# block 1

Figure 1. Routing congestion map (block 1).
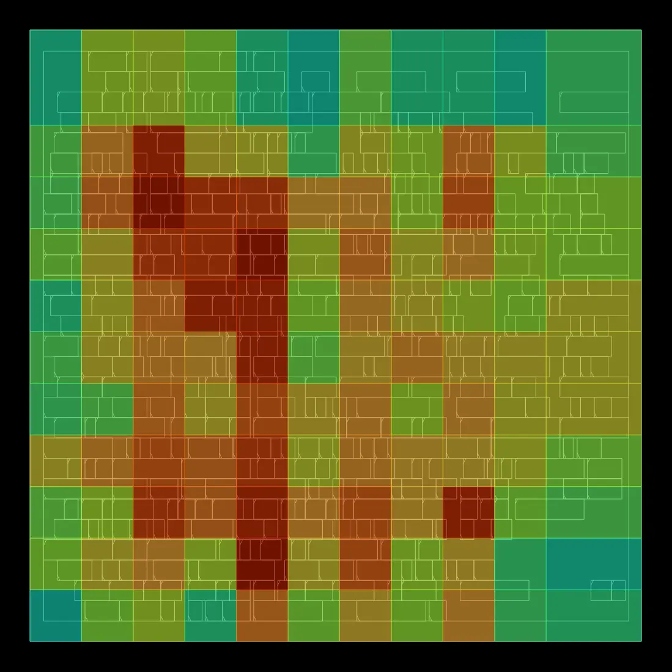

[src/rtl/wash_cycle_ctrl_if.sv]
// Front-panel bus of the wash sequencer: operator inputs in, run status out.
interface wash_cycle_ctrl_if;
  logic       start;
  logic [1:0] mode;
  logic [9:0] bal_in;
  logic       pause;
  logic [9:0] bal_out;
  logic [7:0] secs;
  logic [2:0] phase;
  logic [2:0] led;
  logic       busy;
  logic       done;

  modport master (
    output start, mode, bal_in, pause,
    input  bal_out, secs, phase, led, busy, done
  );

  modport slave (
    input  start, mode, bal_in, pause,
    output bal_out, secs, phase, led, busy, done
  );
endinterface

[src/rtl/wash_cycle_ctrl.sv]
// Washing-machine run sequencer: balance check and deduction, then WASH/RINSE/SPIN countdown.
// Optional pause/blink feature is built when WCC_PAUSE_EN is defined.
module wash_cycle_ctrl #(
  parameter int unsigned TICK_DIV = 100_000_000,
  parameter int unsigned COST0    = 10,
  parameter int unsigned COST1    = 20,
  parameter int unsigned COST2    = 30,
  parameter int unsigned COST3    = 5,
  parameter int unsigned T_W0     = 10,
  parameter int unsigned T_R0     = 5,
  parameter int unsigned T_S0     = 5,
  parameter int unsigned T_W1     = 20,
  parameter int unsigned T_R1     = 10,
  parameter int unsigned T_S1     = 10,
  parameter int unsigned T_W2     = 30,
  parameter int unsigned T_R2     = 15,
  parameter int unsigned T_S2     = 15,
  parameter int unsigned T_W3     = 0,
  parameter int unsigned T_R3     = 0,
  parameter int unsigned T_S3     = 10
) (
  input logic               clk,
  input logic               rst,
  wash_cycle_ctrl_if.slave  bus
);

  localparam int unsigned CntW = (TICK_DIV > 1) ? $clog2(TICK_DIV) : 1;

  // Encoding doubles as the phase output code.
  typedef enum logic [2:0] {
    StIdle  = 3'd0,
    StWash  = 3'd1,
    StRinse = 3'd2,
    StSpin  = 3'd3,
    StDone  = 3'd4,
    StErr   = 3'd5
  } state_e;

  function automatic logic [9:0] cost(input logic [1:0] m);
    logic [9:0] c;
    case (m)
      2'd0:    c = 10'(COST0);
      2'd1:    c = 10'(COST1);
      2'd2:    c = 10'(COST2);
      default: c = 10'(COST3);
    endcase
    return c;
  endfunction

  function automatic logic [7:0] phase_time(input logic [1:0] m, input state_e st);
    logic [7:0] t;
    t = 8'd0;
    case (st)
      StWash: begin
        case (m)
          2'd0:    t = 8'(T_W0);
          2'd1:    t = 8'(T_W1);
          2'd2:    t = 8'(T_W2);
          default: t = 8'(T_W3);
        endcase
      end
      StRinse: begin
        case (m)
          2'd0:    t = 8'(T_R0);
          2'd1:    t = 8'(T_R1);
          2'd2:    t = 8'(T_R2);
          default: t = 8'(T_R3);
        endcase
      end
      StSpin: begin
        case (m)
          2'd0:    t = 8'(T_S0);
          2'd1:    t = 8'(T_S1);
          2'd2:    t = 8'(T_S2);
          default: t = 8'(T_S3);
        endcase
      end
      default: t = 8'd0;
    endcase
    return t;
  endfunction

  // First phase at or after 'from' with a nonzero time; zero-length phases are skipped.
  function automatic state_e first_phase(input logic [1:0] m, input state_e from);
    state_e st;
    st = StDone;
    if (from == StWash && phase_time(m, StWash) != 8'd0) begin
      st = StWash;
    end else if ((from == StWash || from == StRinse) && phase_time(m, StRinse) != 8'd0) begin
      st = StRinse;
    end else if (phase_time(m, StSpin) != 8'd0) begin
      st = StSpin;
    end
    return st;
  endfunction

  state_e            state_q, state_d, nxt;
  logic [7:0]        secs_q, secs_d;
  logic [9:0]        bal_q, bal_d;
  logic [1:0]        mode_q, mode_d;
  logic [CntW-1:0]   cnt_q, cnt_d;
  logic              done_q, done_d;
  logic              tick, busy, hold;
  logic [2:0]        led_on;
`ifdef WCC_PAUSE_EN
  logic              paused_q, paused_d;
  logic [CntW-1:0]   blink_q, blink_d;
`endif

  assign tick = (cnt_q == CntW'(TICK_DIV - 1));
  assign busy = (state_q == StWash) || (state_q == StRinse) || (state_q == StSpin);

  always_comb begin
    state_d = state_q;
    secs_d  = secs_q;
    bal_d   = bal_q;
    mode_d  = mode_q;
    done_d  = 1'b0;
    cnt_d   = tick ? '0 : cnt_q + CntW'(1);
    hold    = 1'b0;
    nxt     = StDone;
`ifdef WCC_PAUSE_EN
    paused_d = paused_q;
    blink_d  = blink_q;
    // A pause pulse swallows any tick in the same cycle.
    if (busy && bus.pause) begin
      paused_d = ~paused_q;
      blink_d  = '0;
      hold     = 1'b1;
    end else if (paused_q) begin
      hold    = 1'b1;
      blink_d = (blink_q == CntW'(TICK_DIV - 1)) ? '0 : blink_q + CntW'(1);
    end
`endif
    if (busy) begin
      if (hold) begin
        cnt_d = cnt_q;
      end else if (tick) begin
        if (secs_q > 8'd1) begin
          secs_d = secs_q - 8'd1;
        end else begin
          nxt     = (state_q == StSpin) ? StDone : first_phase(mode_q, state_e'(state_q + 3'd1));
          state_d = nxt;
          secs_d  = phase_time(mode_q, nxt);
          done_d  = (nxt == StDone);
        end
      end
    end else if (bus.start) begin
      mode_d = bus.mode;
      cnt_d  = '0;
      if (bus.bal_in < cost(bus.mode)) begin
        state_d = StErr;
        bal_d   = bus.bal_in;
        secs_d  = 8'd0;
      end else begin
        bal_d   = bus.bal_in - cost(bus.mode);
        nxt     = first_phase(bus.mode, StWash);
        state_d = nxt;
        secs_d  = phase_time(bus.mode, nxt);
        done_d  = (nxt == StDone);
      end
    end
  end

  always_ff @(posedge clk or negedge rst) begin
    if (!rst) begin
      state_q  <= StIdle;
      secs_q   <= 8'd0;
      bal_q    <= 10'd0;
      mode_q   <= 2'd0;
      cnt_q    <= '0;
      done_q   <= 1'b0;
`ifdef WCC_PAUSE_EN
      paused_q <= 1'b0;
      blink_q  <= '0;
`endif
    end else begin
      state_q  <= state_d;
      secs_q   <= secs_d;
      bal_q    <= bal_d;
      mode_q   <= mode_d;
      cnt_q    <= cnt_d;
      done_q   <= done_d;
`ifdef WCC_PAUSE_EN
      paused_q <= paused_d;
      blink_q  <= blink_d;
`endif
    end
  end

  always_comb begin
    led_on = 3'b000;
    case (state_q)
      StWash:  led_on = 3'b001;
      StRinse: led_on = 3'b010;
      StSpin:  led_on = 3'b100;
      default: led_on = 3'b000;
    endcase
`ifdef WCC_PAUSE_EN
    // Blink: lit for the first half of each tick period while paused.
    if (paused_q && blink_q >= CntW'(TICK_DIV / 2)) begin
      led_on = 3'b000;
    end
`endif
  end

  assign bus.phase   = state_q;
  assign bus.secs    = secs_q;
  assign bus.bal_out = bal_q;
  assign bus.led     = led_on;
  assign bus.busy    = busy;
  assign bus.done    = done_q;

endmodule

[src/flat_wrapper.sv]
// flat-port wrapper written by rule: the top's interface ports become plain ports
module wash_cycle_ctrl_flat 
#(
  parameter int unsigned TICK_DIV = 100_000_000,
  parameter int unsigned COST0    = 10,
  parameter int unsigned COST1    = 20,
  parameter int unsigned COST2    = 30,
  parameter int unsigned COST3    = 5,
  parameter int unsigned T_W0     = 10,
  parameter int unsigned T_R0     = 5,
  parameter int unsigned T_S0     = 5,
  parameter int unsigned T_W1     = 20,
  parameter int unsigned T_R1     = 10,
  parameter int unsigned T_S1     = 10,
  parameter int unsigned T_W2     = 30,
  parameter int unsigned T_R2     = 15,
  parameter int unsigned T_S2     = 15,
  parameter int unsigned T_W3     = 0,
  parameter int unsigned T_R3     = 0,
  parameter int unsigned T_S3     = 10
)
  (clk, rst, bus_start, bus_mode, bus_bal_in, bus_pause, bus_bal_out, bus_secs, bus_phase, bus_led, bus_busy, bus_done);
  wash_cycle_ctrl_if bus_i ();
  input logic clk;
  input logic rst;
  input wire logic [$bits(bus_i.start)-1:0] bus_start;
  input wire logic [$bits(bus_i.mode)-1:0] bus_mode;
  input wire logic [$bits(bus_i.bal_in)-1:0] bus_bal_in;
  input wire logic [$bits(bus_i.pause)-1:0] bus_pause;
  output wire logic [$bits(bus_i.bal_out)-1:0] bus_bal_out;
  output wire logic [$bits(bus_i.secs)-1:0] bus_secs;
  output wire logic [$bits(bus_i.phase)-1:0] bus_phase;
  output wire logic [$bits(bus_i.led)-1:0] bus_led;
  output wire logic [$bits(bus_i.busy)-1:0] bus_busy;
  output wire logic [$bits(bus_i.done)-1:0] bus_done;
  assign bus_i.start = bus_start;
  assign bus_i.mode = bus_mode;
  assign bus_i.bal_in = bus_bal_in;
  assign bus_i.pause = bus_pause;
  assign bus_bal_out = bus_i.bal_out;
  assign bus_secs = bus_i.secs;
  assign bus_phase = bus_i.phase;
  assign bus_led = bus_i.led;
  assign bus_busy = bus_i.busy;
  assign bus_done = bus_i.done;
  wash_cycle_ctrl #(.TICK_DIV(TICK_DIV), .COST0(COST0), .COST1(COST1), .COST2(COST2), .COST3(COST3), .T_W0(T_W0), .T_R0(T_R0), .T_S0(T_S0), .T_W1(T_W1), .T_R1(T_R1), .T_S1(T_S1), .T_W2(T_W2), .T_R2(T_R2), .T_S2(T_S2), .T_W3(T_W3), .T_R3(T_R3), .T_S3(T_S3)) u_core (.clk(clk), .rst(rst), .bus(bus_i));
endmodule
[config.mk]
export PLATFORM = sky130hd
export DESIGN_NAME = wash_cycle_ctrl_flat
export DESIGN_NICKNAME = d
export VERILOG_FILES = /design/src/rtl/wash_cycle_ctrl_if.sv /design/src/rtl/wash_cycle_ctrl.sv /design/src/flat_wrapper.sv
export SDC_FILE = /design/constraint.sdc
export NUM_CORES = 1
export LEC_CHECK = 0
export CORE_MARGIN = 1.5
export CORE_UTILIZATION = 52
export CTS_CLUSTER_DIAMETER = 150
export DETAILED_ROUTE_END_ITERATION = 16
export PLACE_DENSITY = 0.76
export REMOVE_ABC_BUFFERS = 1
export SETUP_SLACK_MARGIN = 0.5
export SLEW_MARGIN = 20
export SYNTH_ARGS = -nofsm -noshare
export SYNTH_HDL_FRONTEND = slang
export SYNTH_SLANG_ARGS = --single-unit
export TNS_END_PERCENT = 10
[constraint.sdc]
create_clock -name clk -period 2.3 [get_ports clk]
set_input_delay 0.575 -clock clk [delete_from_list [all_inputs] [get_ports clk]]
set_output_delay 0.575 -clock clk [all_outputs]
set_load 0.005 [all_outputs]
# block 2

--- src/rtl/matrix_operand_loader.sv ---
// Byte-stream loader for the 2x2 matrix multiplier operands.
// Optional WAIT timeout: define MATRIX_LOADER_TIMEOUT_EN.
module matrix_operand_loader #(
  parameter int DATA_W         = 8,
  parameter int TIMEOUT_CYCLES = 64
) (
  input  logic              clk,
  input  logic              rst,
  input  logic [DATA_W-1:0] in_data,
  input  logic              in_valid,
  input  logic              in_sof,
  output logic              in_ready,
  output logic [DATA_W-1:0] a11,
  output logic [DATA_W-1:0] a12,
  output logic [DATA_W-1:0] a21,
  output logic [DATA_W-1:0] a22,
  output logic [DATA_W-1:0] b11,
  output logic [DATA_W-1:0] b12,
  output logic [DATA_W-1:0] b21,
  output logic [DATA_W-1:0] b22,
  output logic              mul_start,
  input  logic              mul_done,
  output logic              busy,
  output logic              err_sync
`ifdef MATRIX_LOADER_TIMEOUT_EN
  ,
  output logic              err_timeout
`endif
);

  if (TIMEOUT_CYCLES < 1) begin : g_bad_timeout
    $error("TIMEOUT_CYCLES must be at least 1");
  end

  typedef enum logic [1:0] {
    S_LOAD,
    S_FIRE,
    S_WAIT
  } state_t;

  state_t            state;
  logic [2:0]        idx;
  logic [DATA_W-1:0] ops [8];

`ifdef MATRIX_LOADER_TIMEOUT_EN
  localparam int CNT_W = $clog2(TIMEOUT_CYCLES + 1);
  localparam logic [CNT_W-1:0] CNT_LAST =
    CNT_W'(TIMEOUT_CYCLES - 1);

  logic [CNT_W-1:0] wait_cnt;
`endif

  // Ready and busy follow the state, forced low while reset is held.
  assign in_ready = ~rst & (state == S_LOAD);
  assign busy     = ~rst & (state != S_LOAD);

  assign a11 = ops[0];
  assign a12 = ops[1];
  assign a21 = ops[2];
  assign a22 = ops[3];
  assign b11 = ops[4];
  assign b12 = ops[5];
  assign b21 = ops[6];
  assign b22 = ops[7];

  // Frame capture, fire/wait sequencing and error pulses.
  always_ff @(posedge clk) begin
    if (rst) begin
      state     <= S_LOAD;
      idx       <= 3'd0;
      mul_start <= 1'b0;
      err_sync  <= 1'b0;
      for (int i = 0; i < 8; i++) ops[i] <= '0;
`ifdef MATRIX_LOADER_TIMEOUT_EN
      wait_cnt    <= '0;
      err_timeout <= 1'b0;
`endif
    end else begin
      mul_start <= 1'b0;
      err_sync  <= 1'b0;
`ifdef MATRIX_LOADER_TIMEOUT_EN
      err_timeout <= 1'b0;
`endif
      unique case (state)
        S_LOAD: begin
          if (in_valid) begin
            if (in_sof) begin
              ops[0]   <= in_data;
              idx      <= 3'd1;
              err_sync <= (idx != 3'd0);
            end else begin
              ops[idx] <= in_data;
              if (idx == 3'd7) begin
                idx       <= 3'd0;
                state     <= S_FIRE;
                mul_start <= 1'b1;
              end else begin
                idx <= idx + 3'd1;
              end
            end
          end
        end
        S_FIRE: begin
          state <= S_WAIT;
`ifdef MATRIX_LOADER_TIMEOUT_EN
          wait_cnt <= '0;
`endif
        end
        S_WAIT: begin
          if (mul_done) begin
            state <= S_LOAD;
`ifdef MATRIX_LOADER_TIMEOUT_EN
          end else if (wait_cnt == CNT_LAST) begin
            state       <= S_LOAD;
            err_timeout <= 1'b1;
          end else begin
            wait_cnt <= wait_cnt + 1'b1;
`endif
          end
        end
        default: state <= S_LOAD;
      endcase
    end
  end

endmodule
--- config.mk ---
export PLATFORM = sky130hd
export DESIGN_NAME = matrix_operand_loader
export DESIGN_NICKNAME = d
export VERILOG_FILES = /design/src/rtl/matrix_operand_loader.sv
export SDC_FILE = /design/constraint.sdc
export NUM_CORES = 1
export LEC_CHECK = 0
export CORE_AREA = 2 2 80 89
export CTS_BUF_LIST = sky130_fd_sc_hd__clkbuf_16
export DETAILED_ROUTE_END_ITERATION = 7
export DIE_AREA = 0 0 82 91
export DONT_BUFFER_PORTS = 1
export SLEW_MARGIN = 10
export SYNTH_ARGS = -nofsm -noshare
export SYNTH_HDL_FRONTEND = slang
export SYNTH_SLANG_ARGS = --single-unit
--- constraint.sdc ---
create_clock -name clk -period 2.1 [get_ports clk]
set_input_delay 0.21 -clock clk [delete_from_list [all_inputs] [get_ports clk]]
set_output_delay 0.21 -clock clk [all_outputs]
set_load 0.02 [all_outputs]

==> notes/layouts.md <==
Pictures saved along the way, in no particular order.

Placement by cell class.
The bar under the picture is 20 um long.
panel A
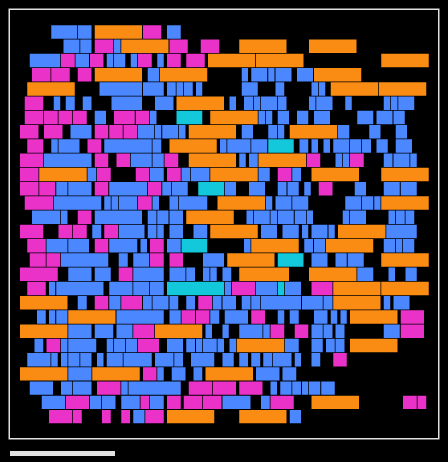
panel B
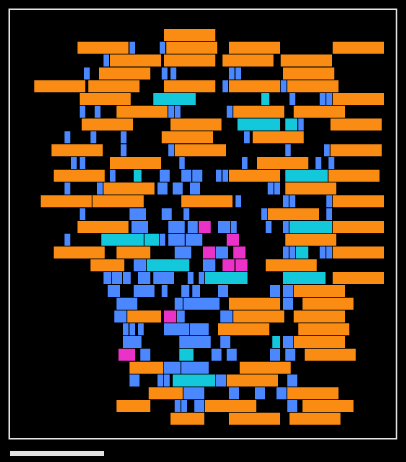
block 1 -> panel A
block 2 -> panel B
- most sequential cells: panel B

Figure 2. Sequential cells coloured by netlist name (block 1).
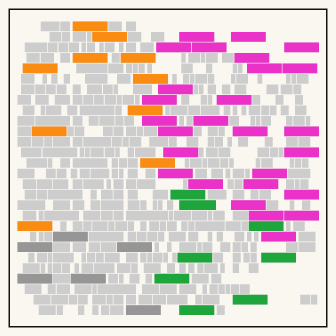
`u_core.bus.bal_out` -> orange  # sequential cells 10
`u_core.bus.secs` -> green  # sequential cells 8, where south
`u_core.cnt_q` -> magenta  # sequential cells 27
not coloured = 6

About Figure 1:
Post-Route Utilization: 0.745
met1 global-route usage: 0.338
busiest layer in global routing: met2

==> flow.log, block 1 <==
[flow] summary of implementation run
INFO  metric outcome = finished with violations
INFO  metric violations = setup timing
INFO  metric setup_viol_count_final = 10
INFO  metric internal-power = approximately 1.4 mW
INFO  metric ys_dominant_reg_cell = dfrtp_1
INFO  metric total_placed_cells_including_tap_cells = 498
INFO  metric final_critical_path_setup_slack = -0.100 ns
INFO  metric logic_gates = 270
INFO  metric synth_flop_count = 51
INFO  metric tapcell.inserted = 75
INFO  metric warning_count = 37
INFO  metric drtIter0Drc = 284
INFO  metric relSlewSlack = 0.559
INFO  metric number_of_flip_flops_and_latches = 51
INFO  metric synth.area.top_cells = dfrtp_1 (40%), ha_1 (7.4%), nor2_1 (5.6%)
==> block 1: power by group through the flow <==
stage | Sequential [mW] | Clock, mW | Combinational (mW)
floorplan | 0.914 | 0 | 0.0767
global placement | 0.914 | 0 | 0.192
detailed placement | 0.914 | 0 | 0.196
CTS | 0.896 | 0.626 | 0.231
global route | 0.896 | 0.662 | 0.302
finish | 0.896 | 0.615 | 0.282
==> block 1: worst register-to-register path, stage by stage (launching register included) <==
cell and delay [ns]:
dfrtp_1 0.40, ha_1 0.19, and3_1 0.18, nand3_1 0.24, o41a_1 0.65, o21ai_0 0.20
o21ai_0 0.10
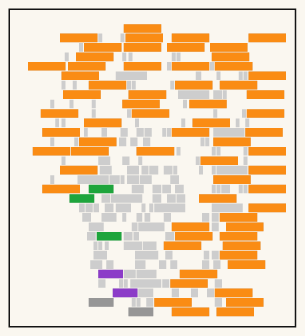
Figure 3: block 2, sequential cells coloured by netlist name.
`idx` -> green  # sequential cells 3
`ops` -> orange  # sequential cells 64, where widely spread
`state` -> purple  # sequential cells 2
Seq power: 1.70 mW
Post-Route Utilization: 0.496
share of cell area taken by flip-flops and latches: 0.638
footprint of the flip-flops and latches: 2060 um^2

==> flow.log, block 2 <==
[flow] summary of implementation run
INFO  metric globalRouteMet3Util = 0.0656
INFO  metric clk-power = roughly 1.4 mW
INFO  metric ys_cells = about 210
INFO  metric fin_hold_ws = between 0.03 and 0.04 ns
INFO  metric stdcell_area = 3230 um^2
INFO  metric mostFrequentLayoutCell = edfxtp_1
INFO  metric outcome = finished, final reports clean
INFO  metric worst_setup_hold_path_clk_slew = approximately 0.05 ns
INFO  metric final_period_utilization = 0.800
INFO  metric grt-busiest-layer = met2
INFO  metric ys_dominant_reg_cell = edfxtp_1
INFO  metric critical_path.reg2reg.startpoint = state[1]
INFO  metric drtIter0Drc = slightly above 80
INFO  metric max_freq = just under 600 MHz
INFO  metric dpl.hpwl = 4070 um
INFO  metric warning_count = 27
INFO  metric report.power.total = 3.18 mW
INFO  metric non_clock_inverter_count = 3
INFO  metric ioPinCount = 81
INFO  metric static_leakage = between 1 and 1.5 nW
INFO  metric timing.critical_path.arrival = 1.67 ns
INFO  metric worst-r2r-setup-slack = around 0.42 ns
INFO  metric logic_pwr_share = 0.036
INFO  metric viasPerCell = 5.32
INFO  metric core.rowCount = 31
INFO  metric n_clock_buffer = 9
INFO  metric synth.area.top_cells = edfxtp_1 (67%), nor2_1 (7.2%), dfxtp_1 (4.9%)
INFO  metric floorplanUtilization = 0.441
INFO  metric number_of_antenna_violations_at_the_first_check_in_global_routing = 0
INFO  metric track_usage = 0.171
INFO  metric timing_max_transition_violations_final = 0
INFO  metric layout.cells.largest_class = flip-flops and latches
INFO  metric timing.critical_path.to_type = flop
INFO  metric timing.setup.tns = 0 ns
INFO  metric postRouteAntennaNets = 0
INFO  metric post-cts-setup-buffer-count = 0
[block 2: synthesized netlist by cell type (2+ instances only)]
library cell and number:
edfxtp_1 64, ha_1 3, nand2_1 9, a41o_1 3, nand3b_1 2, dfxtp_1 7, buf_4 2, inv_2 2
buf_2 6, nand2b_1 2, nand3_2 3, nor2_1 55, a21oi_1 3, nand2_2 8, buf_6 3, and2_1 8
and3_1 10, o21bai_1 3
[block 2: worst max-delay path, stage by stage (launching register included)]
cell     delay (ns)
dfxtp_1        0.40
nor4b_2        0.27
buf_4          0.25
a41o_1         0.42

# block 3

Figure 4. Sequential cells coloured by netlist name (block 3).
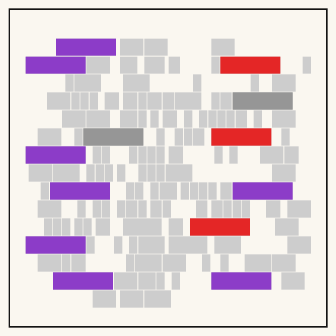

## config.mk

```make
export PLATFORM = sky130hd
export DESIGN_NAME = req_priority_encoder
export DESIGN_NICKNAME = d
export VERILOG_FILES = /design/src/rtl/req_priority_encoder.sv
export SDC_FILE = /design/constraint.sdc
export NUM_CORES = 1
export LEC_CHECK = 0
export ABC_AREA = 1
export CAP_MARGIN = 20
export CORE_MARGIN = 2
export CORE_UTILIZATION = 45
export DETAILED_ROUTE_END_ITERATION = 8
export HOLD_SLACK_MARGIN = 0.02
export PLACE_DENSITY = 0.73
export SYNTH_ARGS = -nofsm -noshare
export SYNTH_HDL_FRONTEND = slang
export SYNTH_SLANG_ARGS = --single-unit
```

## constraint.sdc

```tcl
create_clock -name clk -period 1.9 [get_ports clk]
set_input_delay 0.285 -clock clk [delete_from_list [all_inputs] [get_ports clk]]
set_output_delay 0.285 -clock clk [all_outputs]
set_load 0.02 [all_outputs]
```

## src/rtl/req_priority_encoder.sv

```systemverilog
// Registered priority encoder: sticky pending vector drained lowest-index-first over valid/ready.
// Latency: a req_in pulse appears on idx_out one edge later when the output stage is free.
// Backpressure: with idx_valid & ~idx_ready the output holds and new events accumulate in pending.
// Optional multi-hot checker enabled by defining REQ_ONEHOT_CHK_EN.
module req_priority_encoder #(
    parameter int N     = 8,
    parameter int IDX_W = $clog2(N)
) (
    input  logic             clk,
    input  logic             rst_n,
    input  logic [N-1:0]     req_in,
    input  logic             clear,
    output logic [IDX_W-1:0] idx_out,
    output logic             idx_valid,
    input  logic             idx_ready,
    output logic [N-1:0]     pending,
    output logic             pend_any,
    output logic             onehot_err
);

    typedef enum logic {
        IDLE = 1'b0,
        HOLD = 1'b1
    } state_t;

    state_t           state_q, state_d;
    logic [N-1:0]     pending_q, pending_d;
    logic [IDX_W-1:0] idx_q, idx_d;
    logic             pend_any_q;

    logic [N-1:0]     cand;
    logic [IDX_W-1:0] sel;
    logic             hit;
    logic             load;
    logic [N-1:0]     sel_mask;

    assign cand = pending_q | req_in;
    assign load = (state_q == IDLE) | idx_ready;

    // Descending scan: the last assignment wins, so the lowest set bit is selected.
    always_comb begin
        sel = '0;
        hit = 1'b0;
        for (int i = N - 1; i >= 0; i--) begin
            if (cand[i]) begin
                sel = IDX_W'(i);
                hit = 1'b1;
            end
        end
    end

    assign sel_mask = {{(N-1){1'b0}}, 1'b1} << sel;

    always_comb begin
        state_d   = state_q;
        pending_d = pending_q;
        idx_d     = idx_q;
        if (clear) begin
            state_d   = IDLE;
            pending_d = '0;
        end else begin
            case (state_q)
                IDLE, HOLD: begin
                    if (load) begin
                        if (hit) begin
                            state_d   = HOLD;
                            idx_d     = sel;
                            pending_d = cand & ~sel_mask;
                        end else begin
                            state_d   = IDLE;
                            pending_d = '0;
                        end
                    end else begin
                        pending_d = cand;
                    end
                end
                default: state_d = IDLE;
            endcase
        end
    end

    always_ff @(posedge clk or negedge rst_n) begin
        if (!rst_n) begin
            state_q    <= IDLE;
            pending_q  <= '0;
            idx_q      <= '0;
            pend_any_q <= 1'b0;
        end else begin
            state_q    <= state_d;
            pending_q  <= pending_d;
            idx_q      <= idx_d;
            pend_any_q <= |pending_d;
        end
    end

    assign idx_out   = idx_q;
    assign idx_valid = (state_q == HOLD);
    assign pending   = pending_q;
    assign pend_any  = pend_any_q;

`ifdef REQ_ONEHOT_CHK_EN
    logic err_q, err_d;
    logic multi_hot;

    // x & (x-1) is nonzero exactly when two or more bits are set.
    assign multi_hot = |(req_in & (req_in - {{(N-1){1'b0}}, 1'b1}));

    always_comb begin
        err_d = err_q | multi_hot;
        if (clear) begin
            err_d = 1'b0;
        end
    end

    always_ff @(posedge clk or negedge rst_n) begin
        if (!rst_n) begin
            err_q <= 1'b0;
        end else begin
            err_q <= err_d;
        end
    end

    assign onehot_err = err_q;
`else
    assign onehot_err = 1'b0;
`endif

endmodule

```

# block 4

File: config.mk
export PLATFORM = sky130hd
export DESIGN_NAME = dmem_port_arbiter_flat
export DESIGN_NICKNAME = d
export VERILOG_FILES = /design/src/rtl/dmem_port_arbiter_if.sv /design/src/rtl/dmem_port_arbiter.sv /design/src/flat_wrapper.sv
export SDC_FILE = /design/constraint.sdc
export NUM_CORES = 1
export LEC_CHECK = 0
export ABC_CLOCK_PERIOD_IN_PS = 3500
export CAP_MARGIN = 40
export CORE_MARGIN = 1.5
export CORE_UTILIZATION = 38
export CTS_CLUSTER_DIAMETER = 100
export CTS_CLUSTER_SIZE = 28
export DETAILED_ROUTE_END_ITERATION = 7
export MAX_ROUTING_LAYER = met4
export PLACE_DENSITY = 0.84
export SLEW_MARGIN = 20
export SYNTH_ARGS = -nofsm -noshare
export SYNTH_HDL_FRONTEND = slang
export SYNTH_SLANG_ARGS = --single-unit
File: constraint.sdc
create_clock -name clk -period 3.5 [get_ports clk]
set_input_delay 0.525 -clock clk [delete_from_list [all_inputs] [get_ports clk]]
set_output_delay 0.525 -clock clk [all_outputs]
set_load 0.05 [all_outputs]
File: src/rtl/dmem_port_arbiter_if.sv
// Requester-side and memory-side bundles for the shared data-memory arbiter.
// The master modport is the side that starts an access.
interface dmem_req_if #(
    parameter int AW = 16,
    parameter int DW = 32
);
    logic          req;
    logic          we;
    logic [1:0]    size;
    logic          ld_unsigned;
    logic [AW-1:0] addr;
    logic [DW-1:0] wdata;
    logic          done;
    logic          err;
    logic [DW-1:0] rdata;

    modport master (output req, we, size, ld_unsigned, addr, wdata,
                    input  done, err, rdata);
    modport slave  (input  req, we, size, ld_unsigned, addr, wdata,
                    output done, err, rdata);
endinterface

interface dmem_mem_if #(
    parameter int AW = 16,
    parameter int DW = 32
);
    logic          rden;
    logic          wren;
    logic [AW-1:0] rdaddress;
    logic [AW-1:0] wraddress;
    logic [DW-1:0] write_data;
    logic [DW-1:0] read_data;

    modport master (output rden, wren, rdaddress, wraddress, write_data,
                    input  read_data);
    modport slave  (input  rden, wren, rdaddress, wraddress, write_data,
                    output read_data);
endinterface

File: src/rtl/dmem_port_arbiter.sv
// Two-port round-robin arbiter in front of a word-write-only data memory.
// Sub-word stores become read-modify-write; sub-word loads are extended here.
module dmem_port_arbiter #(
    parameter int AW = 16,
    parameter int DW = 32
) (
    input  logic       clk,
    input  logic       rst,
    dmem_req_if.slave  p0,
    dmem_req_if.slave  p1,
    dmem_mem_if.master mem
);

    typedef enum logic [1:0] {IDLE, RD, WR, RESP} state_t;

    state_t        state, state_nxt;
    logic          last_gnt;
    logic          gnt, gnt_vld;
    logic          sel_we, sel_uns, sel_err;
    logic [1:0]    sel_size;
    logic [AW-1:0] sel_addr;
    logic [DW-1:0] sel_wdata;

    logic          lat_port, lat_we, lat_uns, lat_err;
    logic [1:0]    lat_size;
    logic [AW-1:0] lat_addr;
    logic [DW-1:0] lat_wdata, cap, rdata0, rdata1;

    // Access is rejected when the size is illegal or its last byte runs off the top.
    function automatic logic bad_access(input logic [1:0] sz, input logic [AW-1:0] a);
        logic [AW:0] last;
        last = {1'b0, a};
        case (sz)
            2'b00:   last = {1'b0, a};
            2'b01:   last = last + (AW+1)'(1);
            2'b10:   last = last + (AW+1)'(3);
            default: last = '1;
        endcase
        return last[AW];
    endfunction

    function automatic logic [DW-1:0] load_ext(input logic [DW-1:0] w, input logic [1:0] sz,
                                               input logic zx);
        case (sz)
            2'b00:   return {{(DW-8){w[7] & ~zx}}, w[7:0]};
            2'b01:   return {{(DW-16){w[15] & ~zx}}, w[15:0]};
            default: return w;
        endcase
    endfunction

    function automatic logic [DW-1:0] merge(input logic [DW-1:0] old, input logic [DW-1:0] nw,
                                            input logic [1:0] sz);
        case (sz)
            2'b00:   return {old[DW-1:8], nw[7:0]};
            2'b01:   return {old[DW-1:16], nw[15:0]};
            default: return nw;
        endcase
    endfunction

    always_comb begin
        gnt_vld   = p0.req | p1.req;
        gnt       = (p0.req & p1.req) ? ~last_gnt : p1.req;
        sel_we    = gnt ? p1.we          : p0.we;
        sel_size  = gnt ? p1.size        : p0.size;
        sel_uns   = gnt ? p1.ld_unsigned : p0.ld_unsigned;
        sel_addr  = gnt ? p1.addr        : p0.addr;
        sel_wdata = gnt ? p1.wdata       : p0.wdata;
        sel_err   = bad_access(sel_size, sel_addr);
    end

    always_comb begin
        state_nxt = state;
        case (state)
            IDLE: if (gnt_vld) begin
                if (sel_err)                            state_nxt = RESP;
                else if (!sel_we || sel_size != 2'b10)  state_nxt = RD;
                else                                    state_nxt = WR;
            end
            RD:      state_nxt = lat_we ? WR : RESP;
            WR:      state_nxt = RESP;
            default: state_nxt = IDLE;
        endcase
    end

    always_ff @(posedge clk) begin
        if (rst) begin
            state    <= IDLE;
            last_gnt <= 1'b1;
        end else begin
            state <= state_nxt;
            if (state == IDLE && gnt_vld) last_gnt <= gnt;
        end
    end

    // Request fields are latched at grant; the load result lands at the end of RD.
    always_ff @(posedge clk) begin
        if (rst) begin
            lat_addr <= '0;
            rdata0   <= '0;
            rdata1   <= '0;
        end else begin
            if (state == IDLE && gnt_vld) begin
                lat_port  <= gnt;
                lat_we    <= sel_we;
                lat_size  <= sel_size;
                lat_uns   <= sel_uns;
                lat_addr  <= sel_addr;
                lat_wdata <= sel_wdata;
                lat_err   <= sel_err;
            end
            if (state == RD) begin
                cap <= mem.read_data;
                if (!lat_we && !lat_port) rdata0 <= load_ext(mem.read_data, lat_size, lat_uns);
                if (!lat_we &&  lat_port) rdata1 <= load_ext(mem.read_data, lat_size, lat_uns);
            end
        end
    end

    // A reset in RD or WR suppresses the access in that very cycle.
    always_comb begin
        mem.rden       = (state == RD) & ~rst;
        mem.wren       = (state == WR) & ~rst;
        mem.rdaddress  = lat_addr;
        mem.wraddress  = lat_addr;
        mem.write_data = (state == WR) ? merge(cap, lat_wdata, lat_size) : '0;
        p0.done        = (state == RESP) & ~lat_port & ~rst;
        p1.done        = (state == RESP) &  lat_port & ~rst;
        p0.err         = p0.done & lat_err;
        p1.err         = p1.done & lat_err;
        p0.rdata       = rdata0;
        p1.rdata       = rdata1;
    end

endmodule

File: src/flat_wrapper.sv
// flat-port wrapper written by rule: the top's interface ports become plain ports
module dmem_port_arbiter_flat 
#(
    parameter int AW = 16,
    parameter int DW = 32
)
  (clk, rst, p0_req, p0_we, p0_size, p0_ld_unsigned, p0_addr, p0_wdata, p0_done, p0_err, p0_rdata, p1_req, p1_we, p1_size, p1_ld_unsigned, p1_addr, p1_wdata, p1_done, p1_err, p1_rdata, mem_rden, mem_wren, mem_rdaddress, mem_wraddress, mem_write_data, mem_read_data);
  dmem_req_if #(.AW(AW), .DW(DW)) p0_i ();
  dmem_req_if #(.AW(AW), .DW(DW)) p1_i ();
  dmem_mem_if #(.AW(AW), .DW(DW)) mem_i ();
  input  logic clk;
  input  logic rst;
  input wire logic [$bits(p0_i.req)-1:0] p0_req;
  input wire logic [$bits(p0_i.we)-1:0] p0_we;
  input wire logic [$bits(p0_i.size)-1:0] p0_size;
  input wire logic [$bits(p0_i.ld_unsigned)-1:0] p0_ld_unsigned;
  input wire logic [$bits(p0_i.addr)-1:0] p0_addr;
  input wire logic [$bits(p0_i.wdata)-1:0] p0_wdata;
  output wire logic [$bits(p0_i.done)-1:0] p0_done;
  output wire logic [$bits(p0_i.err)-1:0] p0_err;
  output wire logic [$bits(p0_i.rdata)-1:0] p0_rdata;
  input wire logic [$bits(p1_i.req)-1:0] p1_req;
  input wire logic [$bits(p1_i.we)-1:0] p1_we;
  input wire logic [$bits(p1_i.size)-1:0] p1_size;
  input wire logic [$bits(p1_i.ld_unsigned)-1:0] p1_ld_unsigned;
  input wire logic [$bits(p1_i.addr)-1:0] p1_addr;
  input wire logic [$bits(p1_i.wdata)-1:0] p1_wdata;
  output wire logic [$bits(p1_i.done)-1:0] p1_done;
  output wire logic [$bits(p1_i.err)-1:0] p1_err;
  output wire logic [$bits(p1_i.rdata)-1:0] p1_rdata;
  output wire logic [$bits(mem_i.rden)-1:0] mem_rden;
  output wire logic [$bits(mem_i.wren)-1:0] mem_wren;
  output wire logic [$bits(mem_i.rdaddress)-1:0] mem_rdaddress;
  output wire logic [$bits(mem_i.wraddress)-1:0] mem_wraddress;
  output wire logic [$bits(mem_i.write_data)-1:0] mem_write_data;
  input wire logic [$bits(mem_i.read_data)-1:0] mem_read_data;
  assign p0_i.req = p0_req;
  assign p0_i.we = p0_we;
  assign p0_i.size = p0_size;
  assign p0_i.ld_unsigned = p0_ld_unsigned;
  assign p0_i.addr = p0_addr;
  assign p0_i.wdata = p0_wdata;
  assign p0_done = p0_i.done;
  assign p0_err = p0_i.err;
  assign p0_rdata = p0_i.rdata;
  assign p1_i.req = p1_req;
  assign p1_i.we = p1_we;
  assign p1_i.size = p1_size;
  assign p1_i.ld_unsigned = p1_ld_unsigned;
  assign p1_i.addr = p1_addr;
  assign p1_i.wdata = p1_wdata;
  assign p1_done = p1_i.done;
  assign p1_err = p1_i.err;
  assign p1_rdata = p1_i.rdata;
  assign mem_rden = mem_i.rden;
  assign mem_wren = mem_i.wren;
  assign mem_rdaddress = mem_i.rdaddress;
  assign mem_wraddress = mem_i.wraddress;
  assign mem_write_data = mem_i.write_data;
  assign mem_i.read_data = mem_read_data;
  dmem_port_arbiter #(.AW(AW), .DW(DW)) u_core (.clk(clk), .rst(rst), .p0(p0_i), .p1(p1_i), .mem(mem_i));
endmodule
# block 5

==> config.mk <==
export PLATFORM = sky130hd
export DESIGN_NAME = bcd_serial_add_ctrl
export DESIGN_NICKNAME = d
export VERILOG_FILES = /design/src/rtl/bcd_pkg.sv /design/src/rtl/bcd_digit_slice.sv /design/src/rtl/bcd_serial_add_ctrl.sv
export SDC_FILE = /design/constraint.sdc
export NUM_CORES = 1
export LEC_CHECK = 0
export CAP_MARGIN = 20
export CORE_MARGIN = 2
export CORE_UTILIZATION = 50
export CTS_CLUSTER_SIZE = 8
export DETAILED_ROUTE_END_ITERATION = 8
export GPL_TIMING_DRIVEN = 0
export PLACE_DENSITY_LB_ADDON = 0.1
export SYNTH_ARGS = -nofsm -noshare
export SYNTH_HDL_FRONTEND = slang
export SYNTH_SLANG_ARGS = --single-unit
==> constraint.sdc <==
create_clock -name clk -period 3.34 [get_ports clk]
set_input_delay 0.501 -clock clk [delete_from_list [all_inputs] [get_ports clk]]
set_output_delay 0.501 -clock clk [all_outputs]
set_load 0.05 [all_outputs]
==> src/rtl/bcd_pkg.sv <==
// Shared constants, digit type and controller state encoding for the digit-serial BCD adder.
package bcd_pkg;

   localparam int unsigned BCD_DIGIT_W = 4;
   localparam logic [3:0]  BCD_MAX     = 4'd9;
   localparam logic [3:0]  BCD_ADJ     = 4'd6;

   typedef logic [BCD_DIGIT_W-1:0] bcd_digit_t;

   typedef enum logic [1:0] {
      IDLE = 2'd0,
      RUN  = 2'd1,
      DONE = 2'd2
   } ctrl_state_t;

endpackage

==> src/rtl/bcd_digit_slice.sv <==
// Combinational one-digit BCD adder: d/co = a + b + ci with decimal adjust.
// Digits above 9 are not corrected; they simply flow through the same formula.
module bcd_digit_slice
   import bcd_pkg::*;
(
   input  logic [3:0] a,
   input  logic [3:0] b,
   input  logic       ci,
   output logic [3:0] d,
   output logic       co
);

   logic [4:0] z;

   // Binary sum, decimal carry decision and +6 adjust on overflow past 9.
   always_comb begin
      z  = 5'(a) + 5'(b) + 5'(ci);
      co = (z > 5'(BCD_MAX));
      d  = co ? 4'(z + 5'(BCD_ADJ)) : z[3:0];
   end

endmodule

==> src/rtl/bcd_serial_add_ctrl.sv <==
// Digit-serial BCD adder sequencer: one shared digit slice, LSD first,
// valid/ready handshake on both the operand and result sides.
// Optional feature macro: BCD_DIGIT_CHECK_EN (flags operand digits above 9 on err).
module bcd_serial_add_ctrl
   import bcd_pkg::*;
#(
   parameter int unsigned DIGITS = 4
)(
   input  logic                         clk,
   input  logic                         rst_n,
   input  logic                         in_valid,
   output logic                         in_ready,
   input  logic [4*DIGITS-1:0]          x,
   input  logic [4*DIGITS-1:0]          y,
   input  logic                         cin,
   output logic                         out_valid,
   input  logic                         out_ready,
   output logic [4*DIGITS-1:0]          s,
   output logic                         cout,
   output logic                         busy,
   output logic                         err
);

   localparam int unsigned W     = BCD_DIGIT_W * DIGITS;
   localparam int unsigned CNT_W = $clog2(DIGITS + 1);
   localparam logic [CNT_W-1:0] CNT_LAST = CNT_W'(DIGITS - 1);

   ctrl_state_t      state_q;
   logic [W-1:0]     x_sh_q;
   logic [W-1:0]     y_sh_q;
   logic [W-1:0]     s_q;
   logic [CNT_W-1:0] cnt_q;
   logic             carry_q;
   logic             cout_q;
   logic             in_ready_q;
   logic             out_valid_q;
   logic             busy_q;

   bcd_digit_t       slice_d;
   logic             slice_co;

   bcd_digit_slice u_slice (
      .a  (x_sh_q[BCD_DIGIT_W-1:0]),
      .b  (y_sh_q[BCD_DIGIT_W-1:0]),
      .ci (carry_q),
      .d  (slice_d),
      .co (slice_co)
   );

`ifdef BCD_DIGIT_CHECK_EN
   logic err_q;

   // True when any packed digit of v exceeds 9.
   function automatic logic any_invalid(input logic [W-1:0] v);
      logic bad;
      bad = 1'b0;
      for (int i = 0; i < int'(DIGITS); i++) begin
         if (v[i*BCD_DIGIT_W +: BCD_DIGIT_W] > BCD_MAX) bad = 1'b1;
      end
      return bad;
   endfunction
`endif

   // Sequencer: capture, one digit per RUN cycle, hold result in DONE until taken.
   always_ff @(posedge clk) begin
      if (!rst_n) begin
         state_q     <= IDLE;
         x_sh_q      <= '0;
         y_sh_q      <= '0;
         s_q         <= '0;
         cnt_q       <= '0;
         carry_q     <= 1'b0;
         cout_q      <= 1'b0;
         in_ready_q  <= 1'b1;
         out_valid_q <= 1'b0;
         busy_q      <= 1'b0;
`ifdef BCD_DIGIT_CHECK_EN
         err_q       <= 1'b0;
`endif
      end else begin
         case (state_q)
            IDLE: begin
               if (in_valid && in_ready_q) begin
                  x_sh_q     <= x;
                  y_sh_q     <= y;
                  carry_q    <= cin;
                  cnt_q      <= '0;
                  in_ready_q <= 1'b0;
                  busy_q     <= 1'b1;
                  state_q    <= RUN;
`ifdef BCD_DIGIT_CHECK_EN
                  err_q      <= any_invalid(x) | any_invalid(y);
`endif
               end
            end
            RUN: begin
               x_sh_q  <= W'(x_sh_q >> BCD_DIGIT_W);
               y_sh_q  <= W'(y_sh_q >> BCD_DIGIT_W);
               s_q     <= W'({slice_d, s_q} >> BCD_DIGIT_W);
               carry_q <= slice_co;
               cnt_q   <= cnt_q + CNT_W'(1);
               if (cnt_q == CNT_LAST) begin
                  cout_q      <= slice_co;
                  out_valid_q <= 1'b1;
                  state_q     <= DONE;
               end
            end
            DONE: begin
               if (out_ready) begin
                  out_valid_q <= 1'b0;
                  busy_q      <= 1'b0;
                  in_ready_q  <= 1'b1;
                  state_q     <= IDLE;
               end
            end
            default: begin
               state_q     <= IDLE;
               in_ready_q  <= 1'b1;
               out_valid_q <= 1'b0;
               busy_q      <= 1'b0;
            end
         endcase
      end
   end

   assign in_ready  = in_ready_q;
   assign out_valid = out_valid_q;
   assign s         = s_q;
   assign cout      = cout_q;
   assign busy      = busy_q;
`ifdef BCD_DIGIT_CHECK_EN
   assign err       = err_q;
`else
   assign err       = 1'b0;
`endif

endmodule
Figure 5. Sequential cells coloured by netlist name (block 5).
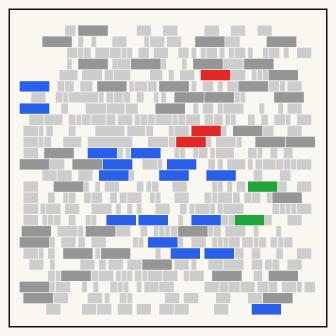
`x_sh_q` -> blue  # sequential cells 16
`state_q` -> green  # sequential cells 2
`cnt_q` -> red  # sequential cells 3
not coloured = 37

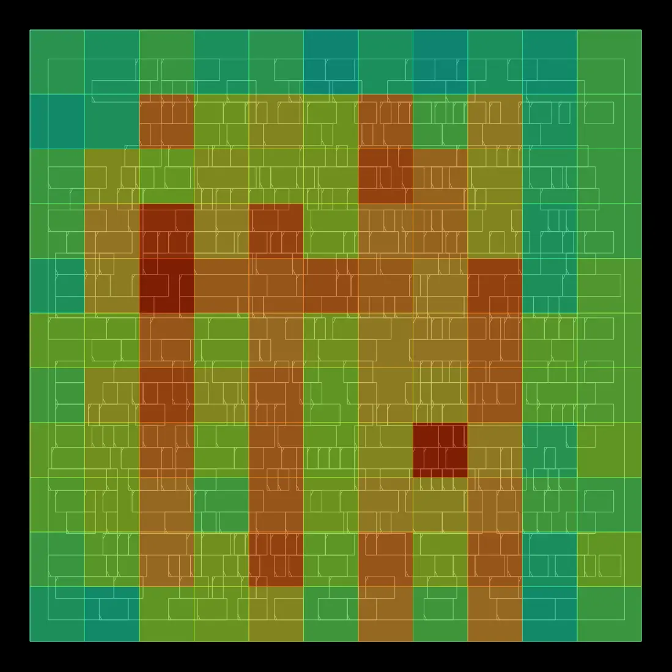
Figure 6: block 5, routing congestion map.
Post-Route Utilization: 0.685
GR Util met2: 0.375
met3 Track Usage GR: 0.0388
total track usage: 0.229

==> flow.log, block 5 <==
[flow] summary of implementation run
INFO  metric cts_root_buf = clkbuf_8
INFO  metric power.sequential.fraction = 0.417
INFO  metric critPathMaxFanout = 6
INFO  metric outcome = finished, final reports clean
INFO  metric holdCritPathClass = reg -> reg
INFO  metric tapcell.inserted = 70
INFO  metric stdcell_area = 3520 um^2
INFO  metric timing.critical_path.arrival = roughly 3.3 ns
INFO  metric timing_hold_violations_final = 0
INFO  metric depth_of_the_worst_register_to_register_path = 9
INFO  metric synth.distinct_cells = 40
INFO  metric number_of_nets_at_floorplan = 366
INFO  metric ys_dominant_reg_cell = dfxtp_1
INFO  metric synth.cellmix.adderShare = 0.0478
INFO  metric cts_made_buffers = 9
INFO  metric timing.setup.critical_path_class = reg -> reg
INFO  metric antenna-diode-count = 0
INFO  metric grt-busiest-layer = met2
INFO  metric insertion_delay = 0.34 ns
INFO  metric footprint_of_the_flip_flops_and_latches = 1160 um^2
INFO  metric worstSetupPathDepth = 9
INFO  metric internal-power = 1.32 mW
INFO  metric total_switching_power = between 0.5 and 0.6 mW
INFO  metric drt_pre_antenna_iters = 4
INFO  metric grt_start_max_net_pins = 11
INFO  metric post-cts-setup-buffer-count = 0
INFO  metric clock_tree_from_tritoncts = yes
INFO  metric first_global_vias = approximately 2300
INFO  metric fillers = 460
INFO  metric post-synth-top-area-fraction = 0.435
INFO  metric final_critical_path_setup_slack = roughly 0.31 ns
==> block 5: placed cells by master (no fill, tap or decap), types with 7 or more instances in the layout <==
master           synthesis  layout
a21oi_1                  9       9
ha_1                     7       7
a21boi_0                 8       8
nand3_1                 27      27
o211a_1                 25      25
clkdlybuf4s50_1          0      56
dfxtp_1                 58      58
o21ai_0                  9       9
nand2_1                 85      85
clkbuf_1                19      19
nor2_1                  12      12
clkbuf_8                 0      11
==> block 5: registers in the layout, summed over array words and instances (netlist names) <==
name	cells
state_q	2
in_ready	1
y_sh_q	16
s	16
busy	1
out_valid	1
x_sh_q	16
cnt_q	3
carry_q	1
cout	1
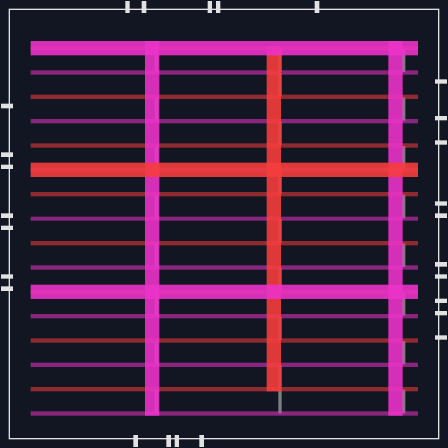
Figure 7: block 3, power grid.
Pins as bars on the die edge. Tap cells in grey.
VDD -> red
VSS -> magenta
rows = 15
met4 straps = 3
met1 rails = 16
Die Span Y: 47.8 um
Die Wd: 47.8 um
peak ir drop on the vdd network: 0.423 mV
area of the core region: 1760 um^2

About Figure 4:
`pending` -> purple  # sequential cells 8, where widely spread
`idx_out` -> red  # sequential cells 3
footprint of the flip-flops and latches: 325 um^2
Post-Route Utilization: 0.653
Seq power: 0.313 mW
share of cell area taken by flip-flops and latches: 0.282

==> flow.log, block 3 <==
[flow] summary of implementation run
INFO  metric edf_count = 0
INFO  metric routedWlPerCell = 11.2 um
INFO  metric outcome = finished, final reports clean
INFO  metric chip_footprint = 2280 um^2
INFO  metric cts-hold-fix-buffers = 0
INFO  metric synth_simple_gate_area_share = 0.431
INFO  metric dp_worst_setup_slack = ~0.030 ns
INFO  metric synth.area.top_cells = dfrtp_1 (38%), nand2_1 (14%), inv_1 (8.7%)
INFO  metric ys_dominant_reg_cell = dfrtp_1
INFO  metric viasPerCell = 4.59
INFO  metric pwr_density_cell = 621 nW/um^2
INFO  metric area_of_placed_instances = about 1100 um^2
INFO  metric timing_hold_violations_final = 0
INFO  metric finalNetCount = about 160
INFO  metric synth.cellmix.adderShare = 0
INFO  metric post_route_wl = 1880 um
INFO  metric worst_setup_path_endpoint = pending[6]
INFO  metric clockBufferDepth = 2
INFO  metric max_freq = 629 MHz
INFO  metric actual_transition_at_the_worst_max_transition_pin = roughly 0.6 ns
INFO  metric mostFrequentLayoutCells = nand2_1 (32), clkdlybuf4s50_1 (24), inv_1 (20)
INFO  metric timing.critical_path.from = pending[6]
INFO  metric drcViolationCount = 0
INFO  metric timing.setup.critical_path_class = reg -> out
INFO  metric floorplanUtilization = 0.489
INFO  metric critical_path.reg2reg.startpoint = pending[1]
INFO  metric synth_xor_xnor_area_share = 0
## block 3: layout make-up
type / instances / area share
Clock buffer: 4 / 0.0228
Inverter: 26 / 0.0847
Multi-Input combinational cell: 76 / 0.375
Sequential cell: 13 / 0.282
Tap cell: 25 / 0.0271
Timing Repair Buffer: 24 / 0.208
## block 3: layer usage
metal	GRT usage	vias up	routed length, um
met4	0.0919	0	21
met1	0.253	349	793
met3	0.0340	2	80
met2	0.328	23	982
met5	0	-	0
li1	-	397	-
## block 3: flip-flops by register name, summed over array words and instances, names as in the netlist
signal / flops
idx_valid: 1
idx_out: 3
pending: 8
pend_any: 1
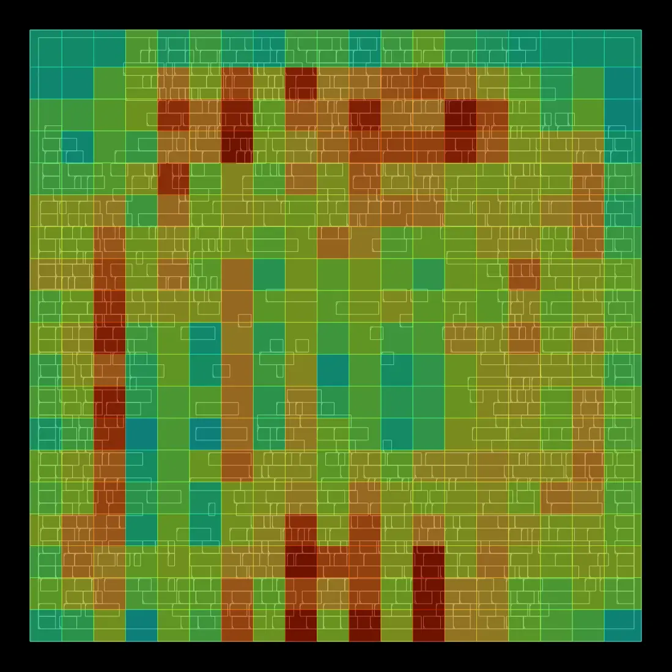
Figure 8: block 4, routing congestion map.
busiest layer in global routing: met2
met3 Track Usage GR: 0.0527
GR Util met2: 0.374
total track usage: 0.218
met1 global-route usage: 0.242

==> flow.log, block 4 <==
[flow] summary of implementation run
INFO  metric combAreaFraction = 0.258
INFO  metric edf_count = a little over 60
INFO  metric core.rowCount = 47
INFO  metric cts_made_buffers = 17
INFO  metric dpl.hpwl = 13200 um
INFO  metric synth.distinct_cells = 37
INFO  metric mostFrequentLayoutCell = clkdlybuf4s50_1
INFO  metric layout.cells.largest_class = flip-flops and latches
INFO  metric async_set_or_reset_register_ratio_after_synthesis = 0
INFO  metric outcome = finished, final reports clean
INFO  metric timing.critical_path.arrival = 2.62 ns
INFO  metric setup_viol_count_final = 0
INFO  metric clock_tree_area_fraction = 0.0633
INFO  metric final_critical_path_setup_slack = 0.353 ns
INFO  metric irDropWorstVdd = 0.465 mV
INFO  metric number_of_instances_resized_during_post_cts_repair = 0
INFO  metric wl_met3 = 1230 um
INFO  metric top_signal_layer_used = met4
INFO  metric finalNetCount = 982
INFO  metric final.setup_skew = 0.00764 ns
INFO  metric mostFrequentLayoutCells = clkdlybuf4s50_1 (271), dfxtp_1 (83), nor2_1 (72)
INFO  metric holdCritPathClass = reg -> reg
INFO  metric antenna-diode-count = 0
INFO  metric drcViolationCount = 0
INFO  metric area.share.sequential = 0.359
INFO  metric ys_dominant_reg_cell = dfxtp_1
INFO  metric coreArea = 16500 um^2
INFO  metric grt_pass1_wl = around 29000 um
INFO  metric actual_transition_at_the_worst_max_transition_pin = 0.641 ns
INFO  metric yosys_warnings = 0
INFO  metric dp_worst_setup_slack = 0.406 ns
INFO  metric floorplan.die.height = 132 um
INFO  metric timing.setup.tns = 0 ns
INFO  metric warning_count = 31
INFO  metric number_of_flip_flops_and_latches = around 150
==> block 4: critical path: stages (launching register included) <==
cell             delay [ns]
edfxtp_1               0.40
or2_1                  0.54
nand2_1                0.14
a21boi_0               0.25
clkdlybuf4s50_1        0.86
==> block 4: metrics by stage <==
stage          area, um^2  hold slack (ns)  cells
3_5_place_dp         9180            0.446   1035
6_report             9800            0.452   1067
3_3_place_gp         9180            0.441   1035
5_1_grt              9800            0.478   1067
4_1_cts              9800            0.454   1067
2_1_floorplan        6350            0.524    587

## Gallery

Clock network drawn from the DEF.
shot_01.png
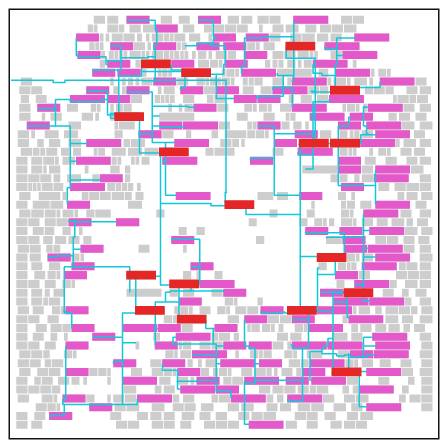
shot_02.png
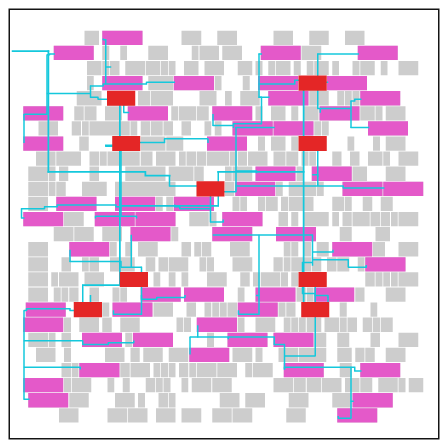
shot_03.png
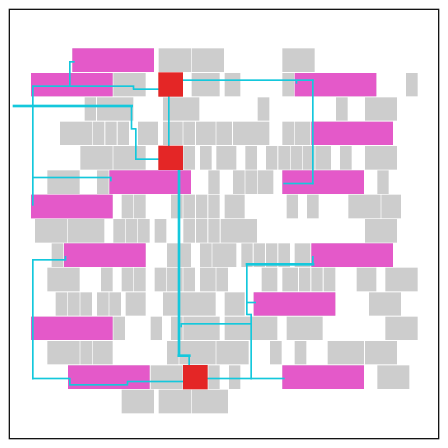
| from | picture |
|---|---|
| block 3 | shot_03.png |
| block 5 | shot_02.png |
| block 4 | shot_01.png |
- fewest sequential cells: shot_03.png
- most sequential cells: shot_01.png


# block 6

File: config.mk
export PLATFORM = sky130hd
export DESIGN_NAME = ps2_scan_decoder
export DESIGN_NICKNAME = d
export VERILOG_FILES = /design/src/rtl/ps2_scan_decoder.sv
export SDC_FILE = /design/constraint.sdc
export NUM_CORES = 1
export LEC_CHECK = 0
export ABC_AREA = 1
export CAP_MARGIN = 20
export CORE_ASPECT_RATIO = 1.75
export CORE_UTILIZATION = 30
export CTS_CLUSTER_SIZE = 20
export DETAILED_ROUTE_END_ITERATION = 8
export PLACE_DENSITY = 0.53
export SLEW_MARGIN = 20
export SYNTH_ARGS = -nofsm -noshare
export SYNTH_HDL_FRONTEND = slang
export SYNTH_SLANG_ARGS = --single-unit
export TNS_END_PERCENT = 5
File: constraint.sdc
create_clock -name clk -period 3.97 [get_ports clk]
set_input_delay 0.794 -clock clk [delete_from_list [all_inputs] [get_ports clk]]
set_output_delay 0.794 -clock clk [all_outputs]
set_load 0.02 [all_outputs]
File: src/rtl/ps2_scan_decoder.sv
// PS/2 scan-code set 2 to ASCII decoder with prefix FSM, shift/caps modifiers and output FIFO.
// Optional caps-lock support is built when PS2_DEC_CAPSLOCK_EN is defined.
module ps2_scan_decoder #(
    parameter int FIFO_DEPTH = 4
) (
    input  logic       clk,
    input  logic       reset,
    input  logic [7:0] scan_code,
    input  logic       scan_ready,
    output logic [7:0] ascii_data,
    output logic       ascii_valid,
    input  logic       ascii_ready,
    output logic       shift_active,
    output logic       overflow
);
    localparam int AW = (FIFO_DEPTH > 1) ? $clog2(FIFO_DEPTH) : 1;

    localparam logic [1:0] IDLE    = 2'd0;
    localparam logic [1:0] BRK     = 2'd1;
    localparam logic [1:0] EXT     = 2'd2;
    localparam logic [1:0] EXT_BRK = 2'd3;

    logic [1:0]  state_reg, state_next;
    logic        lshift_reg, lshift_next;
    logic        rshift_reg, rshift_next;
    logic        shift_active_reg;
    logic        overflow_reg;
    logic        caps;
    logic        ignored;
    logic        push_req;
    logic [7:0]  push_char;
    logic [8:0]  lookup;

    logic [7:0]  mem_reg [FIFO_DEPTH];
    logic [AW-1:0] wr_ptr_reg, rd_ptr_reg;
    logic [AW:0]   count_reg;
    logic        full, pop, push_ok;

`ifdef PS2_DEC_CAPSLOCK_EN
    logic caps_reg, caps_next, caps_held_reg, caps_held_next;
    assign caps = caps_reg;
`else
    assign caps = 1'b0;
`endif

    // Returns {hit, char}; hit=0 for keys that produce no character.
    function automatic logic [8:0] map_char(input logic [7:0] code, input logic shift_on,
                                            input logic caps_on);
        logic [8:0] r;
        logic [7:0] base;
        base = (shift_on ^ caps_on) ? 8'h41 : 8'h61;
        r    = 9'h000;
        case (code)
            8'h1C: r = {1'b1, base + 8'd0};   8'h32: r = {1'b1, base + 8'd1};
            8'h21: r = {1'b1, base + 8'd2};   8'h23: r = {1'b1, base + 8'd3};
            8'h24: r = {1'b1, base + 8'd4};   8'h2B: r = {1'b1, base + 8'd5};
            8'h34: r = {1'b1, base + 8'd6};   8'h33: r = {1'b1, base + 8'd7};
            8'h43: r = {1'b1, base + 8'd8};   8'h3B: r = {1'b1, base + 8'd9};
            8'h42: r = {1'b1, base + 8'd10};  8'h4B: r = {1'b1, base + 8'd11};
            8'h3A: r = {1'b1, base + 8'd12};  8'h31: r = {1'b1, base + 8'd13};
            8'h44: r = {1'b1, base + 8'd14};  8'h4D: r = {1'b1, base + 8'd15};
            8'h15: r = {1'b1, base + 8'd16};  8'h2D: r = {1'b1, base + 8'd17};
            8'h1B: r = {1'b1, base + 8'd18};  8'h2C: r = {1'b1, base + 8'd19};
            8'h3C: r = {1'b1, base + 8'd20};  8'h2A: r = {1'b1, base + 8'd21};
            8'h1D: r = {1'b1, base + 8'd22};  8'h22: r = {1'b1, base + 8'd23};
            8'h35: r = {1'b1, base + 8'd24};  8'h1A: r = {1'b1, base + 8'd25};
            // Digits ignore caps; shift selects the US-layout symbol row.
            8'h45: r = {1'b1, shift_on ? 8'h29 : 8'h30};
            8'h16: r = {1'b1, shift_on ? 8'h21 : 8'h31};
            8'h1E: r = {1'b1, shift_on ? 8'h40 : 8'h32};
            8'h26: r = {1'b1, shift_on ? 8'h23 : 8'h33};
            8'h25: r = {1'b1, shift_on ? 8'h24 : 8'h34};
            8'h2E: r = {1'b1, shift_on ? 8'h25 : 8'h35};
            8'h36: r = {1'b1, shift_on ? 8'h5E : 8'h36};
            8'h3D: r = {1'b1, shift_on ? 8'h26 : 8'h37};
            8'h3E: r = {1'b1, shift_on ? 8'h2A : 8'h38};
            8'h46: r = {1'b1, shift_on ? 8'h28 : 8'h39};
            8'h29: r = {1'b1, 8'h20};
            8'h5A: r = {1'b1, 8'h0D};
            8'h66: r = {1'b1, 8'h08};
            8'h76: r = {1'b1, 8'h1B};
            default: r = 9'h000;
        endcase
        return r;
    endfunction

    assign ignored = (scan_code == 8'hFA) || (scan_code == 8'hAA) || (scan_code == 8'hFC) ||
                     (scan_code == 8'hFE) || (scan_code == 8'h00) || (scan_code == 8'hFF);
    assign lookup  = map_char(scan_code, lshift_reg | rshift_reg, caps);

    always_comb begin
        state_next  = state_reg;
        lshift_next = lshift_reg;
        rshift_next = rshift_reg;
`ifdef PS2_DEC_CAPSLOCK_EN
        caps_next      = caps_reg;
        caps_held_next = caps_held_reg;
`endif
        push_req  = 1'b0;
        push_char = 8'h00;
        if (scan_ready && !ignored) begin
            if (scan_code == 8'hF0) begin
                state_next = (state_reg == EXT || state_reg == EXT_BRK) ? EXT_BRK : BRK;
            end else if (scan_code == 8'hE0) begin
                state_next = EXT;
            end else begin
                state_next = IDLE;
                case (state_reg)
                    IDLE: begin
                        push_req  = lookup[8];
                        push_char = lookup[7:0];
                        if (scan_code == 8'h12) lshift_next = 1'b1;
                        if (scan_code == 8'h59) rshift_next = 1'b1;
`ifdef PS2_DEC_CAPSLOCK_EN
                        if (scan_code == 8'h58) begin
                            if (!caps_held_reg) caps_next = ~caps_reg;
                            caps_held_next = 1'b1;
                        end
`endif
                    end
                    BRK: begin
                        if (scan_code == 8'h12) lshift_next = 1'b0;
                        if (scan_code == 8'h59) rshift_next = 1'b0;
`ifdef PS2_DEC_CAPSLOCK_EN
                        if (scan_code == 8'h58) caps_held_next = 1'b0;
`endif
                    end
                    EXT: begin
                        // Keypad Enter is the only extended key with a character.
                        push_req  = (scan_code == 8'h5A);
                        push_char = 8'h0D;
                    end
                    default: ;
                endcase
            end
        end
    end

    assign ascii_valid = (count_reg != '0);
    assign full        = (count_reg == (AW+1)'(FIFO_DEPTH));
    assign pop         = ascii_valid && ascii_ready;
    assign push_ok     = push_req && (!full || pop);

    always_ff @(posedge clk or negedge reset) begin
        if (!reset) begin
            state_reg        <= IDLE;
            lshift_reg       <= 1'b0;
            rshift_reg       <= 1'b0;
            shift_active_reg <= 1'b0;
            overflow_reg     <= 1'b0;
            wr_ptr_reg       <= '0;
            rd_ptr_reg       <= '0;
            count_reg        <= '0;
            for (int i = 0; i < FIFO_DEPTH; i++) mem_reg[i] <= 8'h00;
        end else begin
            state_reg        <= state_next;
            lshift_reg       <= lshift_next;
            rshift_reg       <= rshift_next;
            shift_active_reg <= lshift_next | rshift_next;
            overflow_reg     <= push_req && full && !pop;
            if (push_ok) begin
                mem_reg[wr_ptr_reg] <= push_char;
                wr_ptr_reg          <= wr_ptr_reg + 1'b1;
            end
            if (pop) rd_ptr_reg <= rd_ptr_reg + 1'b1;
            case ({push_ok, pop})
                2'b10:   count_reg <= count_reg + 1'b1;
                2'b01:   count_reg <= count_reg - 1'b1;
                default: count_reg <= count_reg;
            endcase
        end
    end

`ifdef PS2_DEC_CAPSLOCK_EN
    always_ff @(posedge clk or negedge reset) begin
        if (!reset) begin
            caps_reg      <= 1'b0;
            caps_held_reg <= 1'b0;
        end else begin
            caps_reg      <= caps_next;
            caps_held_reg <= caps_held_next;
        end
    end
`endif

    assign ascii_data   = mem_reg[rd_ptr_reg];
    assign shift_active = shift_active_reg;
    assign overflow     = overflow_reg;
endmodule

# block 7

**config.mk**
```make
export PLATFORM = sky130hd
export DESIGN_NAME = seg_scan_ctrl_flat
export DESIGN_NICKNAME = d
export VERILOG_FILES = /design/src/rtl/seg_scan_ctrl_if.sv /design/src/rtl/seg_scan_ctrl.sv /design/src/flat_wrapper.sv
export SDC_FILE = /design/constraint.sdc
export NUM_CORES = 1
export LEC_CHECK = 0
export ABC_AREA = 0
export CAP_MARGIN = 20
export CORE_ASPECT_RATIO = 1.25
export CORE_MARGIN = 2
export CORE_UTILIZATION = 45
export CTS_CLUSTER_SIZE = 8
export DETAILED_ROUTE_END_ITERATION = 10
export GPL_ROUTABILITY_DRIVEN = 0
export PLACE_DENSITY_LB_ADDON = 0.08
export SYNTH_ARGS = -nofsm -noshare
export SYNTH_HDL_FRONTEND = slang
export SYNTH_SLANG_ARGS = --single-unit
```
**constraint.sdc**
```tcl
create_clock -name ck -period 3.1 [get_ports ck]
set_input_delay 0.775 -clock ck [delete_from_list [all_inputs] [get_ports ck]]
set_output_delay 0.775 -clock ck [all_outputs]
set_load 0.005 [all_outputs]
```
**src/rtl/seg_scan_ctrl_if.sv**
```systemverilog
// Purpose: bundles the datapath-side digit load interface and the board-side
//          segment/digit pins of the 7-segment scan controller.
// Ports (signals):
//   din   4*NDIG  digit values, din[4i+3:4i] is digit i (i=0 is the LSD)
//   ld    1       load strobe
//   lzb   1       leading-zero blanking enable
//   seg   8       segment bus, active low, bit7 = dp (always 1)
//   dig   NDIG    digit enables, active low
//   frame 1       pulse on the last cycle of each frame
//   ack   1       pulse in the first cycle of a frame that took a new load
interface seg_scan_ctrl_if #(
  parameter int unsigned NDIG = 4
);
  logic [4*NDIG-1:0] din;
  logic              ld;
  logic              lzb;
  logic [7:0]        seg;
  logic [NDIG-1:0]   dig;
  logic              frame;
  logic              ack;

  // Datapath / driver side
  modport master (output din, ld, lzb, input seg, dig, frame, ack);
  // Scan controller side
  modport slave  (input din, ld, lzb, output seg, dig, frame, ack);
endinterface

```
**src/rtl/seg_scan_ctrl.sv**
```systemverilog
// Purpose: time-multiplexed scan controller for a common-anode 7-segment
//          display. One digit is enabled per slot of DIV cycles; the first
//          BLANK cycles of each slot are dead time. New digit values are
//          double-buffered and only take effect at a frame boundary.
// Ports:
//   ck    clock, rising edge
//   rs    asynchronous reset, active low
//   bus   seg_scan_ctrl_if.slave (din/ld/lzb in, seg/dig/frame/ack out)
module seg_scan_ctrl #(
  parameter int unsigned NDIG  = 4,
  parameter int unsigned DIV   = 4,
  parameter int unsigned BLANK = 1
) (
  input  logic            ck,
  input  logic            rs,
  seg_scan_ctrl_if.slave  bus
);

  localparam int unsigned DW = 4 * NDIG;
  localparam int unsigned CW = $clog2(DIV);
  localparam int unsigned IW = (NDIG > 1) ? $clog2(NDIG) : 1;

  logic [CW-1:0]   r_cnt,    w_cnt_n;
  logic [IW-1:0]   r_idx,    w_idx_n;
  logic [DW-1:0]   r_shadow, w_shadow_n;
  logic [DW-1:0]   r_pbuf,   w_pbuf_n;
  logic            r_pend,   w_pend_n;
  logic [7:0]      r_seg,    w_seg_n;
  logic [NDIG-1:0] r_dig,    w_dig_n;
  logic            r_frame,  w_frame_n;
  logic            r_ack,    w_ack_n;

  logic            w_boundary;
  logic            w_upper_nz;
  logic            w_suppress;
  logic            w_drive;
  logic [3:0]      w_digit;

  // Active-low segment pattern for one hex digit (dp off)
  function automatic logic [7:0] seg_code(input logic [3:0] d);
    case (d)
      4'h0: seg_code = 8'hC0;
      4'h1: seg_code = 8'hF9;
      4'h2: seg_code = 8'hA4;
      4'h3: seg_code = 8'hB0;
      4'h4: seg_code = 8'h99;
      4'h5: seg_code = 8'h92;
      4'h6: seg_code = 8'h82;
      4'h7: seg_code = 8'hF8;
      4'h8: seg_code = 8'h80;
      4'h9: seg_code = 8'h90;
      4'hA: seg_code = 8'h88;
      4'hB: seg_code = 8'h83;
      4'hC: seg_code = 8'hC6;
      4'hD: seg_code = 8'hA1;
      4'hE: seg_code = 8'h86;
      4'hF: seg_code = 8'h8E;
      default: seg_code = 8'hFF;
    endcase
  endfunction

  // Next-state and next-output logic. Outputs are computed from the
  // next cnt/idx/shadow so the registered pins line up with the scan position.
  always_comb begin
    w_cnt_n    = r_cnt + CW'(1);
    w_idx_n    = r_idx;
    w_shadow_n = r_shadow;
    w_pbuf_n   = r_pbuf;
    w_pend_n   = r_pend;
    w_ack_n    = 1'b0;
    w_seg_n    = 8'hFF;
    w_dig_n    = '1;
    w_digit    = 4'h0;
    w_upper_nz = 1'b0;

    w_boundary = (r_idx == IW'(NDIG - 1)) && (r_cnt == CW'(DIV - 1));

    if (r_cnt == CW'(DIV - 1)) begin
      w_cnt_n = '0;
      w_idx_n = (r_idx == IW'(NDIG - 1)) ? '0 : r_idx + IW'(1);
    end

    // Pending buffer: last load before the boundary wins
    if (bus.ld) begin
      w_pbuf_n = bus.din;
      w_pend_n = 1'b1;
    end

    // A load in the boundary cycle itself goes straight to the shadow
    if (w_boundary) begin
      if (r_pend || bus.ld) begin
        w_shadow_n = bus.ld ? bus.din : r_pbuf;
        w_ack_n    = 1'b1;
      end
      w_pend_n = 1'b0;
    end

    // Digit value for the upcoming slot, and whether it or anything above is non-zero
    for (int j = 0; j < int'(NDIG); j++) begin
      if (IW'(j) == w_idx_n) begin
        w_digit = w_shadow_n[4*j +: 4];
      end
      if ((j >= int'(w_idx_n)) && (w_shadow_n[4*j +: 4] != 4'h0)) begin
        w_upper_nz = 1'b1;
      end
    end

    w_suppress = bus.lzb && (w_idx_n != '0) && !w_upper_nz;
    w_drive    = (w_cnt_n >= CW'(BLANK)) && !w_suppress;

    if (w_drive) begin
      w_seg_n = seg_code(w_digit);
      for (int j = 0; j < int'(NDIG); j++) begin
        if (IW'(j) == w_idx_n) begin
          w_dig_n[j] = 1'b0;
        end
      end
    end

    w_frame_n = (w_idx_n == IW'(NDIG - 1)) && (w_cnt_n == CW'(DIV - 1));
  end

  // State and output registers
  always_ff @(posedge ck or negedge rs) begin
    if (!rs) begin
      r_cnt    <= '0;
      r_idx    <= '0;
      r_shadow <= '0;
      r_pbuf   <= '0;
      r_pend   <= 1'b0;
      r_seg    <= 8'hFF;
      r_dig    <= '1;
      r_frame  <= 1'b0;
      r_ack    <= 1'b0;
    end else begin
      r_cnt    <= w_cnt_n;
      r_idx    <= w_idx_n;
      r_shadow <= w_shadow_n;
      r_pbuf   <= w_pbuf_n;
      r_pend   <= w_pend_n;
      r_seg    <= w_seg_n;
      r_dig    <= w_dig_n;
      r_frame  <= w_frame_n;
      r_ack    <= w_ack_n;
    end
  end

  assign bus.seg   = r_seg;
  assign bus.dig   = r_dig;
  assign bus.frame = r_frame;
  assign bus.ack   = r_ack;

endmodule

```
**src/flat_wrapper.sv**
```systemverilog
// flat-port wrapper written by rule: the top's interface ports become plain ports
module seg_scan_ctrl_flat 
#(
  parameter int unsigned NDIG  = 4,
  parameter int unsigned DIV   = 4,
  parameter int unsigned BLANK = 1
)
  (ck, rs, bus_din, bus_ld, bus_lzb, bus_seg, bus_dig, bus_frame, bus_ack);
  seg_scan_ctrl_if #(.NDIG(NDIG)) bus_i ();
  input  logic ck;
  input  logic rs;
  input wire logic [$bits(bus_i.din)-1:0] bus_din;
  input wire logic [$bits(bus_i.ld)-1:0] bus_ld;
  input wire logic [$bits(bus_i.lzb)-1:0] bus_lzb;
  output wire logic [$bits(bus_i.seg)-1:0] bus_seg;
  output wire logic [$bits(bus_i.dig)-1:0] bus_dig;
  output wire logic [$bits(bus_i.frame)-1:0] bus_frame;
  output wire logic [$bits(bus_i.ack)-1:0] bus_ack;
  assign bus_i.din = bus_din;
  assign bus_i.ld = bus_ld;
  assign bus_i.lzb = bus_lzb;
  assign bus_seg = bus_i.seg;
  assign bus_dig = bus_i.dig;
  assign bus_frame = bus_i.frame;
  assign bus_ack = bus_i.ack;
  seg_scan_ctrl #(.NDIG(NDIG), .DIV(DIV), .BLANK(BLANK)) u_core (.ck(ck), .rs(rs), .bus(bus_i));
endmodule
```
# block 8

[src/rtl/fi_campaign_ctrl.sv]
// Purpose : sequences a fault-injection campaign over a golden/faulty pair of circuit-under-test copies.
// Latency : every output is registered; a run spans 2*N_FF+2 cycles (RPH, N_FF x RAND, INJ, N_FF x OBS).
// Backpres: no handshake; start is ignored while busy, abort returns to IDLE on the next cycle.
//
// Ports:
//   CK, RST          clock, synchronous active-low reset
//   start, abort     campaign control requests
//   gd_out, fl_out   golden / faulty outputs; any differing bit during OBS flags the run
//   stim             LFSR stimulus shared by both instances (0 outside RAND/INJ/OBS)
//   dut_rst          reset to both instances, high only in RPH
//   inj_en, inj_sel  one-cycle injection strobe and the target it applies to
//   busy, done       campaign status
//   run_done/run_det end-of-run pulse and that run's detection result
//   run_cnt, det_cnt completed and detected run counters (saturating)
module fi_campaign_ctrl #(
    parameter int          N_IN   = 4,
    parameter int          N_OUT  = 1,
    parameter int          N_FF   = 3,
    parameter int          N_TGT  = 8,
    parameter int          N_RUNS = 1000,
    parameter logic [15:0] SEED   = 16'hACE1
) (
    input  logic                                        CK,
    input  logic                                        RST,
    input  logic                                        start,
    input  logic                                        abort,
    input  logic [N_OUT-1:0]                            gd_out,
    input  logic [N_OUT-1:0]                            fl_out,
    output logic [N_IN-1:0]                             stim,
    output logic                                        dut_rst,
    output logic                                        inj_en,
    output logic [((N_TGT > 1) ? $clog2(N_TGT) : 1)-1:0] inj_sel,
    output logic                                        busy,
    output logic                                        done,
    output logic                                        run_done,
    output logic                                        run_det,
    output logic [15:0]                                 run_cnt,
    output logic [15:0]                                 det_cnt
);

    localparam int TW = (N_TGT > 1) ? $clog2(N_TGT) : 1;
    // Phase counter spans 0..N_FF-1 in RAND and OBS.
    localparam int PW = (N_FF > 1) ? $clog2(N_FF) : 1;

    localparam logic [15:0] LFSR_MASK = 16'hB400;

    typedef enum logic [2:0] {
        S_IDLE,
        S_RPH,
        S_RAND,
        S_INJ,
        S_OBS,
        S_DONE
    } state_t;

    state_t          state_q,    state_d;
    logic [PW-1:0]   phase_q,    phase_d;
    logic [15:0]     lfsr_q,     lfsr_d;
    logic            sticky_q,   sticky_d;
    logic [TW-1:0]   inj_sel_q,  inj_sel_d;
    logic [15:0]     run_cnt_q,  run_cnt_d;
    logic [15:0]     det_cnt_q,  det_cnt_d;
    logic [N_IN-1:0] stim_q,     stim_d;
    logic            dut_rst_q,  dut_rst_d;
    logic            inj_en_q,   inj_en_d;
    logic            busy_q,     busy_d;
    logic            done_q,     done_d;
    logic            run_done_q, run_done_d;
    logic            run_det_q,  run_det_d;

    logic            miss;
    logic            run_det_w;
    logic            phase_last;
    logic            in_busy;
    logic [15:0]     lfsr_next;
    logic [15:0]     run_cnt_inc;
    logic [15:0]     det_cnt_inc;

    // Only feeds registered state, so there is no combinational path to any output.
    assign miss        = |(gd_out ^ fl_out);
    // Include the current sample so a mismatch in the last OBS cycle still counts.
    assign run_det_w   = sticky_q | miss;
    assign phase_last  = (phase_q == PW'(N_FF - 1));
    assign in_busy     = (state_q == S_RPH) || (state_q == S_RAND) ||
                         (state_q == S_INJ) || (state_q == S_OBS);
    // Galois right shift: the bit leaving at [0] folds the tap mask back in.
    assign lfsr_next   = {1'b0, lfsr_q[15:1]} ^ (lfsr_q[0] ? LFSR_MASK : 16'h0000);
    assign run_cnt_inc = (run_cnt_q == 16'hFFFF) ? run_cnt_q : run_cnt_q + 16'd1;
    assign det_cnt_inc = (det_cnt_q == 16'hFFFF) ? det_cnt_q : det_cnt_q + 16'd1;

    always_comb begin
        state_d    = state_q;
        phase_d    = phase_q;
        sticky_d   = sticky_q;
        inj_sel_d  = inj_sel_q;
        run_cnt_d  = run_cnt_q;
        det_cnt_d  = det_cnt_q;
        run_done_d = 1'b0;
        run_det_d  = 1'b0;

        case (state_q)
            S_IDLE, S_DONE: begin
                // abort wins over a simultaneous start.
                if (start && !abort) begin
                    state_d   = S_RPH;
                    run_cnt_d = 16'd0;
                    det_cnt_d = 16'd0;
                    inj_sel_d = '0;
                    sticky_d  = 1'b0;
                end
            end
            S_RPH: begin
                state_d = S_RAND;
                phase_d = '0;
            end
            S_RAND: begin
                if (phase_last) begin
                    state_d = S_INJ;
                end else begin
                    phase_d = phase_q + PW'(1);
                end
            end
            S_INJ: begin
                state_d = S_OBS;
                phase_d = '0;
            end
            S_OBS: begin
                if (miss) begin
                    sticky_d = 1'b1;
                end
                if (phase_last) begin
                    // Run bookkeeping lands in the cycle that is already the next RPH (or DONE).
                    run_done_d = 1'b1;
                    run_det_d  = run_det_w;
                    run_cnt_d  = run_cnt_inc;
                    if (run_det_w) begin
                        det_cnt_d = det_cnt_inc;
                    end
                    sticky_d  = 1'b0;
                    inj_sel_d = (inj_sel_q == TW'(N_TGT - 1)) ? '0 : inj_sel_q + TW'(1);
                    state_d   = (32'(run_cnt_d) >= N_RUNS) ? S_DONE : S_RPH;
                end else begin
                    phase_d = phase_q + PW'(1);
                end
            end
            default: begin
                state_d = S_IDLE;
            end
        endcase

        // Abort discards the run in flight: counters and target hold, no end-of-run pulse.
        if (in_busy && abort) begin
            state_d    = S_IDLE;
            sticky_d   = 1'b0;
            inj_sel_d  = inj_sel_q;
            run_cnt_d  = run_cnt_q;
            det_cnt_d  = det_cnt_q;
            run_done_d = 1'b0;
            run_det_d  = 1'b0;
        end
    end

    // Outputs are decoded from the next state so they line up with the state they describe.
    always_comb begin
        lfsr_d    = lfsr_q;
        stim_d    = '0;
        busy_d    = (state_d == S_RPH) || (state_d == S_RAND) ||
                    (state_d == S_INJ) || (state_d == S_OBS);
        done_d    = (state_d == S_DONE);
        dut_rst_d = (state_d == S_RPH);
        inj_en_d  = (state_d == S_INJ);
        // The LFSR steps once per cycle of stimulus and never reloads outside reset.
        if ((state_d == S_RAND) || (state_d == S_INJ) || (state_d == S_OBS)) begin
            stim_d = lfsr_q[N_IN-1:0];
            lfsr_d = lfsr_next;
        end
    end

    always_ff @(posedge CK) begin
        if (!RST) begin
            state_q    <= S_IDLE;
            phase_q    <= '0;
            lfsr_q     <= SEED;
            sticky_q   <= 1'b0;
            inj_sel_q  <= '0;
            run_cnt_q  <= 16'd0;
            det_cnt_q  <= 16'd0;
            stim_q     <= '0;
            dut_rst_q  <= 1'b0;
            inj_en_q   <= 1'b0;
            busy_q     <= 1'b0;
            done_q     <= 1'b0;
            run_done_q <= 1'b0;
            run_det_q  <= 1'b0;
        end else begin
            state_q    <= state_d;
            phase_q    <= phase_d;
            lfsr_q     <= lfsr_d;
            sticky_q   <= sticky_d;
            inj_sel_q  <= inj_sel_d;
            run_cnt_q  <= run_cnt_d;
            det_cnt_q  <= det_cnt_d;
            stim_q     <= stim_d;
            dut_rst_q  <= dut_rst_d;
            inj_en_q   <= inj_en_d;
            busy_q     <= busy_d;
            done_q     <= done_d;
            run_done_q <= run_done_d;
            run_det_q  <= run_det_d;
        end
    end

    assign stim     = stim_q;
    assign dut_rst  = dut_rst_q;
    assign inj_en   = inj_en_q;
    assign inj_sel  = inj_sel_q;
    assign busy     = busy_q;
    assign done     = done_q;
    assign run_done = run_done_q;
    assign run_det  = run_det_q;
    assign run_cnt  = run_cnt_q;
    assign det_cnt  = det_cnt_q;

endmodule

[config.mk]
export PLATFORM = sky130hd
export DESIGN_NAME = fi_campaign_ctrl
export DESIGN_NICKNAME = d
export VERILOG_FILES = /design/src/rtl/fi_campaign_ctrl.sv
export SDC_FILE = /design/constraint.sdc
export NUM_CORES = 1
export LEC_CHECK = 0
export CORE_MARGIN = 2
export CORE_UTILIZATION = 37
export DETAILED_ROUTE_END_ITERATION = 10
export GPL_ROUTABILITY_DRIVEN = 0
export HOLD_SLACK_MARGIN = 0.12
export PLACE_DENSITY_LB_ADDON = 0.05
export SYNTH_ARGS = -nofsm -noshare
export SYNTH_HDL_FRONTEND = slang
export SYNTH_SLANG_ARGS = --single-unit
[constraint.sdc]
create_clock -name CK -period 2.7 [get_ports CK]
set_clock_uncertainty 0.2 [all_clocks]
set_input_delay 0.54 -clock CK [delete_from_list [all_inputs] [get_ports CK]]
set_output_delay 0.54 -clock CK [all_outputs]
set_load 0.005 [all_outputs]
# block 9

===== config.mk =====
export PLATFORM = sky130hd
export DESIGN_NAME = lsu_sequencer
export DESIGN_NICKNAME = d
export VERILOG_FILES = /design/src/rtl/cpu_pkg.sv /design/src/rtl/hazard_unit.sv /design/src/rtl/lsu_sequencer.sv
export SDC_FILE = /design/constraint.sdc
export NUM_CORES = 1
export LEC_CHECK = 0
export CAP_MARGIN = 0
export CORE_MARGIN = 3
export CORE_UTILIZATION = 30
export CTS_CLUSTER_DIAMETER = 100
export DETAILED_ROUTE_END_ITERATION = 8
export MAX_ROUTING_LAYER = met4
export SETUP_SLACK_MARGIN = 0.4
export SLEW_MARGIN = 20
export SYNTH_ARGS = -nofsm -noshare
export SYNTH_HDL_FRONTEND = slang
export SYNTH_SLANG_ARGS = --single-unit

===== constraint.sdc =====
create_clock -name clock -period 2.3 [get_ports clock]
set_input_delay 0.46 -clock clock [delete_from_list [all_inputs] [get_ports clock]]
set_output_delay 0.46 -clock clock [all_outputs]
set_load 0.05 [all_outputs]

===== src/rtl/cpu_pkg.sv =====
// Shared encodings for the load/store sequencer slice.
// Op codes, FSM states, register address width and latency counter width.
package cpu_pkg;

  localparam int REG_ADDR_W = 5;
  localparam int LAT_W      = 8;

  typedef enum logic [1:0] {
    OP_ALU   = 2'b00,
    OP_LOAD  = 2'b01,
    OP_STORE = 2'b10,
    OP_NOP   = 2'b11
  } op_t;

  typedef enum logic [1:0] {
    ST_IDLE       = 2'b00,
    ST_LOAD_WAIT  = 2'b01,
    ST_STORE_WAIT = 2'b10
  } state_t;

endpackage


===== src/rtl/hazard_unit.sv =====
// Combinational load-use / WAW hazard and write-port conflict detect.
// In: pending load, its rd, lat_is_two, decoded instr. Out: hazard, wb_conflict.
import cpu_pkg::*;

module hazard_unit (
  input  logic                  pending,
  input  logic [REG_ADDR_W-1:0] pend_rd,
  input  logic                  lat_is_two,
  input  logic [1:0]            instr_op,
  input  logic [REG_ADDR_W-1:0] instr_rd,
  input  logic [REG_ADDR_W-1:0] instr_rs1,
  input  logic [REG_ADDR_W-1:0] instr_rs2,
  output logic                  hazard,
  output logic                  wb_conflict
);

  logic is_alu;
  logic is_load;
  logic is_store;
  logic raw;
  logic waw;

  assign is_alu   = (instr_op == OP_ALU);
  assign is_load  = (instr_op == OP_LOAD);
  assign is_store = (instr_op == OP_STORE);

  assign raw = (pend_rd == instr_rs1) |
               ((pend_rd == instr_rs2) & is_store);
  assign waw = (pend_rd == instr_rd) & (is_alu | is_load);

  assign hazard = pending & (pend_rd != '0) & (raw | waw);

  // An ALU accepted now writes next cycle, which is the
  // load writeback cycle when lat_cnt is 2.
  assign wb_conflict = pending & lat_is_two & is_alu;

endmodule


===== src/rtl/lsu_sequencer.sv =====
// Sequences ALU/LOAD/STORE into regFile and arbitrates its write port.
// In: instr_*, mem_ready. Out: accept, reg/mem strobes, busy, mem_err, counters.
import cpu_pkg::*;

module lsu_sequencer #(
  parameter int MEM_LAT = 2,
  parameter int TIMEOUT = 15,
  parameter int CNT_W   = 16
) (
  input  logic             clock,
  input  logic             reset,
  input  logic             instr_valid,
  input  logic [1:0]       instr_op,
  input  logic [4:0]       instr_rd,
  input  logic [4:0]       instr_rs1,
  input  logic [4:0]       instr_rs2,
  input  logic             mem_ready,
  output logic             instr_accept,
  output logic             read_reg,
  output logic             write_reg,
  output logic             read_mem,
  output logic             write_mem,
  output logic             busy,
  output logic             mem_err,
  output logic [CNT_W-1:0] load_cnt,
  output logic [CNT_W-1:0] store_cnt
);

  state_t                state;
  logic [LAT_W-1:0]      lat_cnt;
  logic                  pending;
  logic [REG_ADDR_W-1:0] pend_rd;
  logic                  hazard;
  logic                  wb_conflict;
  logic                  mem_block;

  hazard_unit u_hazard (
    .pending     (pending),
    .pend_rd     (pend_rd),
    .lat_is_two  (lat_cnt == LAT_W'(2)),
    .instr_op    (instr_op),
    .instr_rd    (instr_rd),
    .instr_rs1   (instr_rs1),
    .instr_rs2   (instr_rs2),
    .hazard      (hazard),
    .wb_conflict (wb_conflict)
  );

  // Only one memory op in flight.
  assign mem_block = pending &
                     ((instr_op == OP_LOAD) |
                      (instr_op == OP_STORE));

  // Nothing is consumed while reset is held.
  assign instr_accept = reset & instr_valid &
                        ~hazard & ~wb_conflict &
                        ~mem_block &
                        (state != ST_STORE_WAIT);

  assign busy = (state != ST_IDLE);

  always_ff @(posedge clock) begin
    if (!reset) begin
      state     <= ST_IDLE;
      lat_cnt   <= '0;
      pending   <= 1'b0;
      pend_rd   <= '0;
      read_reg  <= 1'b0;
      write_reg <= 1'b0;
      read_mem  <= 1'b0;
      write_mem <= 1'b0;
      mem_err   <= 1'b0;
      load_cnt  <= '0;
      store_cnt <= '0;
    end else begin
      read_reg  <= 1'b0;
      write_reg <= 1'b0;
      read_mem  <= 1'b0;
      write_mem <= 1'b0;

      unique case (state)
        ST_LOAD_WAIT: begin
          if (lat_cnt == LAT_W'(1)) begin
            pending  <= 1'b0;
            load_cnt <= load_cnt + CNT_W'(1);
            state    <= ST_IDLE;
          end else begin
            lat_cnt <= lat_cnt - LAT_W'(1);
          end
        end
        ST_STORE_WAIT: begin
          // mem_ready wins over a same-cycle expiry.
          if (mem_ready) begin
            store_cnt <= store_cnt + CNT_W'(1);
            state     <= ST_IDLE;
          end else if (lat_cnt == LAT_W'(1)) begin
            mem_err <= 1'b1;
            state   <= ST_IDLE;
          end else begin
            lat_cnt <= lat_cnt - LAT_W'(1);
          end
        end
        default: ;
      endcase

      // LOAD/STORE only get here from IDLE, so the
      // state writes below never collide with above.
      if (instr_accept) begin
        unique case (instr_op)
          OP_ALU: begin
            read_reg  <= 1'b1;
            write_reg <= (instr_rd != '0);
          end
          OP_LOAD: begin
            read_mem <= 1'b1;
            pend_rd  <= instr_rd;
            pending  <= 1'b1;
            lat_cnt  <= LAT_W'(MEM_LAT);
            state    <= ST_LOAD_WAIT;
          end
          OP_STORE: begin
            write_mem <= 1'b1;
            lat_cnt   <= LAT_W'(TIMEOUT);
            state     <= ST_STORE_WAIT;
          end
          default: ;
        endcase
      end
    end
  end

endmodule


Figure 9. Sequential cells coloured by netlist name (block 7).
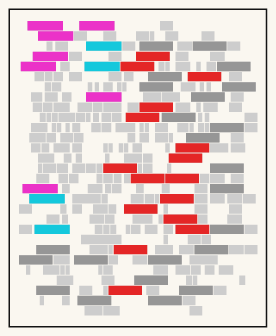
`u_core.r_shadow` -> red  # sequential cells 16
`u_core.bus.seg` -> magenta  # sequential cells 7, where north-west
`u_core.bus.dig` -> cyan  # sequential cells 4
Seq power: 0.738 mW
share of cell area taken by flip-flops and latches: 0.413
footprint of the flip-flops and latches: 1260 um^2
Post-Route Utilization: 0.608

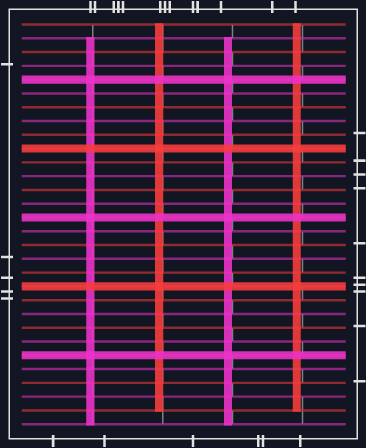
Figure 10: block 7, power grid.
Pins as bars on the die edge. Tap cells in grey.
VSS -> magenta
VDD -> red
met4 straps = 4
met1 rails = 30
tap cells = 62
signal pins = 34
rows = 29
Die Wd: 68.4 um
Die Span Y: 84.5 um
area of the core region: 5040 um^2

==> flow.log, block 7 <==
[flow] summary of implementation run
INFO  metric clock_tree_area_fraction = 0.0359
INFO  metric vias = about 1600
INFO  metric insertion_delay = 0.30 ns
INFO  metric post_route_wl = a little under 5000 um
INFO  metric number_of_nets_at_floorplan = 224
INFO  metric critical_path.reg2reg.startpoint = u_core.r_cnt[0]
INFO  metric whs_endpoint = u_core.r_pbuf[4]
INFO  metric cpMostUsedCell = buf_4
INFO  metric track_usage = 0.185
INFO  metric dr_wl_met2 = 2550 um
INFO  metric number_of_antenna_violations_at_the_first_check_in_global_routing = 0
INFO  metric synth_xor_xnor_area_share = 0
INFO  metric dpl.hpwl = approximately 3600 um
INFO  metric dp_worst_setup_slack = -0.304 ns
INFO  metric yosys_warnings = 0
INFO  metric drt_pre_antenna_iters = 4
INFO  metric actual_transition_at_the_worst_max_transition_pin = around 0.96 ns
INFO  metric mostFrequentLayoutCells = dfrtp_1 (39), buf_4 (34), clkdlybuf4s50_1 (31)
INFO  metric non_clock_buffer_count = 69
INFO  metric warning_count = 34
INFO  metric synth_top_cell_by_area = dfrtp_1
INFO  metric logic_gates = 111
INFO  metric post-cts-setup-buffer-count = 3
INFO  metric netlist_top_cells_count = dfrtp_1 (39), inv_1 (23), mux2i_1 (18)
INFO  metric timing.critical_path.arrival = 3.25 ns
INFO  metric yosysSeqAreaShare = 0.543
INFO  metric syn-instance-count = 194
INFO  metric final-nonclk-buf-share = 0.197
INFO  metric ys_cells = 194
INFO  metric outcome = finished, final reports clean
INFO  metric crit_path_cell_trace = clkdlybuf4s50_1 -> buf_4 -> o211ai_4 -> buf_4 -> buf_4 -> mux2_4 -> and3_4 -> or4_4 -> nand2_2 -> o22ai_1 -> o21ai_1
INFO  metric synth.distinct_cells = 39
INFO  metric post_synth_ao_oa_area_fraction = 0.0687
INFO  metric non_clock_inverter_count = 23
INFO  metric drive_gt1_frac = 0.318
INFO  metric critical_path_required = 3.33 ns
INFO  metric synth-area-yosys = 2330 um^2
INFO  metric crit_path_max_incr_delay = 0.54 ns
block 7: where the power goes:
| part | internal (mW) | total, mW | switching (mW) |
|---|---|---|---|
| clock network | 0.241 | 0.450 | 0.209 |
| logic | 0.151 | 0.270 | 0.119 |
| registers | 0.721 | 0.738 | 0.0171 |
block 7: layer usage:
layer,GRT usage,vias up
li1,-,783
met1,0.227,790
met2,0.318,22
met3,0.0375,7
met4,0.0618,0
met5,0,-
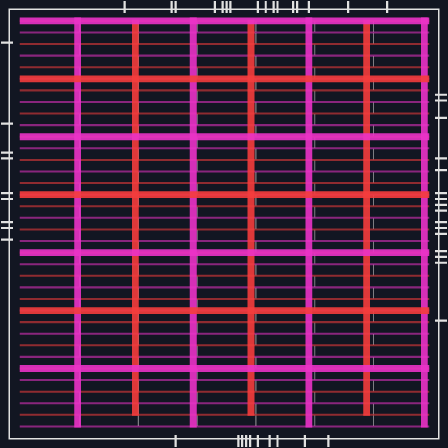
Figure 11: block 8, power grid.
Pins as bars on the die edge. Tap cells in grey.
VDD -> red
VSS -> magenta
rows = 35
met5 straps = 7

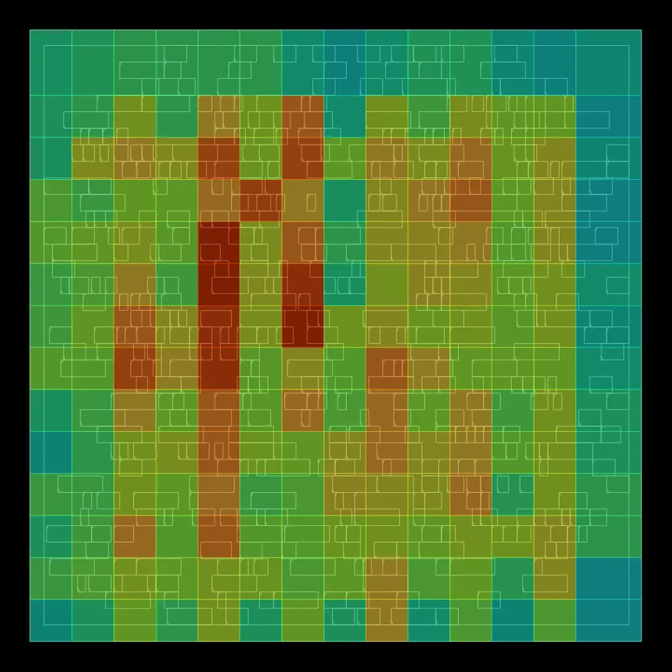
Figure 12: block 8, routing congestion map.
GR Util met2: 0.276
total track usage: 0.180
met3 Track Usage GR: 0.0284
WL per Instance: 14.8 um

==> flow.log, block 8 <==
[flow] summary of implementation run
INFO  metric antenna-diode-count = 0
INFO  metric ioPinCount = 51
INFO  metric synth_xor_xnor_area_share = 0.0534
INFO  metric crit_path_max_incr_delay = roughly 0.75 ns
INFO  metric drcViolationCount = 0
INFO  metric path_buffers = 0
INFO  metric combAreaFraction = 0.448
INFO  metric core.rowCount = 35
INFO  metric n_clock_buffer = 10
INFO  metric most_common_cell = dfxtp_1
INFO  metric drtIter0Drc = 103
INFO  metric synth_simple_gate_area_share = 0.284
INFO  metric hold-path-cell-count = 2
INFO  metric final_period_utilization = 0.910
INFO  metric cts_root_buf = clkbuf_8
INFO  metric pwr_density_cell = 457 nW/um^2
INFO  metric mostFrequentLayoutCells = dfxtp_1 (67), clkdlybuf4s50_1 (50), nor2_1 (47)
INFO  metric timing.critical_path.arrival = ~2.5 ns
INFO  metric synth.distinct_cells = around 66
INFO  metric fillers = 935
INFO  metric die_w = about 100 um
INFO  metric synth-area-yosys = 3440 um^2
INFO  metric logic_pwr_share = 0.063
INFO  metric whs_endpoint = lfsr_q[6]
INFO  metric cts_made_buffers = 9
INFO  metric coreArea = 9150 um^2
INFO  metric fin_hold_ws = 0.276 ns
INFO  metric drive_gt1_frac = 0.124
INFO  metric tapcell.inserted = 111
INFO  metric worstSetupPathDepth = 7
INFO  metric synth.cellmix.adderShare = 0.0182
INFO  metric chip_footprint = 10100 um^2
INFO  metric syn-mean-instance-area = roughly 8.5 um^2
INFO  metric setup_viol_count_final = 0
INFO  metric drt_pre_antenna_iters = 5
INFO  metric worst_setup_hold_path_clk_slew = 0.08 ns
INFO  metric ys_dominant_reg_cell = dfxtp_1
INFO  metric post_synth_ao_oa_area_fraction = 0.164
INFO  metric total_placed_cells_including_tap_cells = 571
INFO  metric outcome = finished, final reports clean
[block 8: sequential cells by signal, indices dropped and copies added, names as in the netlist]
register,cells
run_cnt,16
phase_q,2
state_q,3
busy,1
inj_sel,3
lfsr_q,16
dut_rst,1
stim,4
inj_en,1
det_cnt,16
run_det,1
run_done,1
sticky_q,1
done,1
[block 8: kinds of logic (layout without fill, tap and decap cells)]
kind of cell / Yosys count / count (layout)
simple gates: 179 / 179
compound gates: 86 / 86
flops: 67 / 67
buf+inv: 29 / 101
xor+xnor: 21 / 21
mux: 17 / 17
fa+ha+maj: 5 / 5
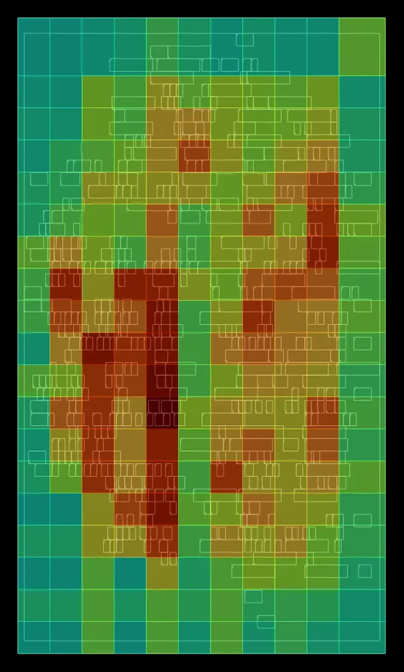
Figure 13: block 6, routing congestion map.
met1 global-route usage: 0.182
Post-Route Utilization: 0.363

==> flow.log, block 6 <==
[flow] summary of implementation run
INFO  metric outcome = finished, final reports clean
INFO  metric numClockSinks = roughly 45
INFO  metric swShare = 0.383
INFO  metric period_minus_slack = 3.29 ns
INFO  metric yosys_warnings = 0
INFO  metric setup_viol_count_final = 0
INFO  metric cts-hold-fix-buffers = 0
INFO  metric postRouteAntennaNets = 0
INFO  metric chip_footprint = 10800 um^2
INFO  metric top_signal_layer_used = met4
INFO  metric dr_wl_met2 = 4840 um
INFO  metric mostFrequentLayoutCell = nand2_1
INFO  metric area.share.sequential = 0.311
INFO  metric footprint_of_the_flip_flops_and_latches = 1130 um^2
INFO  metric mostFrequentLayoutCells = nand2_1 (170), nor2_1 (66), dfrtp_1 (45)
INFO  metric area_of_placed_instances = 3470 um^2
INFO  metric timing.setup.tns = 0 ns
INFO  metric n_clock_buffer = 7
INFO  metric drcViolationCount = 0
INFO  metric synth_xor_xnor_area_share = 0.00564
INFO  metric die_w = 78.9 um
INFO  metric core.rowCount = 48
INFO  metric grt_pass1_wl = 15200 um
INFO  metric yosys-dominant-comb-family = simple AND/OR/NAND/NOR gates
INFO  metric place.port_buffers = 22
INFO  metric post_synth_ao_oa_area_fraction = 0.116
INFO  metric yosysSeqAreaShare = 0.362
INFO  metric post-synth-top-area-fraction = 0.362
## block 6: path summary, 6_finish.rpt
check | from | endpoint | slack [ns] | cells after the start
worst min-delay path | mem_reg[21] | mem_reg[21] | 0.48 | 2
worst max register to register | lshift_reg | mem_reg[27] | 1.61 | 8
max in group asynchronous | reset | state_reg[1] | 3.07 | 1
worst min register to register | mem_reg[21] | mem_reg[21] | 0.48 | 2
worst max-delay path | scan_code[2] | mem_reg[21] | 0.68 | 15
min in group asynchronous | reset | mem_reg[5] | 0.50 | 1
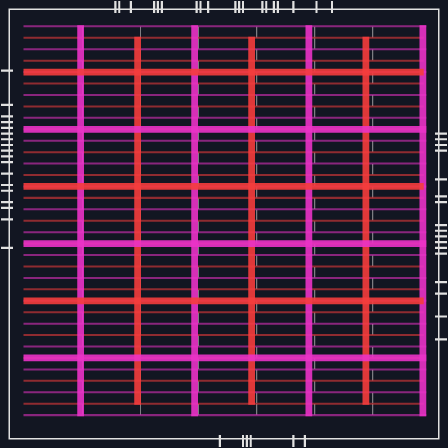
Figure 14: block 9, power grid.
Pins as bars on the die edge. Tap cells in grey.
VSS -> magenta
VDD -> red
rows = 34
met5 straps = 6
area of the core region: 8810 um^2
Die Span Y: 102 um
Die Wd: 102 um
peak ir drop on the vdd network: 0.232 mV

==> flow.log, block 9 <==
[flow] summary of implementation run
INFO  metric worst_setup_path_endpoint = instr_accept
INFO  metric clock_tree_area_fraction = 0.0217
INFO  metric area_of_placed_instances = 3620 um^2
INFO  metric area.share.sequential = 0.272
INFO  metric synth_simple_gate_area_share = 0.275
INFO  metric routedWlPerCell = between 10 and 15 um
INFO  metric critical_path.reg2reg.startpoint = pend_rd[0]
INFO  metric timing.critical_path.arrival = about 1.9 ns
INFO  metric place.port_buffers = between 50 and 60
INFO  metric synth.distinct_cells = approximately 46
INFO  metric drtIter0Drc = 90
INFO  metric violations = setup timing
INFO  metric timing.setup.critical_path_class = reg -> out
INFO  metric whs_endpoint = load_cnt[1]
INFO  metric yosys-dominant-comb-family = simple AND/OR/NAND/NOR gates
INFO  metric post_route_wl = between 6000 and 7000 um
INFO  metric mostFrequentLayoutCell = dfxtp_1
INFO  metric non_clock_inverter_count = 18
INFO  metric dpl.hpwl = 4730 um
INFO  metric clock_network_fraction_of_total_power = 0.301
INFO  metric timing.max_cap.violations = 0
INFO  metric final_critical_path_setup_slack = -0.0472 ns
INFO  metric holdCritPathClass = reg -> reg
INFO  metric static_leakage = between 1.5 and 2 nW
INFO  metric drcViolationCount = 0
INFO  metric synth_xor_xnor_area_share = 0.121
INFO  metric logic_gates = approximately 240
INFO  metric timing_max_transition_violations_final = 0
INFO  metric critical_path.reg2reg.endpoint = pend_rd[0]
INFO  metric viasPerCell = 4.81
INFO  metric combinationalPower = 0.286 mW
INFO  metric total_switching_power = 0.453 mW
INFO  metric utilization = 0.452
INFO  metric outcome = finished with violations
INFO  metric post-cts-setup-buffer-count = 5
INFO  metric cts.htree.levels = 2
INFO  metric grt_pass1_wl = ~11000 um
INFO  metric critical_path.startpoint_type = flop
INFO  metric synth.cell_area = 2750 um^2
INFO  metric vias = 2483
INFO  metric worst-r2r-setup-slack = 0.30 ns
INFO  metric drive_gt1_frac = 0.225
INFO  metric setup_viol_count_final = 1
INFO  metric internal-power = around 1.3 mW
INFO  metric actual_transition_at_the_worst_max_transition_pin = a little under 0.6 ns
block 9: critical path, stage by stage, from the launching register on:
cell and delay [ns]:
dfxtp_4 0.35, or4_4 0.54, o21ai_4 0.18, nor4_4 0.06, a211oi_4 0.29, buf_12 0.18
block 9: layer usage:
layer,wire (um),GRT usage,vias to the layer above
met2,3220,0.207,57
met5,0,-,-
met1,2950,0.165,1145
met4,113,0.0424,0
met3,320,0.0287,10
li1,-,-,1271

==> notes/layouts.md <==
Pictures saved along the way, in no particular order.

Placement by cell class.
The bar under the picture is 20 um long.
Plate I
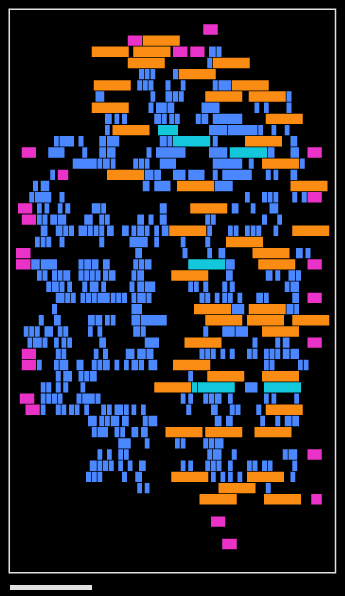
Plate II
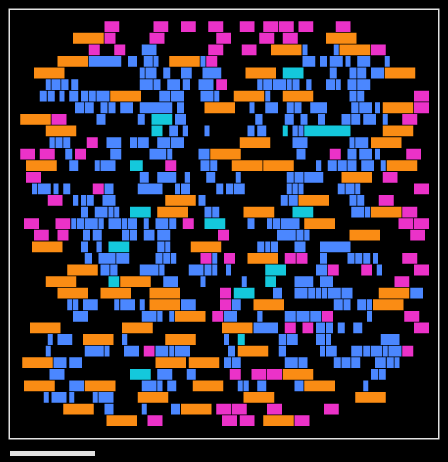
Plate III
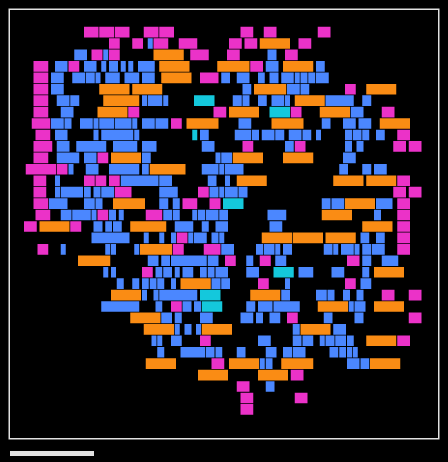
Plate IV
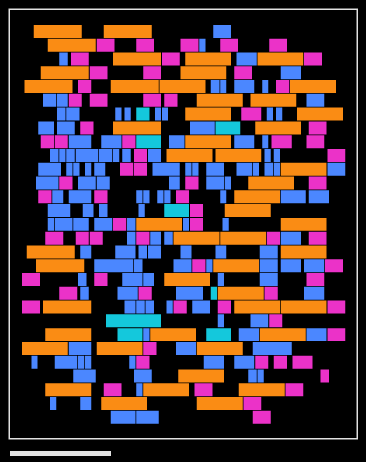
block 9: Plate III
block 8: Plate II
block 6: Plate I
block 7: Plate IV



==> layout pictures side by side <==
Clock network drawn from the DEF.
image #1
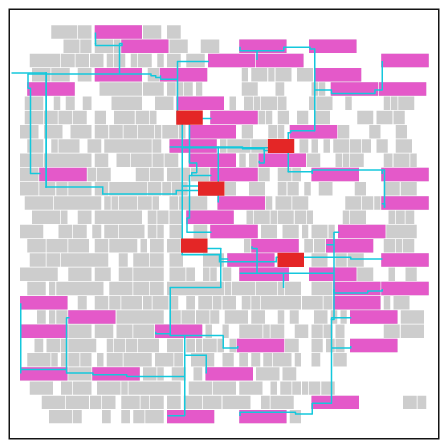
image #2
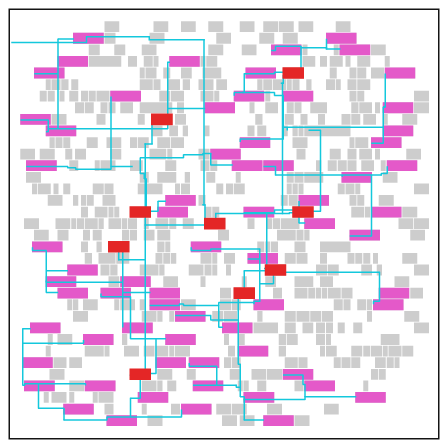
image #3
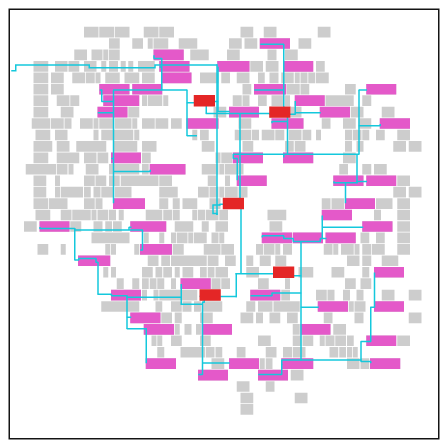
image #4
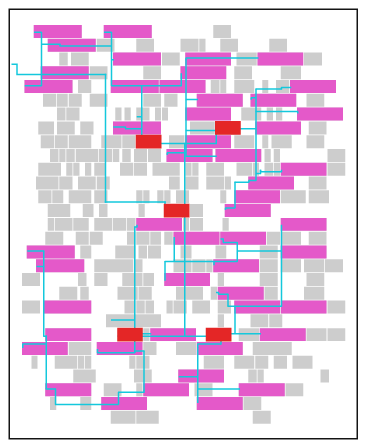
image #5
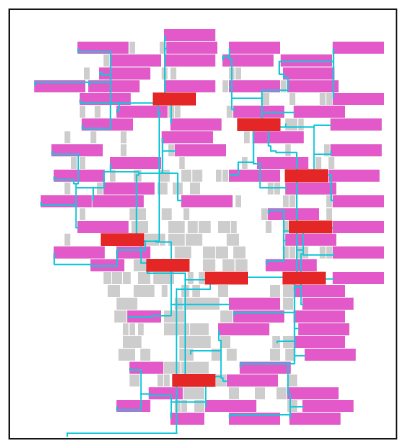
image #6
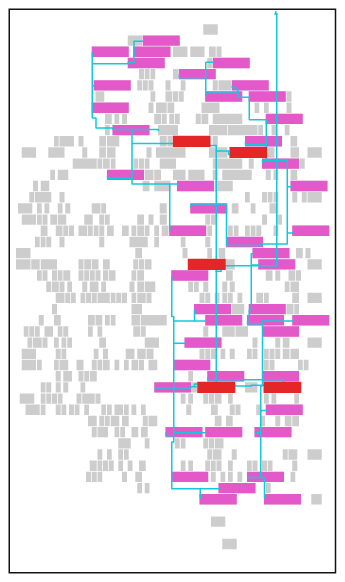
image #6: block 6
image #4: block 7
image #2: block 8
image #1: block 1
image #3: block 9
image #5: block 2


## Gallery

Sequential cells coloured by netlist name.
picture 1
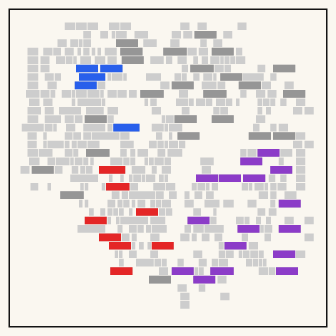
picture 2
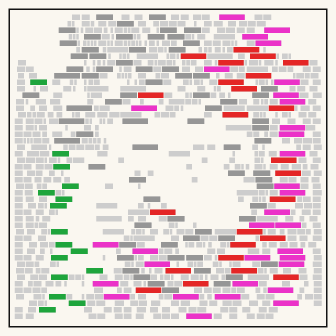
picture 3
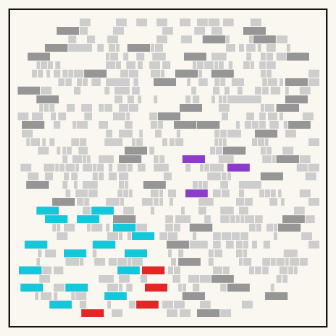
picture 4
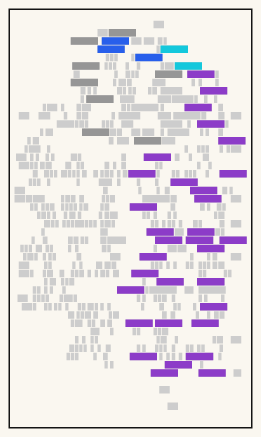
For block 8, see picture 3.
For block 6, see picture 4.
For block 4, see picture 2.
For block 9, see picture 1.

Power is estimated from default activity; no workload was simulated.
